######## fetch_ctrl ########
### Cells by drive strength, fetch_ctrl

Drawn at 4 px/um.
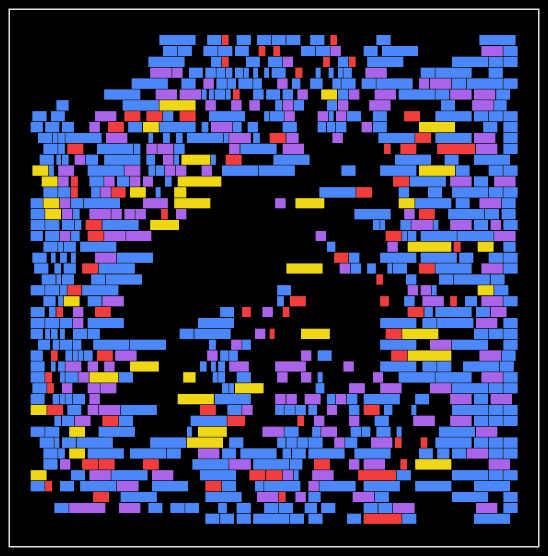

<file path="src/rtl/fetch_pkg.sv">
// Shared types and constants for the instruction fetch controller.
package fetch_pkg;

    typedef enum logic [0:0] {
        FETCH = 1'b0,
        WAIT  = 1'b1
    } fetch_state_t;

    localparam logic [31:0] INSTR_NOP = 32'h0000_0013;
    localparam int unsigned PC_INCR   = 4;

endpackage

</file>
<file path="src/rtl/fetch_out_buf.sv">
// One-entry registered buffer holding the instruction presented to decode.
module fetch_out_buf
    import fetch_pkg::*;
#(
    parameter int DATA_WIDTH = 32
) (
    input  logic                  clk_i,
    input  logic                  rst_i,
    input  logic                  load,
    input  logic                  clear,
    input  logic                  consume,
    input  logic [DATA_WIDTH-1:0] load_data,
    input  logic [DATA_WIDTH-1:0] load_pc,
    output logic                  valid,
    output logic [DATA_WIDTH-1:0] data,
    output logic [DATA_WIDTH-1:0] pc
);

    // Clear wins over load so a redirect always flushes a same-cycle response.
    always_ff @(posedge clk_i or posedge rst_i) begin
        if (rst_i) begin
            valid <= 1'b0;
            data  <= DATA_WIDTH'(INSTR_NOP);
            pc    <= '0;
        end else begin
            if (clear) begin
                valid <= 1'b0;
            end else if (load) begin
                valid <= 1'b1;
            end else if (consume) begin
                valid <= 1'b0;
            end
            if (load && !clear) begin
                data <= load_data;
                pc   <= load_pc;
            end
        end
    end

endmodule

</file>
<file path="src/rtl/fetch_ctrl.sv">
// Instruction fetch controller: drives an external PC register and a single
// outstanding request to instruction memory, feeding decode through a buffer.
//
// state | meaning
// FETCH | may issue a request at pc_i; waits for grant
// WAIT  | request granted, waiting for rvalid (dropped if kill is set)
module fetch_ctrl
    import fetch_pkg::*;
#(
    parameter int                    DATA_WIDTH = 32,
    parameter logic [DATA_WIDTH-1:0] RESET_PC   = '0
) (
    input  logic                  clk_i,
    input  logic                  rst_i,
    input  logic [DATA_WIDTH-1:0] pc_i,
    output logic                  pc_en_o,
    output logic [DATA_WIDTH-1:0] pc_next_o,
    input  logic                  stall_i,
    input  logic                  redirect_i,
    input  logic [DATA_WIDTH-1:0] redirect_pc_i,
    output logic                  imem_req_o,
    output logic [DATA_WIDTH-1:0] imem_addr_o,
    input  logic                  imem_gnt_i,
    input  logic                  imem_rvalid_i,
    input  logic [DATA_WIDTH-1:0] imem_rdata_i,
    output logic                  instr_valid_o,
    output logic [DATA_WIDTH-1:0] instr_o,
    output logic [DATA_WIDTH-1:0] instr_pc_o
);

    fetch_state_t          state_q, state_d;
    logic                  kill_q, kill_d;
    logic [DATA_WIDTH-1:0] req_pc_q;
    logic                  req, grant;
    logic                  buf_valid, buf_load, buf_consume;

    always_comb begin
        state_d  = state_q;
        kill_d   = kill_q;
        req      = 1'b0;
        grant    = 1'b0;
        buf_load = 1'b0;
        case (state_q)
            FETCH: begin
                req   = !redirect_i && (!buf_valid || !stall_i);
                grant = req && imem_gnt_i;
                if (grant) begin
                    state_d = WAIT;
                end
            end
            WAIT: begin
                // A redirect while waiting marks the in-flight response stale.
                if (imem_rvalid_i) begin
                    state_d  = FETCH;
                    kill_d   = 1'b0;
                    buf_load = !kill_q && !redirect_i;
                end else if (redirect_i) begin
                    kill_d = 1'b1;
                end
            end
            default: state_d = FETCH;
        endcase
    end

    always_ff @(posedge clk_i or posedge rst_i) begin
        if (rst_i) begin
            state_q  <= FETCH;
            kill_q   <= 1'b0;
            req_pc_q <= RESET_PC;
        end else begin
            state_q <= state_d;
            kill_q  <= kill_d;
            if (grant) begin
                req_pc_q <= pc_i;
            end
        end
    end

    assign imem_req_o  = req && !rst_i;
    assign imem_addr_o = pc_i;
    assign pc_en_o     = !rst_i && (redirect_i || grant);
    assign pc_next_o   = redirect_i ? (redirect_pc_i & ~DATA_WIDTH'(3))
                                    : pc_i + DATA_WIDTH'(PC_INCR);

    assign buf_consume   = buf_valid && !stall_i;
    assign instr_valid_o = buf_valid;

    fetch_out_buf #(
        .DATA_WIDTH(DATA_WIDTH)
    ) u_out_buf (
        .clk_i    (clk_i),
        .rst_i    (rst_i),
        .load     (buf_load),
        .clear    (redirect_i),
        .consume  (buf_consume),
        .load_data(imem_rdata_i),
        .load_pc  (req_pc_q),
        .valid    (buf_valid),
        .data     (instr_o),
        .pc       (instr_pc_o)
    );

endmodule

</file>
<file path="config.mk">
export PLATFORM = sky130hd
export DESIGN_NAME = fetch_ctrl
export DESIGN_NICKNAME = d
export VERILOG_FILES = /design/src/rtl/fetch_pkg.sv /design/src/rtl/fetch_out_buf.sv /design/src/rtl/fetch_ctrl.sv
export SDC_FILE = /design/constraint.sdc
export NUM_CORES = 1
export LEC_CHECK = 0
export ABC_AREA = 0
export CAP_MARGIN = 20
export CORE_AREA = 5 5 127 129
export DETAILED_ROUTE_END_ITERATION = 8
export DIE_AREA = 0 0 132 134
export PLACE_DENSITY = 0.78
export SETUP_SLACK_MARGIN = 0.05
export SLEW_MARGIN = 20
export SYNTH_ARGS = -nofsm -noshare
export SYNTH_HDL_FRONTEND = slang
export SYNTH_HIERARCHICAL = 1
export SYNTH_SLANG_ARGS = --single-unit
export TNS_END_PERCENT = 100
</file>
<file path="constraint.sdc">
create_clock -name clk_i -period 4 [get_ports clk_i]
set_input_delay 1.2 -clock clk_i [delete_from_list [all_inputs] [get_ports clk_i]]
set_output_delay 1.2 -clock clk_i [all_outputs]
set_load 0.005 [all_outputs]
</file>
######## uart_rx ########
--- src/rtl/uart_pkg.sv ---
// Shared UART definitions for the receiver, the transmitter and the baud clock generator.
package uart_pkg;

  localparam int UART_DATA_BITS    = 8;
  localparam int UART_CLKS_PER_BIT = 104;  // 12 MHz / 115200

  typedef enum logic [2:0] {
    ST_IDLE,
    ST_START,
    ST_DATA,
    ST_STOP,
    ST_BREAK
  } uart_state_e;

endpackage

--- src/rtl/uart_sync2.sv ---
// Two-flop synchronizer for asynchronous inputs, with a selectable reset value.
module uart_sync2 #(
  parameter logic RST_VAL = 1'b1
) (
  input  logic hwclk,
  input  logic reset,
  input  logic d,
  output logic q
);

  logic meta;

  always_ff @(posedge hwclk) begin
    if (reset) begin
      meta <= RST_VAL;
      q    <= RST_VAL;
    end else begin
      meta <= d;
      q    <= meta;
    end
  end

endmodule

--- src/rtl/uart_rx.sv ---
// 8N1 UART receiver: mid-bit sampling of the synchronized line, one-cycle valid / frame_err strobes.
module uart_rx
  import uart_pkg::*;
#(
  parameter int CLKS_PER_BIT = UART_CLKS_PER_BIT
) (
  input  logic                      hwclk,
  input  logic                      reset,
  input  logic                      rx,
  output logic [UART_DATA_BITS-1:0] data,
  output logic                      valid,
  output logic                      frame_err,
  output logic                      busy
);

  localparam int CW   = $clog2(CLKS_PER_BIT);
  localparam int HALF = CLKS_PER_BIT / 2;

  uart_state_e               state;
  logic [CW-1:0]             cnt;
  logic [2:0]                idx;
  logic [UART_DATA_BITS-1:0] sr;
  logic                      rx_s;

  uart_sync2 #(.RST_VAL(1'b1)) u_sync (
    .hwclk (hwclk),
    .reset (reset),
    .d     (rx),
    .q     (rx_s)
  );

  always_ff @(posedge hwclk) begin
    valid     <= 1'b0;
    frame_err <= 1'b0;
    if (reset) begin
      state <= ST_IDLE;
      cnt   <= '0;
      idx   <= '0;
      sr    <= '0;
      data  <= '0;
      busy  <= 1'b0;
    end else begin
      case (state)
        ST_IDLE: if (!rx_s) begin
          state <= ST_START;
          cnt   <= CW'(HALF - 1);
          busy  <= 1'b1;
        end
        ST_START: begin
          if (cnt != '0) begin
            cnt <= cnt - 1'b1;
          end else if (!rx_s) begin
            state <= ST_DATA;
            idx   <= '0;
            cnt   <= CW'(CLKS_PER_BIT - 1);
          end else begin
            // start bit vanished before mid-bit: a glitch, not a frame
            state <= ST_IDLE;
            busy  <= 1'b0;
          end
        end
        ST_DATA: begin
          if (cnt != '0) begin
            cnt <= cnt - 1'b1;
          end else begin
            sr  <= {rx_s, sr[UART_DATA_BITS-1:1]};
            cnt <= CW'(CLKS_PER_BIT - 1);
            if (idx == 3'd7) state <= ST_STOP;
            else             idx   <= idx + 3'd1;
          end
        end
        ST_STOP: begin
          if (cnt != '0) begin
            cnt <= cnt - 1'b1;
          end else if (rx_s) begin
            data  <= sr;
            valid <= 1'b1;
            state <= ST_IDLE;
            busy  <= 1'b0;
          end else begin
            frame_err <= 1'b1;
            state     <= ST_BREAK;
          end
        end
        ST_BREAK: if (rx_s) begin
          // a held-low line must go high before another start edge is accepted
          state <= ST_IDLE;
          busy  <= 1'b0;
        end
        default: begin
          state <= ST_IDLE;
          busy  <= 1'b0;
        end
      endcase
    end
  end

endmodule
--- config.mk ---
export PLATFORM = sky130hd
export DESIGN_NAME = uart_rx
export DESIGN_NICKNAME = d
export VERILOG_FILES = /design/src/rtl/uart_pkg.sv /design/src/rtl/uart_sync2.sv /design/src/rtl/uart_rx.sv
export SDC_FILE = /design/constraint.sdc
export NUM_CORES = 1
export LEC_CHECK = 0
export CAP_MARGIN = 15
export CORE_MARGIN = 1
export CORE_UTILIZATION = 60
export CTS_CLUSTER_SIZE = 8
export DETAILED_ROUTE_END_ITERATION = 16
export GPL_ROUTABILITY_DRIVEN = 0
export GPL_TIMING_DRIVEN = 0
export HOLD_SLACK_MARGIN = 0.02
export PLACE_DENSITY = 0.93
export REMOVE_ABC_BUFFERS = 1
export SETUP_SLACK_MARGIN = 0.1
export SLEW_MARGIN = 40
export SYNTH_ARGS = -nofsm -noshare
export SYNTH_HDL_FRONTEND = slang
export SYNTH_HIERARCHICAL = 1
export SYNTH_SLANG_ARGS = --single-unit
--- constraint.sdc ---
create_clock -name hwclk -period 4.9 [get_ports hwclk]
set_clock_uncertainty 0.15 [all_clocks]
set_input_delay 0.49 -clock hwclk [delete_from_list [all_inputs] [get_ports hwclk]]
set_output_delay 0.49 -clock hwclk [all_outputs]
set_load 0.05 [all_outputs]

## Gallery

Gate families picked out.
shot_01.png
Drawn at 8 px/um.
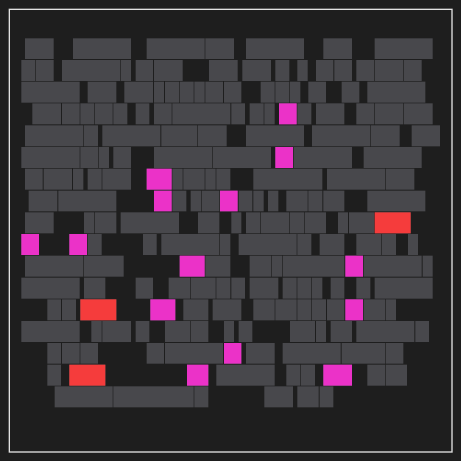
shot_02.png
Drawn at 4 px/um.
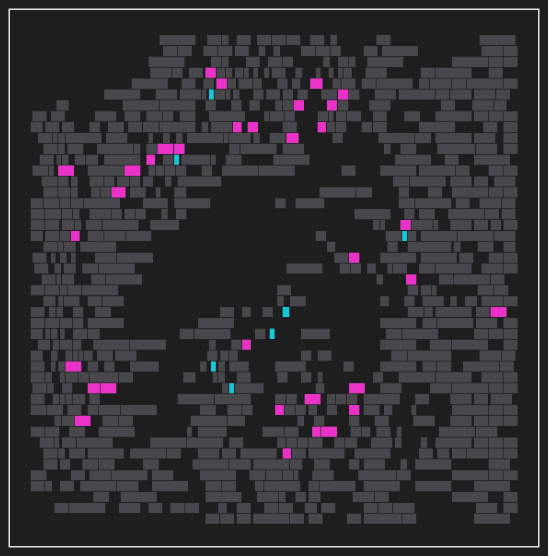
shot_01.png is uart_rx.
shot_02.png is fetch_ctrl.
- most cells: shot_02.png
- largest die: shot_02.png

### Port wiring, fetch_ctrl

Drawn at 2 px/um.
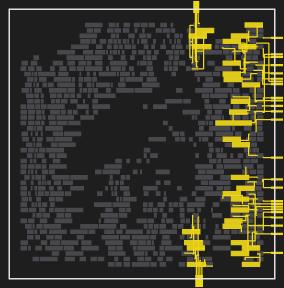
- yellow: `instr_o` (direction output; edge 25 right, 4 bottom, 3 top; end cells 32; buffers 32; wire 861 um)
Ports: 233
port buffer count: 230

## Picture notes: 'Cells by drive strength' of fetch_ctrl
- purple: drive 3 to 4 (cells 153; share 22%)
- blue: drive 1 or less (cells 444; share 63%)
- red: drive 2 (cells 73; share 10%)
- yellow: drive 6 and up (cells 37; share 5.2%)
design area: 8476 um2
Setup WS post-layout: 0.1098 ns
Signal buffers: 319
area added between synthesis and finish: 58.31%

==> CHANGELOG.md, fetch_ctrl <==
### Implementation results

* Most common logic cells in the final layout: 174 x clkdlybuf4s50_1, 96 x dfrtp_1, 76 x buf_4
* CP most frequent cell: clkdlybuf4s50_1
* RSZ-0062 raised after global routing: no
* And+or+nand+nor area frac at 11.31%
* Met3 global-route usage at 5.889%
* Top power group: sequential cells
* Logic area at 2456 um2
* Busiest metal layer after global routing: met2
* Antenna violations before repair at 1
* Max frequency at 0.2571 GHz
* Hold-critical path depth at 2
* Sequential cell power at 1590 uW
* Gate power share at 37.0%
* Final setup vio count at 0
* Least-Margin Pin Slew at 0.4936 ns
* Global-route wire length before repair at 26.90 mm
* GRT overflow at 0
* Met2 layer usage reported by global route at 33.35%
* Slowest CP cell: clkdlybuf4s50_1
* Switching Share at 24.94%
* DP HPWL at 13.13 mm
* Final Max Slew Viols at 0
* Drt total wl at 17.31 mm
* Cells after Synth at 429
* Largest cell class by area: buffers
* Clock period minus worst slack at 3.890 ns
* Run status: finished, final reports clean
* Antenna-violating nets left at 0
* Vias in the first global route at 4,840
* Post-route DRC at 0
* Min-delay src: req_pc_q[17]$_DFFE_PP0P_
* Log Warnings at 28
* Logic share of the area at 28.98%
* DR vias at 4,446
* Top logic family: multiplexers
* Critical Path Sink: imem_req_o
* Top_reg_cell synth: dfrtp_1
* Clock-cell share of area at 4.030%
* Inverter count at 7
* Clock sink total at 99
* Total Neg Setup Slack at 0 ns
* R2R Path Start: state_q$_DFF_PP0_
* CP max FO at 2
* CTS Buffer Depth at 2
## fetch_ctrl: stage by stage
stage               util [%]  std cells  cell area [um2]  hold WS, ns
floorplan                  -        429             5354       0.4444
global placement       53.90        867             8043       0.4666
detailed placement     53.90        867             8043       0.4769
CTS                    56.72        892             8463       0.4966
global route           56.81        895             8476       0.5176
finish                 56.81        895             8476       0.4919
## fetch_ctrl: sequential cells by signal, summed over array words and instances (netlist names)
| register | cells |
|---|---|
| req_pc_q | 32 |
| u_out_buf/data | 32 |
| u_out_buf/pc | 32 |
| kill_q | 1 |
| state_q | 1 |
| u_out_buf/valid | 1 |
### Cells by drive strength, uart_rx

Drawn at 8 px/um.
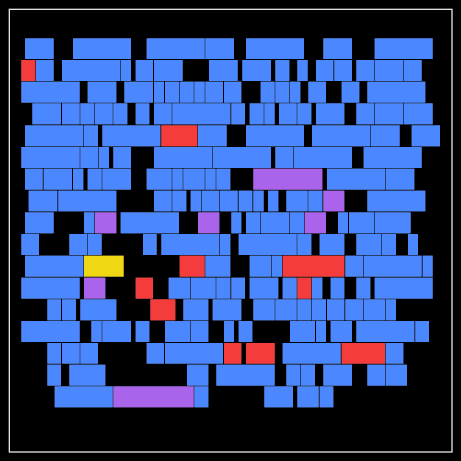
- yellow: drive 6 and up (cells 1; share 0.50%)
- purple: drive 3 to 4 (cells 7; share 3.5%)
- blue: drive 1 or less (cells 182; share 91%)
- red: drive 2 (cells 10; share 5.0%)
design area: 1874 um2
area added between synthesis and finish: 10.55%

==> CHANGELOG.md, uart_rx <==
### Implementation results

* Port buffer count at 13
* Power Dens Cells at 289.3 nW/um2
* DIE HEIGHT at 55.16 um
* Post-placement worst setup slack at 2.119 ns
* Biggest regs: data x8, sr x8, cnt x7
* Top power group: sequential cells
* Critical-path cell list: inv_1 > ha_1 > nor4b_2 > nand2_1 > nor4b_4 > mux2i_1
* Final hold vios at 0
* Initial DRC count at 51
* Total Neg Setup Slack at 0 ns
* Mux area share at 7.085%
* Clock sink total at 34
* Most frequent logic cell in the layout: dfxtp_1
* Run status: finished, final reports clean
* Largest cell class by area: logic gates
* Top-area cell share at 40.15%
* Share of post-route cells with drive strength above 1 at 9.000%
* Clock transition at path regs at 0.10 ns
* Most common logic cells in the final layout: 33 x dfxtp_1, 20 x nand2b_1, 16 x a21oi_1
* Worst reg2reg path endpoint: data[3]$_SDFFE_PP0P_
* Total die size at 3042 um2
* Top logic family: simple AND/OR/NAND/NOR gates
* Ports at 14
* Mapped Area at 1695 um2
* Net Switching at 158.0 uW
* Setup WS post-layout at 2.105 ns
* Synth Seq Share at 40.15%
* GRT overflow at 0
* CTS Buffer Depth at 2
* Gate power share at 16.7%
* Final Max Slew Viols at 0
* Max incr delay on CP at 0.75 ns
* Core ar. at 2567 um2
* Ys async rst share at 0%
* Clock Latency Late Sink at 0.32 ns
* Top_reg_cell synth: dfxtp_1
* H-tree depth at 2
* Worst setup EP type: flip-flop
* Inverter count at 5
* Ys flops at 34
* Cycle use final at 57.03%
[uart_rx: layer usage]
metal | vias to the layer above | global-route usage [%] | part of all wire [%]
met5 | - | 0 | 0
met4 | 0 | 10.83 | 0.60
met3 | 6 | 5.738 | 5.6
met2 | 50 | 42.97 | 52
met1 | 673 | 29.09 | 42
li1 | 704 | - | -
[uart_rx: worst register-to-register path: stages (launching register included)]
cell	delay [ns]
dfxtp_1	0.34
inv_1	0.08
ha_1	0.23
nor4b_2	0.56
nand2_1	0.34
nor4b_4	0.76
mux2i_1	0.26

######## stopwatch_ctrl ########
### I/O pins on the die edge, stopwatch_ctrl

Drawn at 4 px/um. Pins as bars across the die edge, other pins in grey.
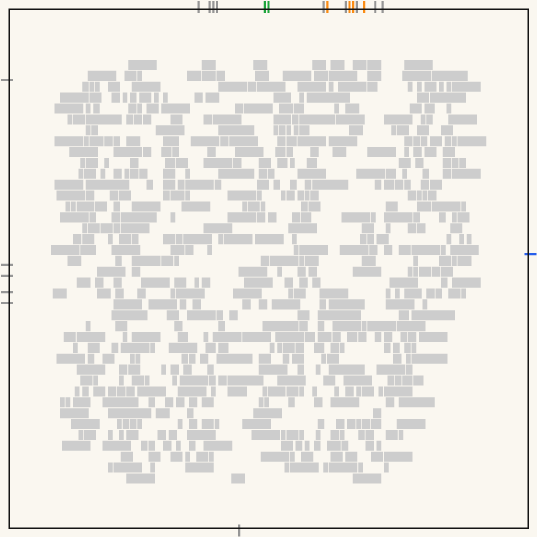

--- config.mk ---
export PLATFORM = sky130hd
export DESIGN_NAME = stopwatch_ctrl
export DESIGN_NICKNAME = d
export VERILOG_FILES = /design/src/rtl/stopwatch_pkg.sv /design/src/rtl/btn_debounce.sv /design/src/rtl/stopwatch_ctrl.sv
export SDC_FILE = /design/constraint.sdc
export NUM_CORES = 1
export LEC_CHECK = 0
export CAP_MARGIN = 0
export CORE_MARGIN = 10
export CORE_UTILIZATION = 40
export DETAILED_ROUTE_END_ITERATION = 8
export GPL_ROUTABILITY_DRIVEN = 1
export GPL_TIMING_DRIVEN = 0
export PLACE_DENSITY_LB_ADDON = 0.05
export SETUP_SLACK_MARGIN = 0.15
export SYNTH_ARGS = -nofsm -noshare
export SYNTH_HDL_FRONTEND = slang
export SYNTH_SLANG_ARGS = --single-unit
--- constraint.sdc ---
create_clock -name clk -period 3.4 [get_ports clk]
set_input_delay 0.34 -clock clk [delete_from_list [all_inputs] [get_ports clk]]
set_output_delay 0.34 -clock clk [all_outputs]
set_load 0.03 [all_outputs]
--- src/rtl/stopwatch_pkg.sv ---
// Shared encodings for the stopwatch control path: FSM states, digit selects
// and the per-digit maxima used to clamp switch values in adjust mode.
package stopwatch_pkg;

    typedef enum logic [1:0] {
        ST_RUN   = 2'd0,
        ST_PAUSE = 2'd1,
        ST_ADJ   = 2'd2
    } state_t;

    localparam logic [1:0] MIN_L = 2'd0;
    localparam logic [1:0] MIN_R = 2'd1;
    localparam logic [1:0] SEC_L = 2'd2;
    localparam logic [1:0] SEC_R = 2'd3;

    localparam logic [3:0] DIGIT_MAX = 4'd9;
    localparam logic [3:0] TENS_MAX  = 4'd5;

    // Seconds-tens is the only digit limited to 0..5; all others go to 9.
    function automatic logic [3:0] clamp_digit(input logic [3:0] val, input logic [1:0] sel);
        logic [3:0] lim;
        lim = (sel == SEC_L) ? TENS_MAX : DIGIT_MAX;
        return (val > lim) ? lim : val;
    endfunction

endpackage

--- src/rtl/btn_debounce.sv ---
// One raw button: 2-flop synchronizer, stability-counter debouncer and a
// registered one-cycle pulse on the debounced rising edge.
module btn_debounce #(
    parameter int DEB_CYCLES = 500000
) (
    input  logic clk,
    input  logic rst,
    input  logic btn,
    output logic press
);

    localparam int CW = $clog2(DEB_CYCLES + 1);
    localparam logic [CW-1:0] CNT_LAST = CW'(DEB_CYCLES - 1);

    logic          sync1;
    logic          sync2;
    logic          level;
    logic          level_d;
    logic [CW-1:0] cnt;

    // The count only advances while the synchronized input disagrees with the
    // debounced level; any agreement (a bounce back) restarts it from zero.
    always_ff @(posedge clk) begin
        if (rst) begin
            sync1   <= 1'b0;
            sync2   <= 1'b0;
            level   <= 1'b0;
            level_d <= 1'b0;
            press   <= 1'b0;
            cnt     <= '0;
        end else begin
            sync1   <= btn;
            sync2   <= sync1;
            level_d <= level;
            press   <= level & ~level_d;
            if (sync2 != level) begin
                if (cnt == CNT_LAST) begin
                    level <= sync2;
                    cnt   <= '0;
                end else begin
                    cnt <= cnt + 1'b1;
                end
            end else begin
                cnt <= '0;
            end
        end
    end

endmodule

--- src/rtl/stopwatch_ctrl.sv ---
// Stopwatch front panel controller: debounces four buttons, runs the
// RUN/PAUSE/ADJ mode FSM and drives registered control outputs to the counter.
module stopwatch_ctrl
    import stopwatch_pkg::*;
#(
    parameter int DEB_CYCLES = 500000
) (
    input  logic       clk,
    input  logic       rst,
    input  logic       btn_pause,
    input  logic       btn_reset,
    input  logic       btn_adj,
    input  logic       btn_sel,
    input  logic [3:0] sw_val,
    output logic       cnt_rst,
    output logic       paused,
    output logic       adj,
    output logic [1:0] adj_sel,
    output logic [3:0] adj_val,
    output logic       adj_we,
    output logic [1:0] state
);

    logic       press_pause;
    logic       press_reset;
    logic       press_adj;
    logic       press_sel;
    logic [3:0] sw_s1;
    logic [3:0] sw_s2;

    state_t     state_q;
    state_t     state_n;
    logic [1:0] sel_n;
    logic       clr_n;
    logic [3:0] val_n;

    btn_debounce #(.DEB_CYCLES(DEB_CYCLES)) u_deb_pause (.clk(clk), .rst(rst), .btn(btn_pause), .press(press_pause));
    btn_debounce #(.DEB_CYCLES(DEB_CYCLES)) u_deb_reset (.clk(clk), .rst(rst), .btn(btn_reset), .press(press_reset));
    btn_debounce #(.DEB_CYCLES(DEB_CYCLES)) u_deb_adj   (.clk(clk), .rst(rst), .btn(btn_adj),   .press(press_adj));
    btn_debounce #(.DEB_CYCLES(DEB_CYCLES)) u_deb_sel   (.clk(clk), .rst(rst), .btn(btn_sel),   .press(press_sel));

    always_ff @(posedge clk) begin
        if (rst) begin
            sw_s1 <= '0;
            sw_s2 <= '0;
        end else begin
            sw_s1 <= sw_val;
            sw_s2 <= sw_s1;
        end
    end

    // Presses are resolved strictly by priority reset > adj > pause > sel, so a
    // pause press in ADJ still swallows a simultaneous sel press.
    always_comb begin
        state_n = state_q;
        sel_n   = adj_sel;
        clr_n   = 1'b0;
        if (press_reset) begin
            state_n = ST_PAUSE;
            sel_n   = MIN_L;
            clr_n   = 1'b1;
        end else begin
            case (state_q)
                ST_RUN: begin
                    if (press_adj) begin
                        state_n = ST_ADJ;
                        sel_n   = MIN_L;
                    end else if (press_pause) begin
                        state_n = ST_PAUSE;
                    end
                end
                ST_PAUSE: begin
                    if (press_adj) begin
                        state_n = ST_ADJ;
                        sel_n   = MIN_L;
                    end else if (press_pause) begin
                        state_n = ST_RUN;
                    end
                end
                ST_ADJ: begin
                    if (press_adj) begin
                        state_n = ST_PAUSE;
                    end else if (!press_pause && press_sel) begin
                        sel_n = adj_sel + 2'd1;
                    end
                end
                default: state_n = ST_PAUSE;
            endcase
        end
        val_n = (state_n == ST_ADJ) ? clamp_digit(sw_s2, sel_n) : 4'd0;
    end

    always_ff @(posedge clk) begin
        if (rst) begin
            state_q <= ST_PAUSE;
            adj_sel <= MIN_L;
            cnt_rst <= 1'b0;
            paused  <= 1'b1;
            adj     <= 1'b0;
            adj_we  <= 1'b0;
            adj_val <= 4'd0;
        end else begin
            state_q <= state_n;
            adj_sel <= sel_n;
            cnt_rst <= clr_n;
            paused  <= (state_n != ST_RUN);
            adj     <= (state_n == ST_ADJ);
            adj_we  <= (state_n == ST_ADJ);
            adj_val <= val_n;
        end
    end

    assign state = state_q;

endmodule

######## regbank_wb_scheduler ########
File: src/rtl/regbank_wb_scheduler_pkg.sv
// Shared definitions for the register-bank writeback scheduler.
package regbank_wb_scheduler_pkg;

  localparam int unsigned REG_IDX_W = 5;
  localparam int unsigned SP_INDEX  = 16;
  localparam int unsigned ZERO_REG  = 0;

  typedef enum logic [1:0] {
    SP_OP_NONE = 2'b00,
    SP_OP_PUSH = 2'b01,
    SP_OP_POP  = 2'b10,
    SP_OP_RSVD = 2'b11
  } sp_op_e;

  // True when idx names a writable GPR: not r0, not SP, and within the tracked range.
  function automatic logic is_gpr(input logic [REG_IDX_W-1:0] idx, input int unsigned nreg);
    return (32'(idx) != ZERO_REG) && (32'(idx) != SP_INDEX) && (32'(idx) < nreg);
  endfunction

endpackage

File: src/rtl/regbank_wb_scheduler_rr_arbiter2.sv
// Two-requester round-robin arbiter; the priority pointer flips only after a contended grant.
module rr_arbiter2 (
  input  logic       clk,
  input  logic       rst,
  input  logic [1:0] req,
  output logic [1:0] gnt_c
);

  logic ptr_q;  // 0: requester 0 has priority
  logic ptr_d;

  always_comb begin
    gnt_c = 2'b00;
    ptr_d = ptr_q;
    if (!rst) begin
      case (req)
        2'b01:   gnt_c = 2'b01;
        2'b10:   gnt_c = 2'b10;
        2'b11: begin
          gnt_c = ptr_q ? 2'b10 : 2'b01;
          ptr_d = ~ptr_q;
        end
        default: gnt_c = 2'b00;
      endcase
    end
  end

  always_ff @(posedge clk) begin
    if (rst) ptr_q <= 1'b0;
    else     ptr_q <= ptr_d;
  end

endmodule

File: src/rtl/regbank_wb_scheduler.sv
// Register-bank write sequencer: GPR writeback arbitration, pending-write scoreboard
// and SP push/pop update with a sticky wrap fault.
module regbank_wb_scheduler
  import regbank_wb_scheduler_pkg::*;
#(
  parameter int unsigned DATA_W  = 32,
  parameter int unsigned NREG    = 16,
  parameter int unsigned SP_STEP = 1
) (
  input  logic                 clk,
  input  logic                 rst,
  input  logic                 a_valid,
  input  logic [REG_IDX_W-1:0] a_reg,
  input  logic [DATA_W-1:0]    a_data,
  output logic                 a_ready,
  input  logic                 b_valid,
  input  logic [REG_IDX_W-1:0] b_reg,
  input  logic [DATA_W-1:0]    b_data,
  output logic                 b_ready,
  input  logic                 issue_valid,
  input  logic [REG_IDX_W-1:0] issue_reg,
  output logic [NREG-1:0]      busy,
  input  logic [1:0]           sp_op,
  input  logic [DATA_W-1:0]    sp_in,
  output logic                 reg_write,
  output logic [REG_IDX_W-1:0] write_reg,
  output logic [DATA_W-1:0]    write_data,
  output logic                 sp_write,
  output logic [DATA_W-1:0]    sp_wdata,
  output logic                 sp_fault
);

  localparam logic [DATA_W-1:0] STEP    = DATA_W'(SP_STEP);
  localparam logic [DATA_W-1:0] POP_MAX = {DATA_W{1'b1}} - STEP;

  logic [1:0]           gnt;
  logic [REG_IDX_W-1:0] sel_reg;
  logic [DATA_W-1:0]    sel_data;
  logic                 wr_en;

  logic                 reg_write_q,  reg_write_d;
  logic [REG_IDX_W-1:0] write_reg_q,  write_reg_d;
  logic [DATA_W-1:0]    write_data_q, write_data_d;
  logic [NREG-1:0]      busy_q,       busy_d;
  logic                 sp_write_q,   sp_write_d;
  logic [DATA_W-1:0]    sp_wdata_q,   sp_wdata_d;
  logic                 sp_fault_q,   sp_fault_d;

  rr_arbiter2 u_arb (
    .clk   (clk),
    .rst   (rst),
    .req   ({b_valid, a_valid}),
    .gnt_c (gnt)
  );

  assign a_ready = gnt[0];
  assign b_ready = gnt[1];

  // GPR port and scoreboard; r0 and out-of-range grants are consumed without effect.
  always_comb begin
    sel_reg      = gnt[1] ? b_reg  : a_reg;
    sel_data     = gnt[1] ? b_data : a_data;
    wr_en        = (|gnt) && is_gpr(sel_reg, NREG);
    reg_write_d  = wr_en;
    write_reg_d  = wr_en ? sel_reg  : write_reg_q;
    write_data_d = wr_en ? sel_data : write_data_q;
    busy_d       = busy_q;
    for (int i = 1; i < int'(NREG); i++) begin
      if (wr_en && (32'(sel_reg) == 32'(i))) busy_d[i] = 1'b0;
      // A newer producer issued this cycle outranks the retiring write.
      if (issue_valid && is_gpr(issue_reg, NREG) && (32'(issue_reg) == 32'(i))) busy_d[i] = 1'b1;
    end
    busy_d[0] = 1'b0;
  end

  // SP update; a wrapping push/pop is suppressed and latches the fault.
  always_comb begin
    sp_write_d = 1'b0;
    sp_wdata_d = sp_wdata_q;
    sp_fault_d = sp_fault_q;
    case (sp_op_e'(sp_op))
      SP_OP_PUSH: begin
        if (sp_in < STEP) begin
          sp_fault_d = 1'b1;
        end else begin
          sp_write_d = 1'b1;
          sp_wdata_d = sp_in - STEP;
        end
      end
      SP_OP_POP: begin
        if (sp_in > POP_MAX) begin
          sp_fault_d = 1'b1;
        end else begin
          sp_write_d = 1'b1;
          sp_wdata_d = sp_in + STEP;
        end
      end
      default: sp_write_d = 1'b0;
    endcase
  end

  always_ff @(posedge clk) begin
    if (rst) begin
      reg_write_q  <= 1'b0;
      write_reg_q  <= '0;
      write_data_q <= '0;
      busy_q       <= '0;
      sp_write_q   <= 1'b0;
      sp_wdata_q   <= '0;
      sp_fault_q   <= 1'b0;
    end else begin
      reg_write_q  <= reg_write_d;
      write_reg_q  <= write_reg_d;
      write_data_q <= write_data_d;
      busy_q       <= busy_d;
      sp_write_q   <= sp_write_d;
      sp_wdata_q   <= sp_wdata_d;
      sp_fault_q   <= sp_fault_d;
    end
  end

  assign reg_write  = reg_write_q;
  assign write_reg  = write_reg_q;
  assign write_data = write_data_q;
  assign busy       = busy_q;
  assign sp_write   = sp_write_q;
  assign sp_wdata   = sp_wdata_q;
  assign sp_fault   = sp_fault_q;

endmodule

File: config.mk
export PLATFORM = sky130hd
export DESIGN_NAME = regbank_wb_scheduler
export DESIGN_NICKNAME = d
export VERILOG_FILES = /design/src/rtl/regbank_wb_scheduler_pkg.sv /design/src/rtl/regbank_wb_scheduler_rr_arbiter2.sv /design/src/rtl/regbank_wb_scheduler.sv
export SDC_FILE = /design/constraint.sdc
export NUM_CORES = 1
export LEC_CHECK = 0
export ABC_AREA = 1
export CORE_MARGIN = 2
export CORE_UTILIZATION = 47
export DETAILED_ROUTE_END_ITERATION = 8
export PLACE_DENSITY = 0.92
export RECOVER_POWER = 100
export SLEW_MARGIN = 5
export SYNTH_ARGS = -nofsm -noshare
export SYNTH_HDL_FRONTEND = slang
export SYNTH_SLANG_ARGS = --single-unit
File: constraint.sdc
create_clock -name clk -period 2.1 [get_ports clk]
set_clock_uncertainty 0.05 [all_clocks]
set_input_delay 0.315 -clock clk [delete_from_list [all_inputs] [get_ports clk]]
set_output_delay 0.315 -clock clk [all_outputs]
set_load 0.1 [all_outputs]
### Port wiring, stopwatch_ctrl

Drawn at 2 px/um.
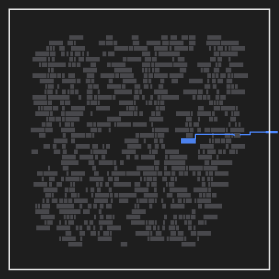
- blue: `cnt_rst` (direction output; edge right; end cells 1; buffers 1; wire 37.6 um)
port buffer count: 21
Ports: 22

About 'I/O pins on the die edge' of stopwatch_ctrl:
- blue: `cnt_rst` (pins 1; direction output; edge right)
- orange: `adj_val` (pins 4; direction output; edge top)
- green: `adj_sel` (pins 2; direction output; edge top)
Chip Width: 129.4 um
DIE HEIGHT: 129.4 um

==> CHANGELOG.md, stopwatch_ctrl <==
### Implementation results

* YS chip area at 4783 um2
* Final setup vio count at 0
* Non-filler cells, final at 725
* Logic area at 2345 um2
* Global Route met1 Usage at 14.16%
* Setup WS post-layout at 0.5992 ns
* Synth Seq Share at 48.13%
* Run status: finished, final reports clean
* Final hold vios at 0
* Ys flops at 115
* Initial Util at 41.36%
* Largest cell class by area: logic gates
* First-pass DRT Iterations at 4
* CP max FO at 6
* Critical path startpoint category: flip-flop
* Worst hold slack at 0.3827 ns
* Mux area share at 0.6278%
* Least-Margin Pin Slew at 0.6187 ns
* FP Rows at 39
* Most common logic cells in the final layout: 115 x dfxtp_1, 81 x nor2_1, 41 x xnor2_1
* Vias in the first global route at 3,562
## stopwatch_ctrl: path summary, 6_finish.rpt
kind | cells after the start | from | slack, ns | endpoint
max | 9 | state[1]$_SDFF_PP0_ | 0.60 | adj_val[3]$_SDFF_PP0_
min | 1 | u_deb_pause.level_d$_SDFF_PP0_ | 0.38 | u_deb_pause.press$_SDFF_PP0_
max reg2reg | 9 | state[1]$_SDFF_PP0_ | 0.60 | adj_val[3]$_SDFF_PP0_
min reg2reg | 1 | u_deb_pause.level_d$_SDFF_PP0_ | 0.38 | u_deb_pause.press$_SDFF_PP0_
### Cells by drive strength, regbank_wb_scheduler

Drawn at 4 px/um.
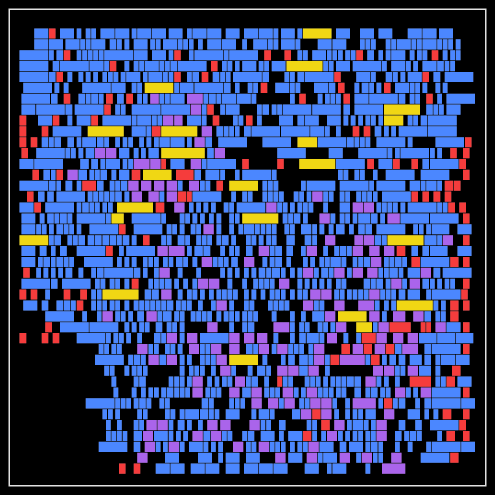
- red: drive 2 (cells 121; share 8.5%)
- yellow: drive 6 and up (cells 22; share 1.5%)
- purple: drive 3 to 4 (cells 148; share 10%)
- blue: drive 1 or less (cells 1,133; share 80%)
Setup WS post-layout: 0.09548 ns
area added between synthesis and finish: 49.74%
Signal buffers: 344

### I/O pins on the die edge, regbank_wb_scheduler

Drawn at 4 px/um. Pins as bars across the die edge, other pins in grey.
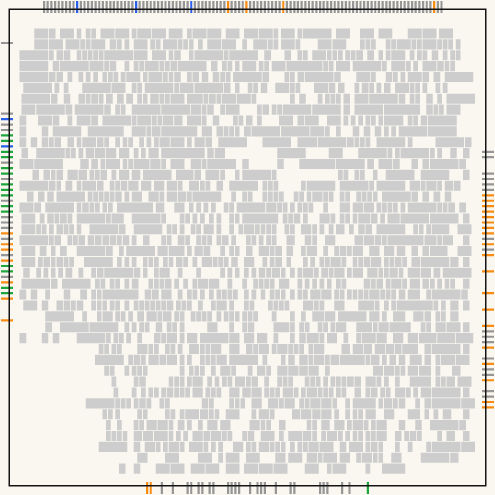
- green: `busy` (pins 16; direction output; edge 15 left, 1 bottom)
- orange: `sp_wdata` (pins 32; direction output; edge 19 right, 7 left, 4 top, 2 bottom)
- blue: `a_reg` (pins 5; direction input; edge 3 top, 2 left)
port buffer count: 206
Chip Width: 118.7 um
DIE HEIGHT: 118.7 um

==> CHANGELOG.md, regbank_wb_scheduler <==
### Implementation results

* CP most frequent cell: buf_4
* Wire length on met2 at 10.53 mm
* Worst slew margin at 55.68%
* Critical path class: primary input to primary output
* Flip-flops with a built-in enable at 0
* Launch point of the worst path: b_valid
* Register-to-register setup slack at 0.25 ns
* Int Pwr at 3407 uW
* CP Depth at 7
* Run status: finished, final reports clean
* Largest net degree at the start of global routing at 68
* Least-Margin Pin Slew at 0.6649 ns
* Ports at 208
* Clk root buf: clkbuf_16
* H-tree depth at 3
* Worst hold slack at 0.4076 ns
* Cycle use final at 95.45%
* WP buf/inv at 5
* CP Data Required Time at 1.74 ns
* Min-delay src: write_reg[4]$_SDFFE_PP0P_
* # placed instances at 1,579
* Met3 global-route usage at 6.081%
* Total chip power at 5658 uW
* Min-delay worst type: flip-flop to flip-flop
* Share of post-route cells with drive strength above 1 at 20.44%
* CTS resizes at 1
* Post-route DRC at 0
* Total Neg Setup Slack at 0 ns
* Slowest CP cell: clkdlybuf4s50_1
* Synth Seq Share at 28.47%
regbank_wb_scheduler: area by class of cell:
type                       count  area, um2
tap                          172      215.2
inverter                      85      326.6
fill                        1124       3456
multi-input combinational    891       3900
sequential                    88       1762
clock inverter                 5      63.81
clock buffer                  11      252.7
timing repair buffer         344       2746
regbank_wb_scheduler: kinds of logic (layout without fill, tap and decap cells):
logic type,count (synthesis),in the layout,synth area share (%)
simple gates,800,800,53.60
buf+inv,123,445,9.341
flops,88,88,28.47
compound gates,76,76,6.248
xor+xnor,9,9,1.274
fa+ha+maj,5,5,1.011
other cells,1,1,0.06060

######## motor_pwm_driver ########
### Cells by drive strength, motor_pwm_driver

Drawn at 4 px/um.
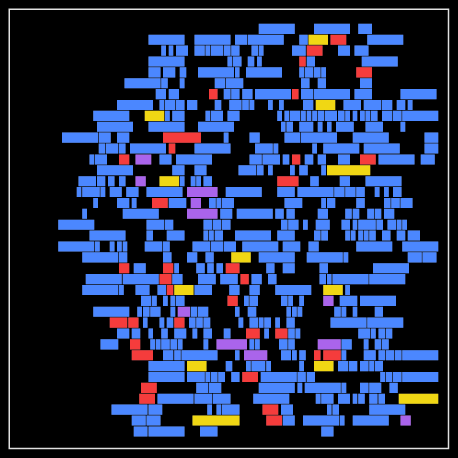

[src/rtl/motor_pwm_driver_pkg.sv]
// Shared types for the H-bridge PWM driver: direction codes,
// channel FSM states and small state predicates.
package motor_pwm_driver_pkg;

  typedef enum logic [1:0] {
    DIR_COAST = 2'b00,
    DIR_REV   = 2'b01,
    DIR_FWD   = 2'b10,
    DIR_BRAKE = 2'b11
  } dir_e;

  typedef enum logic [2:0] {
    ST_IDLE,
    ST_RAMP,
    ST_RUN,
    ST_DEAD,
    ST_BRAKE
  } state_e;

  localparam logic [1:0] PINS_OFF   = 2'b00;
  localparam logic [1:0] PINS_BRAKE = 2'b11;

  function automatic logic is_drive(state_e s);
    return (s == ST_RAMP) || (s == ST_RUN);
  endfunction

  function automatic logic is_busy(state_e s);
    return (s == ST_RAMP) || (s == ST_DEAD);
  endfunction

endpackage

[src/rtl/motor_pwm_channel.sv]
// One H-bridge channel: direction FSM, soft-start duty,
// reversal dead-time counter, registered pins and enable.
module motor_pwm_channel
  import motor_pwm_driver_pkg::*;
#(
  parameter int PWM_BITS  = 8,
  parameter int DUTY_MAX  = 200,
  parameter int RAMP_STEP = 8,
  parameter int DEAD_CYC  = 1000
) (
  input  logic                clk,
  input  logic                rst_n,
  input  logic [1:0]          dir,
  input  logic                tick,
  input  logic                wrap,
  input  logic [PWM_BITS-1:0] pwm_cnt,
  output logic [1:0]          pins,
  output logic                en,
  output logic                busy_nxt
);

  localparam int DW = ($clog2(DEAD_CYC) > 0) ? $clog2(DEAD_CYC) : 1;
  localparam logic [PWM_BITS-1:0] DMAX = PWM_BITS'(DUTY_MAX);
  localparam logic [PWM_BITS:0]   STEP = (PWM_BITS+1)'(RAMP_STEP);

  state_e              state_q, state_d;
  dir_e                tgt_q, tgt_d;
  dir_e                cmd;
  logic [PWM_BITS-1:0] duty_q, duty_d;
  logic [DW-1:0]       dead_q, dead_d;
  logic [1:0]          pins_q, pins_d;
  logic                en_q, en_d;
  logic [PWM_BITS:0]   ramp_sum;

  always_comb begin
    cmd      = dir_e'(dir);
    state_d  = state_q;
    tgt_d    = tgt_q;
    duty_d   = duty_q;
    dead_d   = dead_q;
    pins_d   = pins_q;
    ramp_sum = {1'b0, duty_q} + STEP;
    unique case (state_q)
      ST_RAMP, ST_RUN: begin
        unique case (cmd)
          DIR_COAST: begin
            state_d = ST_IDLE;
            pins_d  = PINS_OFF;
            duty_d  = '0;
          end
          DIR_BRAKE: begin
            state_d = ST_BRAKE;
            pins_d  = PINS_BRAKE;
            duty_d  = '0;
          end
          default: begin
            if (cmd != tgt_q) begin
              state_d = ST_DEAD;
              tgt_d   = cmd;
              pins_d  = PINS_OFF;
              duty_d  = '0;
              dead_d  = DW'(DEAD_CYC - 1);
            end else if (state_q == ST_RAMP && wrap && tick) begin
              if (ramp_sum >= {1'b0, DMAX}) begin
                duty_d  = DMAX;
                state_d = ST_RUN;
              end else begin
                duty_d = ramp_sum[PWM_BITS-1:0];
              end
            end
          end
        endcase
      end
      ST_DEAD: begin
        unique case (cmd)
          DIR_COAST: begin
            state_d = ST_IDLE;
            pins_d  = PINS_OFF;
          end
          DIR_BRAKE: begin
            state_d = ST_BRAKE;
            pins_d  = PINS_BRAKE;
          end
          default: begin
            // Latest direction wins; the dead interval is never extended.
            tgt_d = cmd;
            if (dead_q == '0) begin
              state_d = ST_RAMP;
              pins_d  = dir;
            end else begin
              dead_d = dead_q - DW'(1);
            end
          end
        endcase
      end
      default: begin
        duty_d = '0;
        unique case (cmd)
          DIR_FWD, DIR_REV: begin
            state_d = ST_RAMP;
            tgt_d   = cmd;
            pins_d  = dir;
          end
          DIR_BRAKE: begin
            state_d = ST_BRAKE;
            pins_d  = PINS_BRAKE;
          end
          default: begin
            state_d = ST_IDLE;
            pins_d  = PINS_OFF;
          end
        endcase
      end
    endcase
    en_d     = is_drive(state_d) ? (pwm_cnt < duty_d)
                                 : (state_d == ST_BRAKE);
    busy_nxt = is_busy(state_d);
  end

  always_ff @(posedge clk or negedge rst_n) begin
    if (!rst_n) begin
      state_q <= ST_IDLE;
      tgt_q   <= DIR_COAST;
      duty_q  <= '0;
      dead_q  <= '0;
      pins_q  <= PINS_OFF;
      en_q    <= 1'b0;
    end else begin
      state_q <= state_d;
      tgt_q   <= tgt_d;
      duty_q  <= duty_d;
      dead_q  <= dead_d;
      pins_q  <= pins_d;
      en_q    <= en_d;
    end
  end

  assign pins = pins_q;
  assign en   = en_q;

endmodule

[src/rtl/motor_pwm_driver.sv]
// Two-channel H-bridge driver: command register, shared PWM
// timebase and busy flag around two motor_pwm_channel instances.
module motor_pwm_driver
  import motor_pwm_driver_pkg::*;
#(
  parameter int PWM_BITS  = 8,
  parameter int PRESC     = 195,
  parameter int DUTY_MAX  = 200,
  parameter int RAMP_STEP = 8,
  parameter int DEAD_CYC  = 1000
) (
  input  logic       clk,
  input  logic       rst_n,
  input  logic [3:0] motor_cmd,
  output logic [3:0] drv_in,
  output logic       ena,
  output logic       enb,
  output logic       busy
);

  localparam int PW = (PRESC > 1) ? $clog2(PRESC) : 1;

  logic [3:0]          cmd_q;
  logic [PW-1:0]       presc_q, presc_d;
  logic [PWM_BITS-1:0] pwm_q, pwm_d;
  logic                busy_q, busy_d;
  logic                tick, wrap;
  logic [1:0]          pins_a, pins_b;
  logic                busy_a, busy_b;

  always_comb begin
    tick    = (presc_q == PW'(PRESC - 1));
    presc_d = tick ? '0 : presc_q + PW'(1);
    pwm_d   = tick ? pwm_q + PWM_BITS'(1) : pwm_q;
    wrap    = tick && (pwm_q == '1);
    busy_d  = busy_a | busy_b;
  end

  always_ff @(posedge clk or negedge rst_n) begin
    if (!rst_n) begin
      cmd_q   <= '0;
      presc_q <= '0;
      pwm_q   <= '0;
      busy_q  <= 1'b0;
    end else begin
      cmd_q   <= motor_cmd;
      presc_q <= presc_d;
      pwm_q   <= pwm_d;
      busy_q  <= busy_d;
    end
  end

  // Channel A decodes {IN1,IN2}, so its pair is swapped in and out.
  motor_pwm_channel #(
    .PWM_BITS (PWM_BITS),
    .DUTY_MAX (DUTY_MAX),
    .RAMP_STEP(RAMP_STEP),
    .DEAD_CYC (DEAD_CYC)
  ) u_ch_a (
    .clk     (clk),
    .rst_n   (rst_n),
    .dir     ({cmd_q[0], cmd_q[1]}),
    .tick    (tick),
    .wrap    (wrap),
    .pwm_cnt (pwm_q),
    .pins    (pins_a),
    .en      (ena),
    .busy_nxt(busy_a)
  );

  motor_pwm_channel #(
    .PWM_BITS (PWM_BITS),
    .DUTY_MAX (DUTY_MAX),
    .RAMP_STEP(RAMP_STEP),
    .DEAD_CYC (DEAD_CYC)
  ) u_ch_b (
    .clk     (clk),
    .rst_n   (rst_n),
    .dir     (cmd_q[3:2]),
    .tick    (tick),
    .wrap    (wrap),
    .pwm_cnt (pwm_q),
    .pins    (pins_b),
    .en      (enb),
    .busy_nxt(busy_b)
  );

  assign drv_in = {pins_b, pins_a[0], pins_a[1]};
  assign busy   = busy_q;

endmodule

[config.mk]
export PLATFORM = sky130hd
export DESIGN_NAME = motor_pwm_driver
export DESIGN_NICKNAME = d
export VERILOG_FILES = /design/src/rtl/motor_pwm_driver_pkg.sv /design/src/rtl/motor_pwm_channel.sv /design/src/rtl/motor_pwm_driver.sv
export SDC_FILE = /design/constraint.sdc
export NUM_CORES = 1
export LEC_CHECK = 0
export CAP_MARGIN = 20
export CORE_MARGIN = 2
export CORE_UTILIZATION = 40
export CTS_BUF_LIST = sky130_fd_sc_hd__clkbuf_2 sky130_fd_sc_hd__clkbuf_4 sky130_fd_sc_hd__clkbuf_8
export DETAILED_ROUTE_END_ITERATION = 8
export GPL_TIMING_DRIVEN = 0
export SYNTH_ARGS = -nofsm -noshare
export SYNTH_HDL_FRONTEND = slang
export SYNTH_SLANG_ARGS = --single-unit
[constraint.sdc]
create_clock -name clk -period 3.9 [get_ports clk]
set_clock_uncertainty 0.05 [all_clocks]
set_input_delay 1.17 -clock clk [delete_from_list [all_inputs] [get_ports clk]]
set_output_delay 1.17 -clock clk [all_outputs]
set_load 0.1 [all_outputs]
######## mdu ########
File: src/rtl/cpu_types_pkg.sv
// Shared CPU types: word width, MDU opcode encoding, iteration count
// and a two's-complement magnitude helper used by the MDU.
package cpu_types_pkg;

    typedef logic [31:0] word_t;

    typedef enum logic [1:0] {
        MDU_MULT  = 2'b00,
        MDU_MULTU = 2'b01,
        MDU_DIV   = 2'b10,
        MDU_DIVU  = 2'b11
    } mdop_t;

    localparam int MDU_ITER = 32;

    function automatic word_t abs_w(input word_t v);
        return v[31] ? -v : v;
    endfunction

endpackage

File: src/rtl/mdu.sv
// mdu: iterative radix-2 multiply / restoring divide with HI/LO registers.
// Ports: CLK, RST (sync, active-high); start/mdop/portA/portB request;
// wr_hi/wr_lo MTHI/MTLO writes; busy/done/divzero status; hi/lo results.
// Optional abort input when MDU_ABORT_EN is defined.
module mdu
    import cpu_types_pkg::*;
(
    input  logic  CLK,
    input  logic  RST,
    input  logic  start,
    input  mdop_t mdop,
    input  word_t portA,
    input  word_t portB,
    input  logic  wr_hi,
    input  logic  wr_lo,
`ifdef MDU_ABORT_EN
    input  logic  abort,
`endif
    output logic  busy,
    output logic  done,
    output logic  divzero,
    output word_t hi,
    output word_t lo
);

    typedef enum logic [1:0] {
        S_IDLE = 2'd0,
        S_CALC = 2'd1,
        S_FIX  = 2'd2
    } state_t;

    localparam logic [4:0] CNT_INIT = 5'(MDU_ITER - 1);

    state_t      state_q, state_d;
    logic [4:0]  cnt_q, cnt_d;
    mdop_t       op_q, op_d;
    word_t       opnd_q, opnd_d;
    logic        sa_q, sa_d;
    logic        sb_q, sb_d;
    logic        zero_q, zero_d;
    logic [63:0] acc_q, acc_d;
    logic        busy_q, busy_d;
    logic        done_q, done_d;
    logic        dz_q, dz_d;
    word_t       hi_q, hi_d;
    word_t       lo_q, lo_d;

    // Start-side operand preparation
    logic  st_signed, st_div, st_zero;
    word_t a_mag, b_mag;

    // Datapath step results
    logic [32:0] mul_sum;
    logic [63:0] mul_next;
    logic [32:0] rem_sh;
    logic        div_ge;
    word_t       div_diff;
    logic [63:0] div_next;

    // Sign correction
    logic        op_signed, op_div, neg_res;
    logic [63:0] prod;
    word_t       quo, rem;

    always_comb begin
        st_signed = ~mdop[0];
        st_div    = mdop[1];
        st_zero   = st_div && (portB == '0);
        a_mag     = st_signed ? abs_w(portA) : portA;
        b_mag     = st_signed ? abs_w(portB) : portB;

        // acc = {partial product, remaining multiplier bits}
        mul_sum  = {1'b0, acc_q[63:32]} + {1'b0, opnd_q};
        mul_next = acc_q[0] ? {mul_sum, acc_q[31:1]}
                            : {1'b0, acc_q[63:1]};

        // acc = {partial remainder, remaining dividend / quotient bits}
        rem_sh   = {acc_q[63:32], acc_q[31]};
        div_ge   = rem_sh >= {1'b0, opnd_q};
        div_diff = rem_sh[31:0] - opnd_q;
        div_next = div_ge ? {div_diff, acc_q[30:0], 1'b1}
                          : {rem_sh[31:0], acc_q[30:0], 1'b0};

        op_signed = ~op_q[0];
        op_div    = op_q[1];
        neg_res   = op_signed && (sa_q ^ sb_q);
        prod      = neg_res ? -acc_q : acc_q;
        quo       = neg_res ? -acc_q[31:0] : acc_q[31:0];
        rem       = (op_signed && sa_q) ? -acc_q[63:32]
                                        : acc_q[63:32];
    end

    always_comb begin
        state_d = state_q;
        cnt_d   = cnt_q;
        op_d    = op_q;
        opnd_d  = opnd_q;
        sa_d    = sa_q;
        sb_d    = sb_q;
        zero_d  = zero_q;
        acc_d   = acc_q;
        busy_d  = busy_q;
        done_d  = 1'b0;
        dz_d    = dz_q;
        hi_d    = hi_q;
        lo_d    = lo_q;

        unique case (state_q)
            S_IDLE: begin
                if (start) begin
                    op_d   = mdop;
                    sa_d   = st_signed && portA[31];
                    sb_d   = st_signed && portB[31];
                    zero_d = st_zero;
                    busy_d = 1'b1;
                    cnt_d  = CNT_INIT;
                    opnd_d = st_div ? b_mag : a_mag;
                    if (st_zero) begin
                        // Keep raw dividend for the HI result
                        state_d = S_FIX;
                        acc_d   = {portA, 32'h0};
                    end else begin
                        state_d = S_CALC;
                        acc_d   = {32'h0, st_div ? a_mag : b_mag};
                    end
                end else begin
                    if (wr_hi) hi_d = portA;
                    if (wr_lo) lo_d = portA;
                end
            end
            S_CALC: begin
                acc_d = op_div ? div_next : mul_next;
                if (cnt_q == '0) begin
                    state_d = S_FIX;
                end else begin
                    cnt_d = cnt_q - 5'd1;
                end
            end
            S_FIX: begin
                if (!op_div) begin
                    hi_d = prod[63:32];
                    lo_d = prod[31:0];
                end else if (zero_q) begin
                    hi_d = acc_q[63:32];
                    lo_d = '1;
                end else begin
                    hi_d = rem;
                    lo_d = quo;
                end
                dz_d    = op_div && zero_q;
                done_d  = 1'b1;
                busy_d  = 1'b0;
                state_d = S_IDLE;
            end
            default: begin
                state_d = S_IDLE;
                busy_d  = 1'b0;
            end
        endcase

`ifdef MDU_ABORT_EN
        if (abort && state_q != S_IDLE) begin
            state_d = S_IDLE;
            cnt_d   = '0;
            busy_d  = 1'b0;
            done_d  = 1'b0;
            dz_d    = dz_q;
            hi_d    = hi_q;
            lo_d    = lo_q;
        end
`endif
    end

    always_ff @(posedge CLK) begin
        if (RST) begin
            state_q <= S_IDLE;
            cnt_q   <= '0;
            op_q    <= MDU_MULT;
            opnd_q  <= '0;
            sa_q    <= 1'b0;
            sb_q    <= 1'b0;
            zero_q  <= 1'b0;
            acc_q   <= '0;
            busy_q  <= 1'b0;
            done_q  <= 1'b0;
            dz_q    <= 1'b0;
            hi_q    <= '0;
            lo_q    <= '0;
        end else begin
            state_q <= state_d;
            cnt_q   <= cnt_d;
            op_q    <= op_d;
            opnd_q  <= opnd_d;
            sa_q    <= sa_d;
            sb_q    <= sb_d;
            zero_q  <= zero_d;
            acc_q   <= acc_d;
            busy_q  <= busy_d;
            done_q  <= done_d;
            dz_q    <= dz_d;
            hi_q    <= hi_d;
            lo_q    <= lo_d;
        end
    end

    assign busy    = busy_q;
    assign done    = done_q;
    assign divzero = dz_q;
    assign hi      = hi_q;
    assign lo      = lo_q;

endmodule

File: config.mk
export PLATFORM = sky130hd
export DESIGN_NAME = mdu
export DESIGN_NICKNAME = d
export VERILOG_FILES = /design/src/rtl/cpu_types_pkg.sv /design/src/rtl/mdu.sv
export SDC_FILE = /design/constraint.sdc
export NUM_CORES = 1
export LEC_CHECK = 0
export CAP_MARGIN = 20
export CORE_MARGIN = 5
export CORE_UTILIZATION = 50
export DETAILED_ROUTE_END_ITERATION = 6
export PLACE_DENSITY_LB_ADDON = 0.2
export SETUP_SLACK_MARGIN = 0.1
export SLEW_MARGIN = 20
export SYNTH_ARGS = -nofsm -noshare
export SYNTH_HDL_FRONTEND = slang
export SYNTH_SLANG_ARGS = --single-unit
File: constraint.sdc
create_clock -name CLK -period 5.7 [get_ports CLK]
set_input_delay 0.57 -clock CLK [delete_from_list [all_inputs] [get_ports CLK]]
set_output_delay 0.57 -clock CLK [all_outputs]
set_load 0.01 [all_outputs]

==> notes/layouts.md <==
Pictures saved along the way, in no particular order.

Gate families picked out.
panel A
Drawn at 4 px/um.
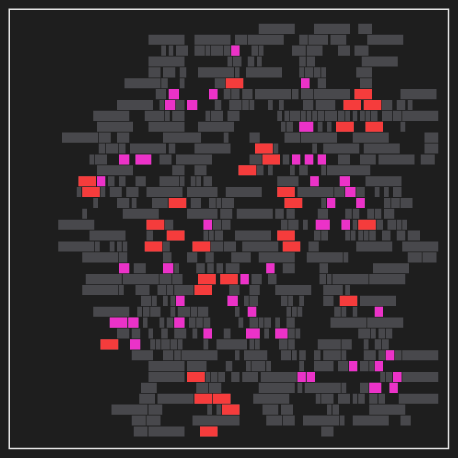
panel B
Drawn at 2 px/um.
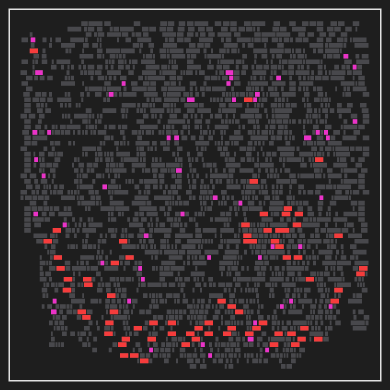
Of these, most cells: panel B
Of these, largest die: panel B
mdu: panel B
motor_pwm_driver: panel A

### Port wiring, mdu

Drawn at 1.5 px/um.
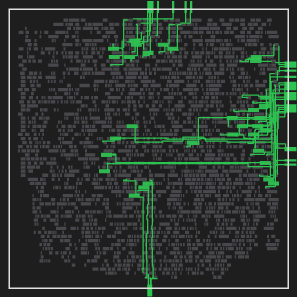
- green: `hi` (direction output; edge 21 right, 8 top, 3 bottom; end cells 32; buffers 32; wire 2,080 um)
Ports: 138
port buffer count: 137

### Cells by drive strength, mdu

Drawn at 2 px/um.
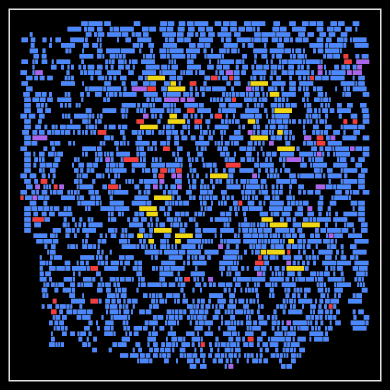
- red: drive 2 (cells 40; share 1.8%)
- blue: drive 1 or less (cells 2,062; share 95%)
- purple: drive 3 to 4 (cells 41; share 1.9%)
- yellow: drive 6 and up (cells 29; share 1.3%)
area added between synthesis and finish: 13.02%
Signal buffers: 164

==> CHANGELOG.md, mdu <==
### Implementation results

* Syn Area/Cell at 7.110 um2
* Mapped Area at 15,310 um2
* Sequential power share at 30.3%
* And+or+nand+nor area frac at 22.50%
* GRT overflow at 0
* Top power group: combinational cells
* Final Max Slew Viols at 0
* Logic area at 10,900 um2
* Placed cell areas at 16,720 um2
* Run status: finished, final reports clean
* Flop count at 175
* Mux area share at 2.926%
* RSZ-0062 raised after global routing: no
* # placed instances at 2,536
* DR vias at 17,100
* Synth Seq Share at 22.89%
* Critical Path Sink: acc_q[40]$_SDFFE_PP0P_
* FP Rows at 64
* CTS resizes at 0
* Total Neg Setup Slack at 0 ns
* Flip-flops with a built-in enable at 0
* Share of post-route cells with drive strength above 1 at 5.064%
* Clock-cell share of area at 3.341%
* Launch point of the worst path: acc_q[32]$_SDFFE_PP0P_
* Top_reg_cell synth: dfxtp_1
* Critical-path cell list: ha_1 > nor2b_1 > o31a_1 > o21a_1 > o31ai_2 > buf_4 > o21ai_0 > a21oi_1 > o21a_1 > nand2_1 > a32o_1 > a2111oi_1
* Clock sink total at 175
* Routed WL per cell at 24.57 um
* Slowest CP cell: o21a_1
* Int Pwr at 2852 uW
* ANT cells at 0
* Register-to-register setup slack at 1.74 ns
* Worst setup EP type: flip-flop
* CP max FO at 18
* Clock power share at 23.2%
* Hold-critical path depth at 2
* Cycle use final at 69.50%
[mdu: metal layers]
layer / track usage [%] / routed length (um) / vias to the layer above
met2: 53.82 / 27250 / 1002
met5: 0 / 0 / -
li1: - / - / 7822
met1: 48.60 / 25780 / 8086
met4: 17.09 / 3559 / 0
met3: 7.541 / 6511 / 188
[mdu: flip-flops by register name, indices dropped and copies added, names as in the netlist, 2 cells and up]
register / cells
cnt_q: 5
opnd_q: 32
op_q: 2
acc_q: 64
lo: 32
state_q: 2
hi: 32
### Port wiring, motor_pwm_driver

Drawn at 2 px/um.
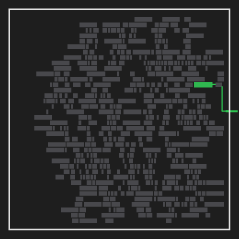
- green: `enb` (direction output; edge right; end cells 1; buffers 1; wire 17.6 um)
port buffer count: 12
Ports: 13

### I/O pins on the die edge, motor_pwm_driver

Drawn at 4 px/um. Pins as bars across the die edge, other pins in grey.
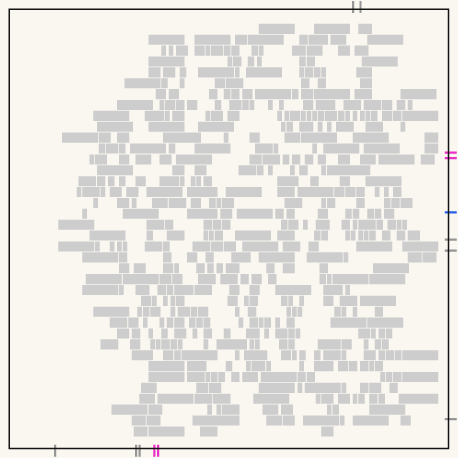
- blue: `enb` (pins 1; direction output; edge right)
- magenta: `drv_in` (pins 4; direction output; edge 2 bottom, 2 right)
- all pins by edge: 6 right, 5 bottom, 2 top
Chip Width: 109.4 um
DIE HEIGHT: 109.4 um

Notes on 'Cells by drive strength' of motor_pwm_driver above:
- blue: drive 1 or less (cells 438; share 88%)
- purple: drive 3 to 4 (cells 11; share 2.2%)
- red: drive 2 (cells 34; share 6.9%)
- yellow: drive 6 and up (cells 12; share 2.4%)
design area: 4995 um2
Signal buffers: 25
Setup WS post-layout: 0.3319 ns
area added between synthesis and finish: 12.32%

==> CHANGELOG.md, motor_pwm_driver <==
### Implementation results

* Peak VDD IR at 0.3104 mV
* CTS resizes at 1
* P_clk at 590 uW
* Clock Buffer Count at 10
* Met3 global-route usage at 3.794%
* Total die size at 11,980 um2
* Max frequency at 0.2803 GHz
* Mux area share at 2.251%
* M1 WL at 4.878 mm
* CTS Buffer Depth at 2
* Flip-flops with a built-in enable at 0
* DR WL met3 at 267 um
* Sequential power share at 45.4%
* ANT cells at 0
* Initial Util at 41.02%
* Final core occ at 46.08%
* Clock sink total at 73
* Run status: finished, final reports clean
* Post-placement worst setup slack at -0.02770 ns
* Net Switching at 642.9 uW
* Yosys xor share at 5.318%
* Largest net degree at the start of global routing at 61
* Final hold vios at 0
* Comb power at 449 uW
* Hold-critical path depth at 1
* Final #Nets at 527
* Clock Latency Late Sink at 0.36 ns
* Launch point of the worst path: pwm_q[1]$_DFFE_PN0N_
* Global-route wire length before repair at 16.20 mm
## motor_pwm_driver: registers in the layout, summed over array words and instances (netlist names), 2 cells and up
| name | flops |
|---|---|
| u_ch_a.state_q | 3 |
| u_ch_b.dead_q | 10 |
| pwm_q | 8 |
| presc_q | 8 |
| u_ch_b.pins | 2 |
| u_ch_a.dead_q | 10 |
| u_ch_a.pins | 2 |
| u_ch_b.state_q | 3 |
| u_ch_a.duty_q | 8 |
| cmd_q | 4 |
| u_ch_a.tgt_q | 2 |
| u_ch_b.tgt_q | 2 |
| u_ch_b.duty_q | 8 |

######## seq_mux_rr_flat ########
File: config.mk
export PLATFORM = sky130hd
export DESIGN_NAME = seq_mux_rr_flat
export DESIGN_NICKNAME = d
export VERILOG_FILES = /design/src/rtl/seq_mux_rr_if.sv /design/src/rtl/seq_mux_rr.sv /design/src/flat_wrapper.sv
export SDC_FILE = /design/constraint.sdc
export NUM_CORES = 1
export LEC_CHECK = 0
export CAP_MARGIN = 10
export CELL_PAD_IN_SITES_DETAIL_PLACEMENT = 1
export CELL_PAD_IN_SITES_GLOBAL_PLACEMENT = 2
export CORE_ASPECT_RATIO = 1.75
export CORE_MARGIN = 5
export CORE_UTILIZATION = 23
export DETAILED_ROUTE_END_ITERATION = 7
export GPL_TIMING_DRIVEN = 0
export PLACE_DENSITY_LB_ADDON = 0.3
export SLEW_MARGIN = 40
export SYNTH_ARGS = -nofsm -noshare
export SYNTH_HDL_FRONTEND = slang
export SYNTH_SLANG_ARGS = --single-unit
File: constraint.sdc
create_clock -name clk -period 6.9 [get_ports clk]
set_clock_uncertainty 0.15 [all_clocks]
set_input_delay 1.38 -clock clk [delete_from_list [all_inputs] [get_ports clk]]
set_output_delay 1.38 -clock clk [all_outputs]
set_load 0.03 [all_outputs]
File: src/rtl/seq_mux_rr_if.sv
// Handshake bundle for seq_mux_rr: per-channel input lanes, mode/select and the registered output.
// The out_par signal exists only when SEQ_MUX_PARITY_EN is defined.
interface seq_mux_rr_if #(
   parameter int unsigned WIDTH = 8,
   parameter int unsigned NCH   = 4,
   parameter int unsigned SELW  = 2
);
   logic [NCH*WIDTH-1:0] in_data;
   logic [NCH-1:0]       in_valid;
   logic [NCH-1:0]       in_ready;
   logic                 mode;
   logic [SELW-1:0]      sel;
   logic [WIDTH-1:0]     out_data;
   logic [SELW-1:0]      out_ch;
   logic                 out_valid;
   logic                 out_ready;
`ifdef SEQ_MUX_PARITY_EN
   logic                 out_par;

   modport master (
      output in_data, in_valid, mode, sel, out_ready,
      input  in_ready, out_data, out_ch, out_valid, out_par
   );
   modport slave (
      input  in_data, in_valid, mode, sel, out_ready,
      output in_ready, out_data, out_ch, out_valid, out_par
   );
`else
   modport master (
      output in_data, in_valid, mode, sel, out_ready,
      input  in_ready, out_data, out_ch, out_valid
   );
   modport slave (
      input  in_data, in_valid, mode, sel, out_ready,
      output in_ready, out_data, out_ch, out_valid
   );
`endif
endinterface

File: src/rtl/seq_mux_rr.sv
// Registered NCH:1 mux with valid/ready on every lane; fixed-select or round-robin arbitration.
// Optional even-parity output register enabled by SEQ_MUX_PARITY_EN.
module seq_mux_rr #(
   parameter int unsigned WIDTH = 8,
   parameter int unsigned NCH   = 4,
   parameter int unsigned SELW  = 2
) (
   input logic         clk,
   input logic         rst_n,
   seq_mux_rr_if.slave bus
);
   typedef enum logic {StEmpty, StFull} state_e;

   state_e           state_q, state_d;
   logic [WIDTH-1:0] data_q, data_d;
   logic [SELW-1:0]  ch_q, ch_d;
   logic [SELW-1:0]  ptr_q, ptr_d;

   logic             gnt_vld;
   logic [SELW-1:0]  gnt_idx;
   logic [WIDTH-1:0] gnt_data;
   logic             load;
   logic             xfer;
   logic [NCH-1:0]   one_hot;

   // Grant: reverse scan so the candidate closest to ptr is written last and wins.
   always_comb begin
      int unsigned     idx;
      logic [SELW-1:0] idx_s;
      gnt_vld = 1'b0;
      gnt_idx = '0;
      idx     = 0;
      idx_s   = '0;
      if (!bus.mode) begin
         if (32'(bus.sel) < NCH) begin
            if (bus.in_valid[bus.sel]) begin
               gnt_vld = 1'b1;
               gnt_idx = bus.sel;
            end
         end
      end else begin
         for (int i = int'(NCH) - 1; i >= 0; i--) begin
            idx = 32'(ptr_q) + 32'(i);
            if (idx >= NCH) idx = idx - NCH;
            idx_s = SELW'(idx);
            if (bus.in_valid[idx_s]) begin
               gnt_vld = 1'b1;
               gnt_idx = idx_s;
            end
         end
      end
   end

   assign gnt_data = bus.in_data[32'(gnt_idx)*WIDTH +: WIDTH];
   assign load     = (state_q == StEmpty) | bus.out_ready;
   assign xfer     = load & gnt_vld;

   always_comb begin
      one_hot = '0;
      one_hot[gnt_idx] = 1'b1;
   end

   // Reset gates in_ready: an empty register would otherwise advertise load during reset.
   assign bus.in_ready = (xfer && rst_n) ? one_hot : '0;

   always_comb begin
      state_d = state_q;
      data_d  = data_q;
      ch_d    = ch_q;
      ptr_d   = ptr_q;
      unique case (state_q)
         StEmpty: if (xfer) state_d = StFull;
         StFull:  if (bus.out_ready && !gnt_vld) state_d = StEmpty;
         default: state_d = StEmpty;
      endcase
      if (xfer) begin
         data_d = gnt_data;
         ch_d   = gnt_idx;
         if (bus.mode) begin
            ptr_d = (gnt_idx == SELW'(NCH - 1)) ? '0 : gnt_idx + 1'b1;
         end
      end
   end

   always_ff @(posedge clk or negedge rst_n) begin
      if (!rst_n) begin
         state_q <= StEmpty;
         data_q  <= '0;
         ch_q    <= '0;
         ptr_q   <= '0;
      end else begin
         state_q <= state_d;
         data_q  <= data_d;
         ch_q    <= ch_d;
         ptr_q   <= ptr_d;
      end
   end

   assign bus.out_valid = (state_q == StFull);
   assign bus.out_data  = data_q;
   assign bus.out_ch    = ch_q;

`ifdef SEQ_MUX_PARITY_EN
   logic par_q, par_d;

   assign par_d = xfer ? ^gnt_data : par_q;

   always_ff @(posedge clk or negedge rst_n) begin
      if (!rst_n) par_q <= 1'b0;
      else        par_q <= par_d;
   end

   assign bus.out_par = par_q;
`endif
endmodule

File: src/flat_wrapper.sv
// flat-port wrapper written by rule: the top's interface ports become plain ports
module seq_mux_rr_flat 
#(
   parameter int unsigned WIDTH = 8,
   parameter int unsigned NCH   = 4,
   parameter int unsigned SELW  = 2
)
  (clk, rst_n, bus_in_data, bus_in_valid, bus_mode, bus_sel, bus_out_ready, bus_in_ready, bus_out_data, bus_out_ch, bus_out_valid);
  seq_mux_rr_if #(.WIDTH(WIDTH), .NCH(NCH), .SELW(SELW)) bus_i ();
  input logic clk;
  input logic rst_n;
  input wire logic [$bits(bus_i.in_data)-1:0] bus_in_data;
  input wire logic [$bits(bus_i.in_valid)-1:0] bus_in_valid;
  input wire logic [$bits(bus_i.mode)-1:0] bus_mode;
  input wire logic [$bits(bus_i.sel)-1:0] bus_sel;
  input wire logic [$bits(bus_i.out_ready)-1:0] bus_out_ready;
  output wire logic [$bits(bus_i.in_ready)-1:0] bus_in_ready;
  output wire logic [$bits(bus_i.out_data)-1:0] bus_out_data;
  output wire logic [$bits(bus_i.out_ch)-1:0] bus_out_ch;
  output wire logic [$bits(bus_i.out_valid)-1:0] bus_out_valid;
  assign bus_i.in_data = bus_in_data;
  assign bus_i.in_valid = bus_in_valid;
  assign bus_i.mode = bus_mode;
  assign bus_i.sel = bus_sel;
  assign bus_i.out_ready = bus_out_ready;
  assign bus_in_ready = bus_i.in_ready;
  assign bus_out_data = bus_i.out_data;
  assign bus_out_ch = bus_i.out_ch;
  assign bus_out_valid = bus_i.out_valid;
  seq_mux_rr #(.WIDTH(WIDTH), .NCH(NCH), .SELW(SELW)) u_core (.clk(clk), .rst_n(rst_n), .bus(bus_i));
endmodule
######## inst_issuer ########
### src/rtl/inst_issuer.sv
// Instruction sequencer: loads a byte-serial program, issues it to the ALU core, collects results.
// Optional WAIT-state result timeout enabled by defining ISSUER_TIMEOUT_EN.
//
// state  | meaning
// IDLE   | accept program bytes, clear, or start
// ISSUE  | inst_valid high, waiting for inst_ready
// WAIT   | waiting for res_valid from the core
// DONE   | one-cycle done pulse, back to IDLE
module inst_issuer #(
    parameter int AW      = 3,
    parameter int TMO_CYC = 15
) (
    input  logic          clk,
    input  logic          rst_n,
    input  logic [7:0]    i_load_byte,
    input  logic          i_load_valid,
    output logic          o_load_ready,
    input  logic          i_clear,
    input  logic          i_start,
    output logic          o_busy,
    output logic          o_done,
    output logic [15:0]   o_inst_out,
    output logic          o_inst_valid,
    input  logic          i_inst_ready,
    input  logic [7:0]    i_res_in,
    input  logic          i_res_zero,
    input  logic          i_res_valid,
    output logic [7:0]    o_last_result,
    output logic [AW:0]   o_zero_count,
    output logic [AW:0]   o_prog_len,
    output logic          o_err
);

    localparam int          DEPTH   = 2 ** AW;
    localparam logic [AW:0] DEPTH_L = (AW + 1)'(DEPTH);

    typedef enum logic [1:0] {S_IDLE, S_ISSUE, S_WAIT, S_DONE} state_t;

    state_t         r_state;
    logic [15:0]    r_mem [DEPTH];
    logic [7:0]     r_stage;
    logic           r_tog;
    logic [AW-1:0]  r_wr_ptr;
    logic [AW:0]    r_prog_len;
    logic [AW-1:0]  r_pc;
    logic [AW:0]    r_zero_count;
    logic [7:0]     r_last_result;
    logic           r_err;
    logic           r_done;
    logic           r_busy;
    logic           r_inst_valid;
    logic [15:0]    r_inst_out;
    logic           r_armed;

`ifdef ISSUER_TIMEOUT_EN
    localparam int TW = (TMO_CYC > 1) ? $clog2(TMO_CYC) : 1;
    logic [TW-1:0]  r_tmo;
`endif

    logic           w_accept;
    logic           w_wr_en;
    logic           w_last;
    logic [AW-1:0]  w_pc_next;

    // r_armed keeps load_ready low while in reset and for the first cycle after release
    assign o_load_ready = r_armed & (r_state == S_IDLE) & ~i_start & (r_prog_len != DEPTH_L);
    assign w_accept     = i_load_valid & o_load_ready;
    assign w_wr_en      = w_accept & ~i_clear & r_tog;
    assign w_last       = ({1'b0, r_pc} == (r_prog_len - 1'b1));
    assign w_pc_next    = r_pc + 1'b1;

    always_ff @(posedge clk) begin
        if (w_wr_en) begin
            r_mem[r_wr_ptr] <= {i_load_byte, r_stage};
        end
    end

    always_ff @(posedge clk or negedge rst_n) begin
        if (!rst_n) begin
            r_state       <= S_IDLE;
            r_stage       <= '0;
            r_tog         <= 1'b0;
            r_wr_ptr      <= '0;
            r_prog_len    <= '0;
            r_pc          <= '0;
            r_zero_count  <= '0;
            r_last_result <= '0;
            r_err         <= 1'b0;
            r_done        <= 1'b0;
            r_busy        <= 1'b0;
            r_inst_valid  <= 1'b0;
            r_inst_out    <= '0;
            r_armed       <= 1'b0;
`ifdef ISSUER_TIMEOUT_EN
            r_tmo         <= '0;
`endif
        end else begin
            r_armed <= 1'b1;
            r_done  <= 1'b0;
            case (r_state)
                S_IDLE: begin
                    if (i_start) begin
                        r_tog <= 1'b0;
                        if (r_tog) begin
                            r_err <= 1'b1;
                        end
                        if (r_prog_len == '0) begin
                            r_done  <= 1'b1;
                            r_state <= S_DONE;
                        end else begin
                            r_pc         <= '0;
                            r_zero_count <= '0;
                            r_inst_out   <= r_mem[0];
                            r_inst_valid <= 1'b1;
                            r_busy       <= 1'b1;
                            r_state      <= S_ISSUE;
                        end
                    end else if (i_clear) begin
                        r_prog_len <= '0;
                        r_wr_ptr   <= '0;
                        r_tog      <= 1'b0;
                        r_err      <= 1'b0;
                    end else if (w_accept) begin
                        if (!r_tog) begin
                            r_stage <= i_load_byte;
                            r_tog   <= 1'b1;
                        end else begin
                            r_wr_ptr   <= r_wr_ptr + 1'b1;
                            r_prog_len <= r_prog_len + 1'b1;
                            r_tog      <= 1'b0;
                        end
                    end
                end
                S_ISSUE: begin
                    if (i_inst_ready) begin
                        r_inst_valid <= 1'b0;
                        r_state      <= S_WAIT;
`ifdef ISSUER_TIMEOUT_EN
                        r_tmo        <= TW'(TMO_CYC - 1);
`endif
                    end
                end
                S_WAIT: begin
                    if (i_res_valid) begin
                        r_last_result <= i_res_in;
                        if (i_res_zero && (r_zero_count != DEPTH_L)) begin
                            r_zero_count <= r_zero_count + 1'b1;
                        end
                        if (w_last) begin
                            r_busy  <= 1'b0;
                            r_done  <= 1'b1;
                            r_state <= S_DONE;
                        end else begin
                            r_pc         <= w_pc_next;
                            r_inst_out   <= r_mem[w_pc_next];
                            r_inst_valid <= 1'b1;
                            r_state      <= S_ISSUE;
                        end
                    end
`ifdef ISSUER_TIMEOUT_EN
                    else if (r_tmo == '0) begin
                        r_err   <= 1'b1;
                        r_busy  <= 1'b0;
                        r_done  <= 1'b1;
                        r_state <= S_DONE;
                    end else begin
                        r_tmo <= r_tmo - 1'b1;
                    end
`endif
                end
                S_DONE: begin
                    r_state <= S_IDLE;
                end
                default: begin
                    r_state <= S_IDLE;
                end
            endcase
        end
    end

    assign o_busy        = r_busy;
    assign o_done        = r_done;
    assign o_inst_out    = r_inst_out;
    assign o_inst_valid  = r_inst_valid;
    assign o_last_result = r_last_result;
    assign o_zero_count  = r_zero_count;
    assign o_prog_len    = r_prog_len;
    assign o_err         = r_err;

endmodule

### config.mk
export PLATFORM = sky130hd
export DESIGN_NAME = inst_issuer
export DESIGN_NICKNAME = d
export VERILOG_FILES = /design/src/rtl/inst_issuer.sv
export SDC_FILE = /design/constraint.sdc
export NUM_CORES = 1
export LEC_CHECK = 0
export ABC_CLOCK_PERIOD_IN_PS = 5200
export CORE_UTILIZATION = 45
export CTS_CLUSTER_SIZE = 24
export DETAILED_ROUTE_END_ITERATION = 16
export GPL_TIMING_DRIVEN = 0
export PLACE_DENSITY = 0.75
export RECOVER_POWER = 50
export SLEW_MARGIN = 20
export SYNTH_ARGS = -nofsm -noshare
export SYNTH_HDL_FRONTEND = slang
export SYNTH_SLANG_ARGS = --single-unit
### constraint.sdc
create_clock -name clk -period 5.2 [get_ports clk]
set_input_delay 1.56 -clock clk [delete_from_list [all_inputs] [get_ports clk]]
set_output_delay 1.56 -clock clk [all_outputs]
set_load 0.01 [all_outputs]
######## fright_mode_sched_flat ########
--- config.mk ---
export PLATFORM = sky130hd
export DESIGN_NAME = fright_mode_sched_flat
export DESIGN_NICKNAME = d
export VERILOG_FILES = /design/src/rtl/fright_mode_sched_pkg.sv /design/src/rtl/fright_mode_sched_if.sv /design/src/rtl/fright_mode_sched_flash_timer.sv /design/src/rtl/fright_mode_sched.sv /design/src/flat_wrapper.sv
export SDC_FILE = /design/constraint.sdc
export NUM_CORES = 1
export LEC_CHECK = 0
export CELL_PAD_IN_SITES_DETAIL_PLACEMENT = 0
export CELL_PAD_IN_SITES_GLOBAL_PLACEMENT = 1
export CORE_ASPECT_RATIO = 1.4
export CORE_UTILIZATION = 35
export DETAILED_ROUTE_END_ITERATION = 7
export PLACE_DENSITY_LB_ADDON = 0.1
export SLEW_MARGIN = 0
export SYNTH_ARGS = -nofsm -noshare
export SYNTH_HDL_FRONTEND = slang
export SYNTH_SLANG_ARGS = --single-unit
--- constraint.sdc ---
create_clock -name clk -period 3.8 [get_ports clk]
set_input_delay 0.38 -clock clk [delete_from_list [all_inputs] [get_ports clk]]
set_output_delay 0.38 -clock clk [all_outputs]
set_load 0.02 [all_outputs]
--- src/rtl/fright_mode_sched_pkg.sv ---
// Shared types and constants for the ghost scatter/chase/frightened scheduler.
// Phase durations are in 60 Hz frames; phase 7 never expires.
package fright_mode_sched_pkg;

    typedef enum logic [1:0] {
        ST_IDLE   = 2'd0,
        ST_RUN    = 2'd1,
        ST_FRIGHT = 2'd2
    } state_e;

    localparam int FRAMES_PER_SEC = 60;
    localparam int FLASH_HALF     = 14;
    localparam logic [15:0] PHASE_INF = 16'hFFFF;

    // Rows: level group (L1, L2-4, L5+); columns: phase 0..7.
    localparam logic [0:2][0:7][15:0] PHASE_TBL = {
        16'd420, 16'd1200, 16'd420, 16'd1200, 16'd300, 16'd1200,  16'd300, PHASE_INF,
        16'd420, 16'd1200, 16'd420, 16'd1200, 16'd300, 16'd61980, 16'd1,   PHASE_INF,
        16'd300, 16'd1200, 16'd300, 16'd1200, 16'd300, 16'd62220, 16'd1,   PHASE_INF
    };

    function automatic logic [1:0] level_group(input logic [4:0] lvl);
        if (lvl <= 5'd1)      return 2'd0;
        else if (lvl <= 5'd4) return 2'd1;
        else                  return 2'd2;
    endfunction

    function automatic logic [15:0] phase_dur(input logic [1:0] grp, input logic [2:0] ph);
        return PHASE_TBL[grp][ph];
    endfunction

endpackage

--- src/rtl/fright_mode_sched_if.sv ---
// Game-controller side bundle for the scheduler: frame/level events in, ghost mode out.
interface fright_mode_sched_if;
    logic       level_start;
    logic [4:0] level;
    logic [3:0] fright_time;
    logic [2:0] fright_flashes;
    logic       frame_tick;
    logic       energizer_eaten;
    logic       pause;
    logic       chase_mode;
    logic       frightened;
    logic       fright_flash;
    logic       reverse_req;
    logic [2:0] phase;

    modport master (
        output level_start, level, fright_time, fright_flashes,
               frame_tick, energizer_eaten, pause,
        input  chase_mode, frightened, fright_flash, reverse_req, phase
    );

    modport slave (
        input  level_start, level, fright_time, fright_flashes,
               frame_tick, energizer_eaten, pause,
        output chase_mode, frightened, fright_flash, reverse_req, phase
    );
endinterface

--- src/rtl/fright_mode_sched_flash_timer.sv ---
// Frightened-duration down-counter with the end-of-fright white/blue flash window.
// Flash starts white on entry to the window and toggles every FLASH_HALF counted ticks.
module fright_flash_timer
    import fright_mode_sched_pkg::*;
(
    input  logic       clk,
    input  logic       rst,
    input  logic       clr,
    input  logic       load,
    input  logic       tick,
    input  logic [3:0] secs,
    input  logic [2:0] flashes,
    output logic       fright_flash,
    output logic       expire
);

    logic [9:0] cnt_q, cnt_d;
    logic [7:0] win_q, win_d;
    logic [3:0] half_q, half_d;
    logic       flash_q, flash_d;
    logic [9:0] ld_val;
    logic [7:0] ld_win;

    always_comb begin
        cnt_d   = cnt_q;
        win_d   = win_q;
        half_d  = half_q;
        flash_d = flash_q;
        ld_val  = 10'(secs) * 10'(FRAMES_PER_SEC);
        ld_win  = 8'(flashes) * 8'(2 * FLASH_HALF);
        expire  = tick && (cnt_q == 10'd1);

        if (clr) begin
            cnt_d   = '0;
            win_d   = '0;
            half_d  = '0;
            flash_d = 1'b0;
        end else if (load) begin
            cnt_d = ld_val;
            win_d = ld_win;
            if (ld_val <= {2'b00, ld_win}) begin
                flash_d = 1'b1;
                half_d  = 4'(FLASH_HALF);
            end else begin
                flash_d = 1'b0;
                half_d  = '0;
            end
        end else if (tick) begin
            if (cnt_q == 10'd1) begin
                cnt_d   = '0;
                half_d  = '0;
                flash_d = 1'b0;
            end else begin
                cnt_d = cnt_q - 10'd1;
                if (cnt_q <= {2'b00, win_q}) begin
                    // Already inside the window: count out the current half-period.
                    if (half_q == 4'd1) begin
                        flash_d = ~flash_q;
                        half_d  = 4'(FLASH_HALF);
                    end else begin
                        half_d = half_q - 4'd1;
                    end
                end else if (cnt_d <= {2'b00, win_q}) begin
                    flash_d = 1'b1;
                    half_d  = 4'(FLASH_HALF);
                end
            end
        end
    end

    always_ff @(posedge clk) begin
        if (rst) begin
            cnt_q   <= '0;
            win_q   <= '0;
            half_q  <= '0;
            flash_q <= 1'b0;
        end else begin
            cnt_q   <= cnt_d;
            win_q   <= win_d;
            half_q  <= half_d;
            flash_q <= flash_d;
        end
    end

    assign fright_flash = flash_q;

endmodule

--- src/rtl/fright_mode_sched.sv ---
// Ghost scatter/chase phase scheduler with energizer-driven frightened mode.
//   state     | meaning
//   ST_IDLE   | after reset, waiting for level_start
//   ST_RUN    | scatter/chase phase timer counting frame ticks
//   ST_FRIGHT | frightened; phase timer frozen, fright timer counting
module fright_mode_sched
    import fright_mode_sched_pkg::*;
(
    input  logic                 clk,
    input  logic                 rst,
    fright_mode_sched_if.slave   bus
);

    state_e      state_q, state_d;
    logic [2:0]  phase_q, phase_d;
    logic [15:0] ptmr_q, ptmr_d;
    logic [1:0]  grp_q, grp_d;
    logic        rev_q, rev_d;
    logic        fr_clr, fr_load, fr_tick, fr_expire, fr_flash;
    logic        tick_ok;

    assign tick_ok = bus.frame_tick && !bus.pause;

    always_comb begin
        state_d = state_q;
        phase_d = phase_q;
        ptmr_d  = ptmr_q;
        grp_d   = grp_q;
        rev_d   = 1'b0;
        fr_clr  = 1'b0;
        fr_load = 1'b0;
        fr_tick = 1'b0;

        if (bus.level_start) begin
            state_d = ST_RUN;
            phase_d = 3'd0;
            grp_d   = level_group(bus.level);
            ptmr_d  = phase_dur(level_group(bus.level), 3'd0);
            fr_clr  = 1'b1;
        end else begin
            case (state_q)
                ST_RUN: begin
                    if (bus.energizer_eaten) begin
                        rev_d = 1'b1;
                        if (bus.fright_time != 4'd0) begin
                            fr_load = 1'b1;
                            state_d = ST_FRIGHT;
                        end
                    end else if (tick_ok && phase_q != 3'd7) begin
                        if (ptmr_q == 16'd1) begin
                            phase_d = phase_q + 3'd1;
                            ptmr_d  = phase_dur(grp_q, phase_q + 3'd1);
                            rev_d   = 1'b1;
                        end else begin
                            ptmr_d = ptmr_q - 16'd1;
                        end
                    end
                end
                ST_FRIGHT: begin
                    if (bus.energizer_eaten) begin
                        rev_d   = 1'b1;
                        fr_load = (bus.fright_time != 4'd0);
                    end else if (tick_ok) begin
                        fr_tick = 1'b1;
                        if (fr_expire) state_d = ST_RUN;
                    end
                end
                default: ;
            endcase
        end
    end

    always_ff @(posedge clk) begin
        if (rst) begin
            state_q <= ST_IDLE;
            phase_q <= '0;
            ptmr_q  <= '0;
            grp_q   <= '0;
            rev_q   <= 1'b0;
        end else begin
            state_q <= state_d;
            phase_q <= phase_d;
            ptmr_q  <= ptmr_d;
            grp_q   <= grp_d;
            rev_q   <= rev_d;
        end
    end

    fright_flash_timer u_flash (
        .clk          (clk),
        .rst          (rst),
        .clr          (fr_clr),
        .load         (fr_load),
        .tick         (fr_tick),
        .secs         (bus.fright_time),
        .flashes      (bus.fright_flashes),
        .fright_flash (fr_flash),
        .expire       (fr_expire)
    );

    assign bus.chase_mode   = phase_q[0];
    assign bus.phase        = phase_q;
    assign bus.frightened   = (state_q == ST_FRIGHT);
    assign bus.fright_flash = fr_flash;
    assign bus.reverse_req  = rev_q;

endmodule
--- src/flat_wrapper.sv ---
// flat-port wrapper written by rule: the top's interface ports become plain ports
module fright_mode_sched_flat import fright_mode_sched_pkg::*;
  (clk, rst, bus_level_start, bus_level, bus_fright_time, bus_fright_flashes, bus_frame_tick, bus_energizer_eaten, bus_pause, bus_chase_mode, bus_frightened, bus_fright_flash, bus_reverse_req, bus_phase);
  fright_mode_sched_if bus_i ();
  input  logic clk;
  input  logic rst;
  input wire logic [$bits(bus_i.level_start)-1:0] bus_level_start;
  input wire logic [$bits(bus_i.level)-1:0] bus_level;
  input wire logic [$bits(bus_i.fright_time)-1:0] bus_fright_time;
  input wire logic [$bits(bus_i.fright_flashes)-1:0] bus_fright_flashes;
  input wire logic [$bits(bus_i.frame_tick)-1:0] bus_frame_tick;
  input wire logic [$bits(bus_i.energizer_eaten)-1:0] bus_energizer_eaten;
  input wire logic [$bits(bus_i.pause)-1:0] bus_pause;
  output wire logic [$bits(bus_i.chase_mode)-1:0] bus_chase_mode;
  output wire logic [$bits(bus_i.frightened)-1:0] bus_frightened;
  output wire logic [$bits(bus_i.fright_flash)-1:0] bus_fright_flash;
  output wire logic [$bits(bus_i.reverse_req)-1:0] bus_reverse_req;
  output wire logic [$bits(bus_i.phase)-1:0] bus_phase;
  assign bus_i.level_start = bus_level_start;
  assign bus_i.level = bus_level;
  assign bus_i.fright_time = bus_fright_time;
  assign bus_i.fright_flashes = bus_fright_flashes;
  assign bus_i.frame_tick = bus_frame_tick;
  assign bus_i.energizer_eaten = bus_energizer_eaten;
  assign bus_i.pause = bus_pause;
  assign bus_chase_mode = bus_i.chase_mode;
  assign bus_frightened = bus_i.frightened;
  assign bus_fright_flash = bus_i.fright_flash;
  assign bus_reverse_req = bus_i.reverse_req;
  assign bus_phase = bus_i.phase;
  fright_mode_sched u_core (.clk(clk), .rst(rst), .bus(bus_i));
endmodule
######## fifo_param ########
[src/rtl/fifo_param.sv]
// -----------------------------------------------------------------------------
// fifo_param
// Parametrised single-clock FIFO with arbitrary (non power-of-two) depth,
// programmable almost-full / almost-empty flags, occupancy count, one-cycle
// overflow / underflow error pulses and a selectable read mode.
//
// Parameters
//   WIDTH          data width in bits (>= 1)
//   DEPTH          number of entries (>= 2, any integer)
//   AFULL_THRESH   almost_full  when count >= AFULL_THRESH  (1..DEPTH)
//   AEMPTY_THRESH  almost_empty when count <= AEMPTY_THRESH (0..DEPTH-1)
//   FWFT           1: show-ahead, head word visible on rd_data
//                  0: registered read, word appears one cycle after the pop
//
// Ports
//   clk           clock, rising edge
//   rst           synchronous active-high reset
//   wr_en/wr_data push request and data
//   rd_en         pop request
//   rd_data       read data
//   rd_valid      FWFT=1: !empty; FWFT=0: one-cycle pulse after an accepted pop
//   full/empty    count == DEPTH / count == 0
//   almost_full   count >= AFULL_THRESH
//   almost_empty  count <= AEMPTY_THRESH
//   count         current occupancy
//   overflow      one-cycle pulse: a push was rejected because the FIFO was full
//   underflow     one-cycle pulse: a pop was rejected because the FIFO was empty
// -----------------------------------------------------------------------------
module fifo_param #(
    parameter int WIDTH         = 8,
    parameter int DEPTH         = 4,
    parameter int AFULL_THRESH  = DEPTH - 1,
    parameter int AEMPTY_THRESH = 1,
    parameter bit FWFT          = 1'b1
) (
    input  logic                       clk,
    input  logic                       rst,
    input  logic                       wr_en,
    input  logic [WIDTH-1:0]           wr_data,
    input  logic                       rd_en,
    output logic [WIDTH-1:0]           rd_data,
    output logic                       rd_valid,
    output logic                       full,
    output logic                       empty,
    output logic                       almost_full,
    output logic                       almost_empty,
    output logic [$clog2(DEPTH+1)-1:0] count,
    output logic                       overflow,
    output logic                       underflow
);

    localparam int PW = $clog2(DEPTH);
    localparam int CW = $clog2(DEPTH + 1);

    localparam logic [PW-1:0] PTR_LAST  = PW'(DEPTH - 1);
    localparam logic [CW-1:0] CNT_FULL  = CW'(DEPTH);
    localparam logic [CW-1:0] CNT_AFULL = CW'(AFULL_THRESH);
    localparam logic [CW-1:0] CNT_AEMPT = CW'(AEMPTY_THRESH);

    logic [WIDTH-1:0] r_mem [DEPTH];
    logic [PW-1:0]    r_wr_ptr;
    logic [PW-1:0]    r_rd_ptr;
    logic [CW-1:0]    r_count;
    logic             r_full;
    logic             r_empty;
    logic             r_almost_full;
    logic             r_almost_empty;
    logic             r_overflow;
    logic             r_underflow;

    logic             w_push;
    logic             w_pop;
    logic [CW-1:0]    w_count_next;

    // Explicit wrap at DEPTH-1 so non power-of-two depths never index past
    // the last entry.
    function automatic logic [PW-1:0] f_next_ptr(input logic [PW-1:0] ptr);
        return (ptr == PTR_LAST) ? '0 : ptr + 1'b1;
    endfunction

    // Accept decisions use only registered state, so a full FIFO can still
    // pop and an empty FIFO can still push in the same cycle.
    assign w_push       = wr_en && !r_full;
    assign w_pop        = rd_en && !r_empty;
    assign w_count_next = r_count + CW'(w_push) - CW'(w_pop);

    // NOTE: sequential state uses non-blocking assignments so every register
    // samples the pre-edge values regardless of statement order.
    always_ff @(posedge clk) begin
        if (rst) begin
            r_wr_ptr       <= '0;
            r_rd_ptr       <= '0;
            r_count        <= '0;
            r_full         <= 1'b0;
            r_empty        <= 1'b1;
            r_almost_full  <= 1'b0;
            r_almost_empty <= 1'b1;
            r_overflow     <= 1'b0;
            r_underflow    <= 1'b0;
        end else begin
            if (w_push) r_wr_ptr <= f_next_ptr(r_wr_ptr);
            if (w_pop)  r_rd_ptr <= f_next_ptr(r_rd_ptr);
            // All flags derive from the same next count so they never
            // disagree with count in any cycle.
            r_count        <= w_count_next;
            r_full         <= (w_count_next == CNT_FULL);
            r_empty        <= (w_count_next == '0);
            r_almost_full  <= (w_count_next >= CNT_AFULL);
            r_almost_empty <= (w_count_next <= CNT_AEMPT);
            r_overflow     <= wr_en && r_full;
            r_underflow    <= rd_en && r_empty;
        end
    end

    // NOTE: the storage array is deliberately not reset; only the pointers
    // and count define which entries are meaningful.
    always_ff @(posedge clk) begin
        if (!rst && w_push) r_mem[r_wr_ptr] <= wr_data;
    end

    generate
        if (FWFT) begin : g_show_ahead
            // Head word is visible combinationally; a pop consumes it.
            assign rd_data  = r_mem[r_rd_ptr];
            assign rd_valid = !r_empty;
        end else begin : g_registered
            logic [WIDTH-1:0] r_rd_data;
            logic             r_rd_valid;

            always_ff @(posedge clk) begin
                if (rst) begin
                    r_rd_data  <= '0;
                    r_rd_valid <= 1'b0;
                end else begin
                    r_rd_valid <= w_pop;
                    if (w_pop) r_rd_data <= r_mem[r_rd_ptr];
                end
            end

            assign rd_data  = r_rd_data;
            assign rd_valid = r_rd_valid;
        end
    endgenerate

    assign full         = r_full;
    assign empty        = r_empty;
    assign almost_full  = r_almost_full;
    assign almost_empty = r_almost_empty;
    assign count        = r_count;
    assign overflow     = r_overflow;
    assign underflow    = r_underflow;

endmodule

[config.mk]
export PLATFORM = sky130hd
export DESIGN_NAME = fifo_param
export DESIGN_NICKNAME = d
export VERILOG_FILES = /design/src/rtl/fifo_param.sv
export SDC_FILE = /design/constraint.sdc
export NUM_CORES = 1
export LEC_CHECK = 0
export CORE_AREA = 2 2 84 54
export CTS_CLUSTER_DIAMETER = 40
export DETAILED_ROUTE_END_ITERATION = 16
export DIE_AREA = 0 0 86 56
export GPL_TIMING_DRIVEN = 0
export PLACE_DENSITY_LB_ADDON = 0.25
export SLEW_MARGIN = 5
export SYNTH_ARGS = -nofsm -noshare
export SYNTH_HDL_FRONTEND = slang
export SYNTH_SLANG_ARGS = --single-unit
[constraint.sdc]
create_clock -name clk -period 6 [get_ports clk]
set_clock_uncertainty 0.1 [all_clocks]
set_input_delay 1.2 -clock clk [delete_from_list [all_inputs] [get_ports clk]]
set_output_delay 1.2 -clock clk [all_outputs]
set_load 0.03 [all_outputs]
### I/O pins on the die edge, fifo_param

Drawn at 6 px/um. Pins as bars across the die edge, other pins in grey.
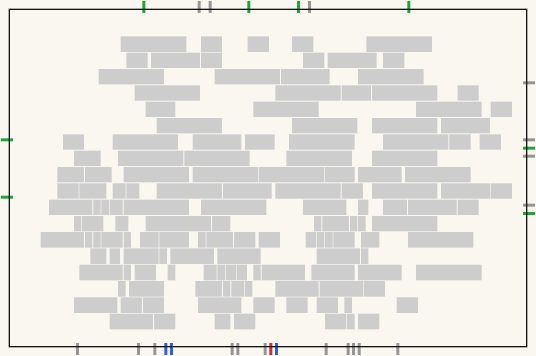
- red: `overflow` (pins 1; direction output; edge bottom)
- blue: `count` (pins 3; direction output; edge bottom)
- green: `wr_data` (pins 8; direction input; edge 4 top, 2 right, 2 left)
DIE HEIGHT: 56 um
port buffer count: 29

### Cells by drive strength, fifo_param

Drawn at 6 px/um.
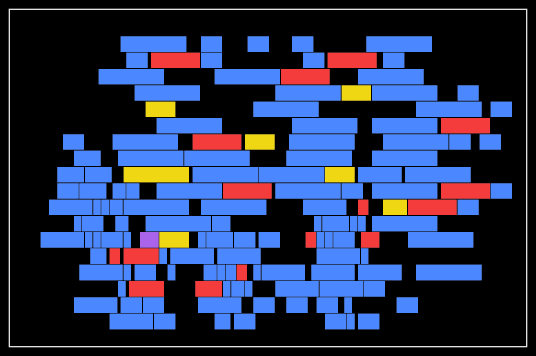
- red: drive 2 (cells 16; share 11%)
- purple: drive 3 to 4 (cells 1; share 0.69%)
- yellow: drive 6 and up (cells 7; share 4.9%)
- blue: drive 1 or less (cells 120; share 83%)
design area: 2275 um2
Setup WS post-layout: 2.772 ns

==> CHANGELOG.md, fifo_param <==
### Implementation results

* Run status: finished, final reports clean
* Area added between synthesis and finish at 25.73%
* Flop count at 47
* Well Taps at 50
* Routability Congestion at 0.6963
* Top routing layer used: met4
* Max incr delay on CP at 0.61 ns
* Final #Nets at 162
* Hold Path End: overflow$_SDFF_PP0_
* DP HPWL at 2.128 mm
* Chip Width at 86 um
* Initial Util at 45.39%
* Antenna-violating nets left at 0
* Yosys top cell by instances: edfxtp_1
* Max frequency at 0.3098 GHz
* Clock transition at path regs at 0.08 ns
* Signal buffers at 33
* CP max FO at 8
* Yosys warns at 0
* Clock-cell share of area at 4.950%
fifo_param: metrics by stage:
stage                     std cells  hold WS [ns]  setup slack (ns)
final                           194        0.3548             2.772
after global routing            194        0.3877             2.692
after CTS                       194        0.3560             2.741
after detailed placement        186        0.3462             2.547
after global placement          186        0.3347             2.585
after floorplan                 107        0.3839             3.173
fifo_param: critical path: cells and delay by family, from the launching register on:
family   cells  cell delay (ns)
flops        1             0.33
mux          1             0.53
buf+inv      2             0.78
fifo_param: power breakdown:
part	total, uW	switching (uW)	internal (uW)
sequential	418	24.9	394
clock	225	101	124
combinational	363	197	166
total	1010	323	683
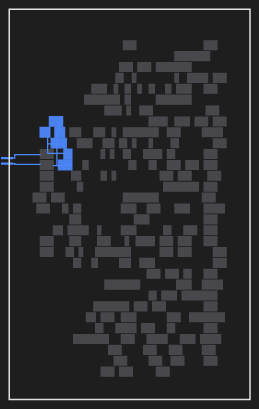
*Port wiring, seq_mux_rr_flat*
Drawn at 4 px/um.
- blue: `bus_sel` (direction input; edge left; end cells 6; buffers 2; wire 46.3 um)
port buffer count: 56
Ports: 57

==> CHANGELOG.md, seq_mux_rr_flat <==
### Implementation results

* Area added between synthesis and finish at 66.71%
* Chip Width at 59.84 um
* Routed WL per cell at 18.18 um
* Top-area cell share at 32.54%
* Run status: finished, final reports clean
* Non-filler cells, final at 204
* Synth area leader: dfrtp_1
* FP Rows at 31
* Gr usage total at 13.44%
* Max incr delay on CP at 0.70 ns
* CTS Hold Bufs at 0
* NonClk Buf Share at 35.74%
* Crit-path leading delay family: buffers and inverters
* Most common logic cells in the final layout: 56 x clkdlybuf4s50_1, 13 x dfrtp_1, 8 x and2_1, 8 x a221o_1, 8 x o221a_2
* Worst slew margin at 52.91%
* First-pass DRT Iterations at 4
* Clock sink total at 13
* Final core occ at 39.78%
* Largest net degree at the start of global routing at 17
* FF+latch area at 325.3 um2
* Vias/cell at 4.995
-- seq_mux_rr_flat: per-layer routing --
| metal | share of wire, % | routed length [um] | global-route usage [%] | vias to the layer above |
|---|---|---|---|---|
| li1 | - | - | - | 493 |
| met1 | 40 | 1478 | 15.32 | 479 |
| met2 | 52 | 1918 | 23.50 | 43 |
| met3 | 6.7 | 249 | 2.128 | 4 |
| met4 | 1.7 | 62 | 5.631 | 0 |
| met5 | 0 | 0 | 0 | - |
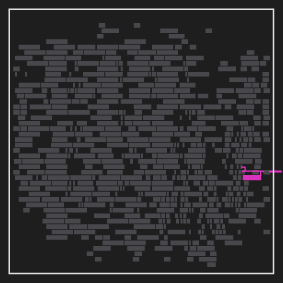
*Port wiring, inst_issuer*
Drawn at 2 px/um.
- magenta: `o_inst_valid` (direction output; edge right; end cells 1; buffers 1; wire 19.0 um)
port buffer count: 60
Ports: 61

==> CHANGELOG.md, inst_issuer <==
### Implementation results

* CP Data Required Time at 3.64 ns
* Run status: finished with violations
* Synth area leader: edfxtp_1
* Logic area at 2211 um2
* Ys async rst share at 29.67%
* Flip-flops with a built-in enable at 128
* Final #Nets at 581
* Hold Path End: o_last_result[3]$_DFFE_PN0P_
* Clock transition at path regs at 0.06 ns
* Max-cap viol count at 1
* Cycle use final at 94.03%
* Skew final at 0.01078 ns
* Final Max Slew Viols at 50
* Top-area cell share at 51.00%
* Worst slew margin at -93.18%
* Fillers at 1,243
* Failing checks: capacitance limit, slew limit
* Vias/cell at 5.735
* P_clk at 1250 uW
* Critical path startpoint category: primary input
* Non-filler cells, final at 780
* Most common logic cells in the final layout: 128 x edfxtp_1, 54 x dfrtp_1, 47 x clkdlybuf4s50_1
==> inst_issuer: cell usage after synthesis, types with 4 or more instances <==
| cell | count |
|---|---|
| nand2_1 | 45 |
| ha_1 | 6 |
| a31oi_1 | 17 |
| mux2_2 | 25 |
| nor3_1 | 8 |
| mux4_2 | 32 |
| nand2b_1 | 4 |
| nor2_1 | 31 |
| inv_1 | 5 |
| o21ai_0 | 12 |
| xor2_1 | 4 |
| a21oi_1 | 7 |
| clkbuf_1 | 12 |
| mux2_4 | 8 |
| buf_2 | 9 |
| edfxtp_1 | 128 |
| dfrtp_1 | 54 |
### Port wiring, fright_mode_sched_flat

Drawn at 2 px/um.
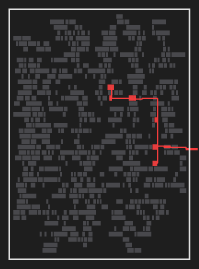
- red: `bus_level_start` (direction input; edge right; end cells 7; buffers 1; wire 83.8 um)
Ports: 25
port buffer count: 24

==> CHANGELOG.md, fright_mode_sched_flat <==
### Implementation results

* Synth cell types at 52
* Total die size at 11,100 um2
* And+or+nand+nor area frac at 21.85%
* Clock period minus worst slack at 3.625 ns
* Min-delay worst type: flip-flop to flip-flop
* DIE HEIGHT at 124.3 um
* Syn nets at 557
* Mapped Area at 3739 um2
* Synth area leader: dfxtp_1
* Gate power share at 35.0%
* Min-delay src: u_core.grp_q[0]$_SDFFE_PP0P_
* Run status: finished, final reports clean
* Sequential power share at 34.2%
* Non-filler cells, final at 663
* Hold-critical path depth at 2
* Yosys top cell by instances: a21oi_1
* Top logic family: simple AND/OR/NAND/NOR gates
* CP most frequent cell: buf_4
[fright_mode_sched_flat: layer usage]
metal / vias up / track usage [%] / wire [um]
met5: - / 0 / 0
met4: 0 / 7.563 / 253
met3: 16 / 2.783 / 221
met2: 52 / 38.53 / 5846
met1: 1657 / 20.50 / 3975
li1: 1792 / - / -
[fright_mode_sched_flat: layout by cell type, fill, tap and decap left out, types with 21 or more instances in the layout]
cell and instances:
inv_1 41, o21ai_0 23, buf_4 31, clkdlybuf4s50_1 21
dfxtp_1 45, ha_1 48, nor2_1 51, nand2_1 32
a21oi_1 57

==> gallery <==
Placed standard cells.
image #1
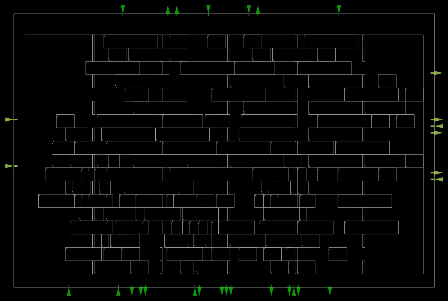
image #2
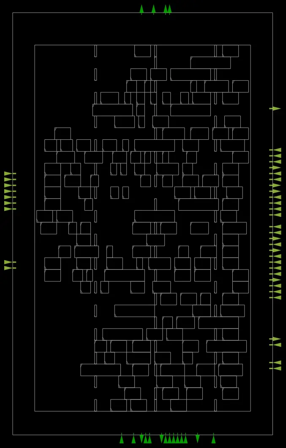
image #3
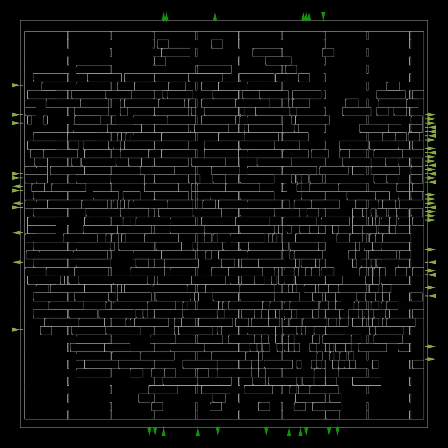
image #4
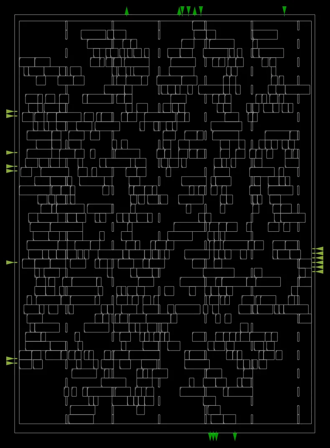
- fifo_param = image #1
- seq_mux_rr_flat = image #2
- inst_issuer = image #3
- fright_mode_sched_flat = image #4
- most cells: image #3
- fewest sequential cells: image #2



==> notes/layouts.md <==
Pictures saved along the way, in no particular order.

Cells by drive strength.
(a)
Drawn at 4 px/um.
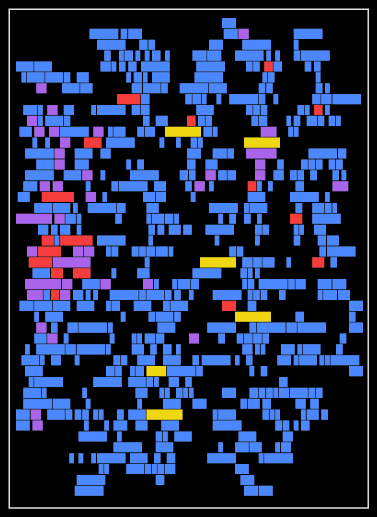
(b)
Drawn at 4 px/um.
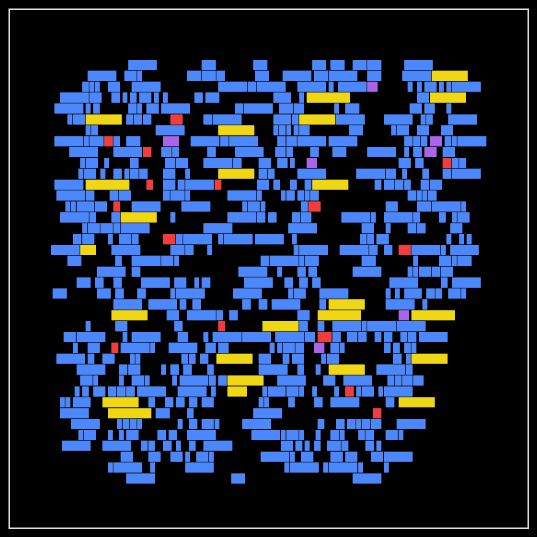
(c)
Drawn at 4 px/um.
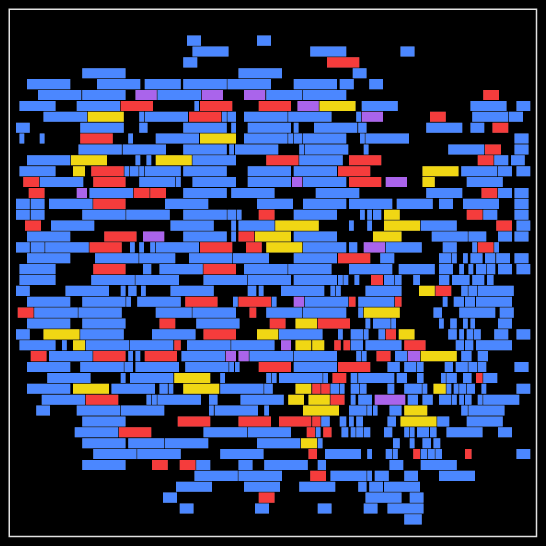
(d)
Drawn at 6 px/um.
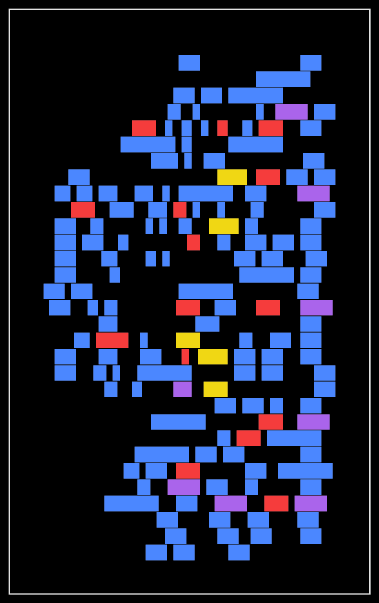
Of these, fewest cells: (d)
Of these, smallest die: (d)
- seq_mux_rr_flat = (d)
- fright_mode_sched_flat = (a)
- inst_issuer = (c)
- stopwatch_ctrl = (b)

Key to (b):
- blue: drive 1 or less (cells 536; share 92%)
- purple: drive 3 to 4 (cells 7; share 1.2%)
- yellow: drive 6 and up (cells 24; share 4.1%)
- red: drive 2 (cells 15; share 2.6%)


==> notes/layouts.md <==
Pictures saved along the way, in no particular order.

I/O pins on the die edge.
Plate I
Drawn at 4 px/um. Pins as bars across the die edge, other pins in grey.
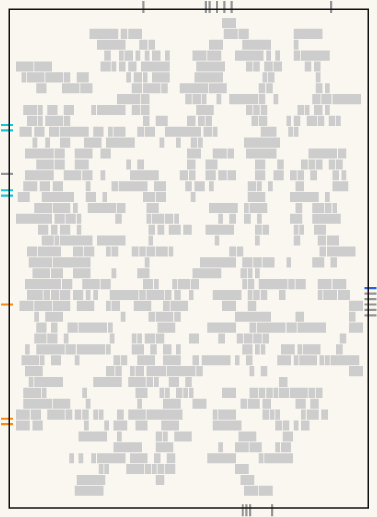
Plate II
Drawn at 6 px/um. Pins as bars across the die edge, other pins in grey.
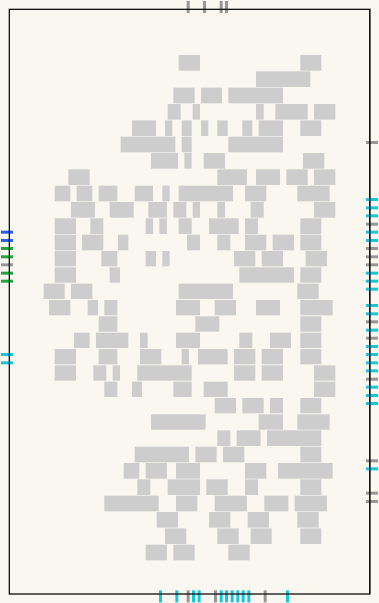
Plate III
Drawn at 2 px/um. Pins as bars across the die edge, other pins in grey.
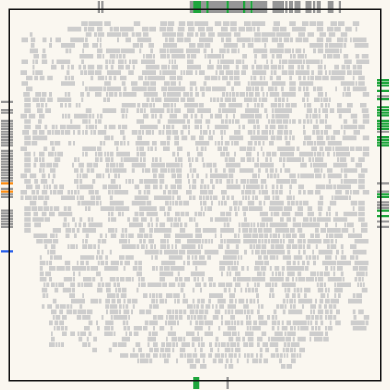
Plate IV
Drawn at 8 px/um. Pins as bars across the die edge, other pins in grey.
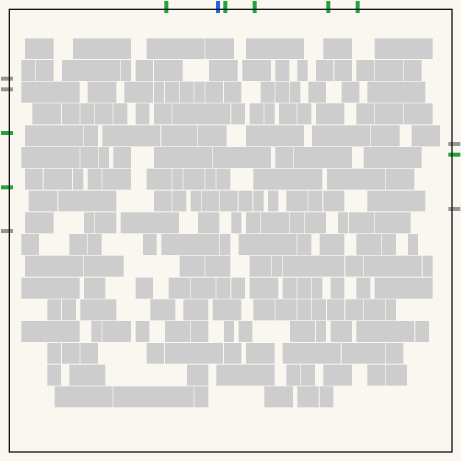
Plate V
Drawn at 4 px/um. Pins as bars across the die edge, other pins in grey.
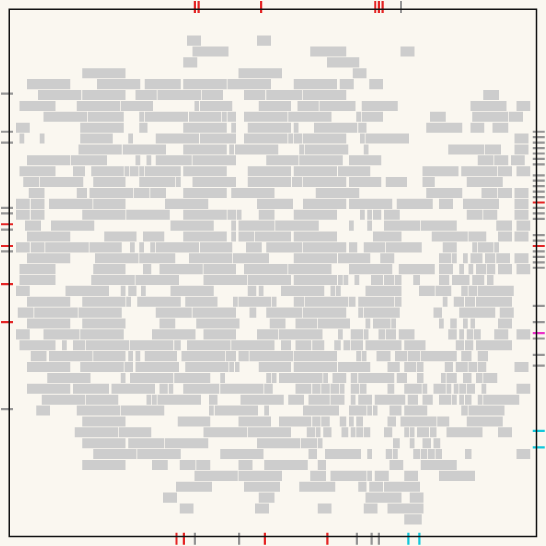
Plate VI
Drawn at 4 px/um. Pins as bars across the die edge, other pins in grey.
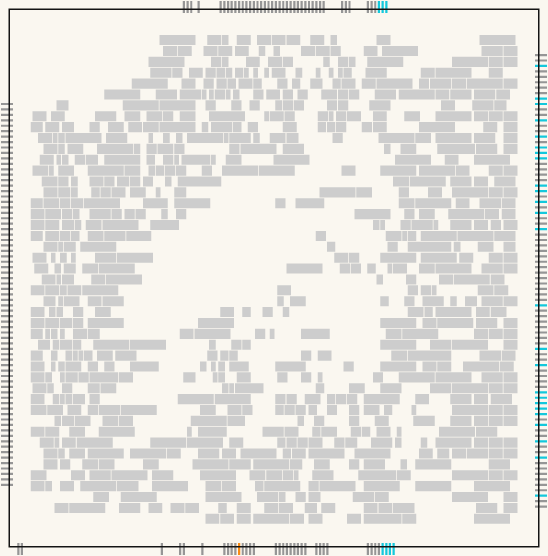
- largest die: Plate III
| picture | from |
|---|---|
| Plate II | seq_mux_rr_flat |
| Plate VI | fetch_ctrl |
| Plate I | fright_mode_sched_flat |
| Plate III | mdu |
| Plate V | inst_issuer |
| Plate IV | uart_rx |

Key to Plate III:
- orange: `mdop` (pins 2; direction input; edge left)
- green: `hi` (pins 32; direction output; edge 21 right, 8 top, 3 bottom)
- blue: `busy` (pins 1; direction output; edge left)
- all pins by edge: 66 top, 38 left, 30 right, 4 bottom

No activity file was given, so power comes from the tool's default toggle rates.
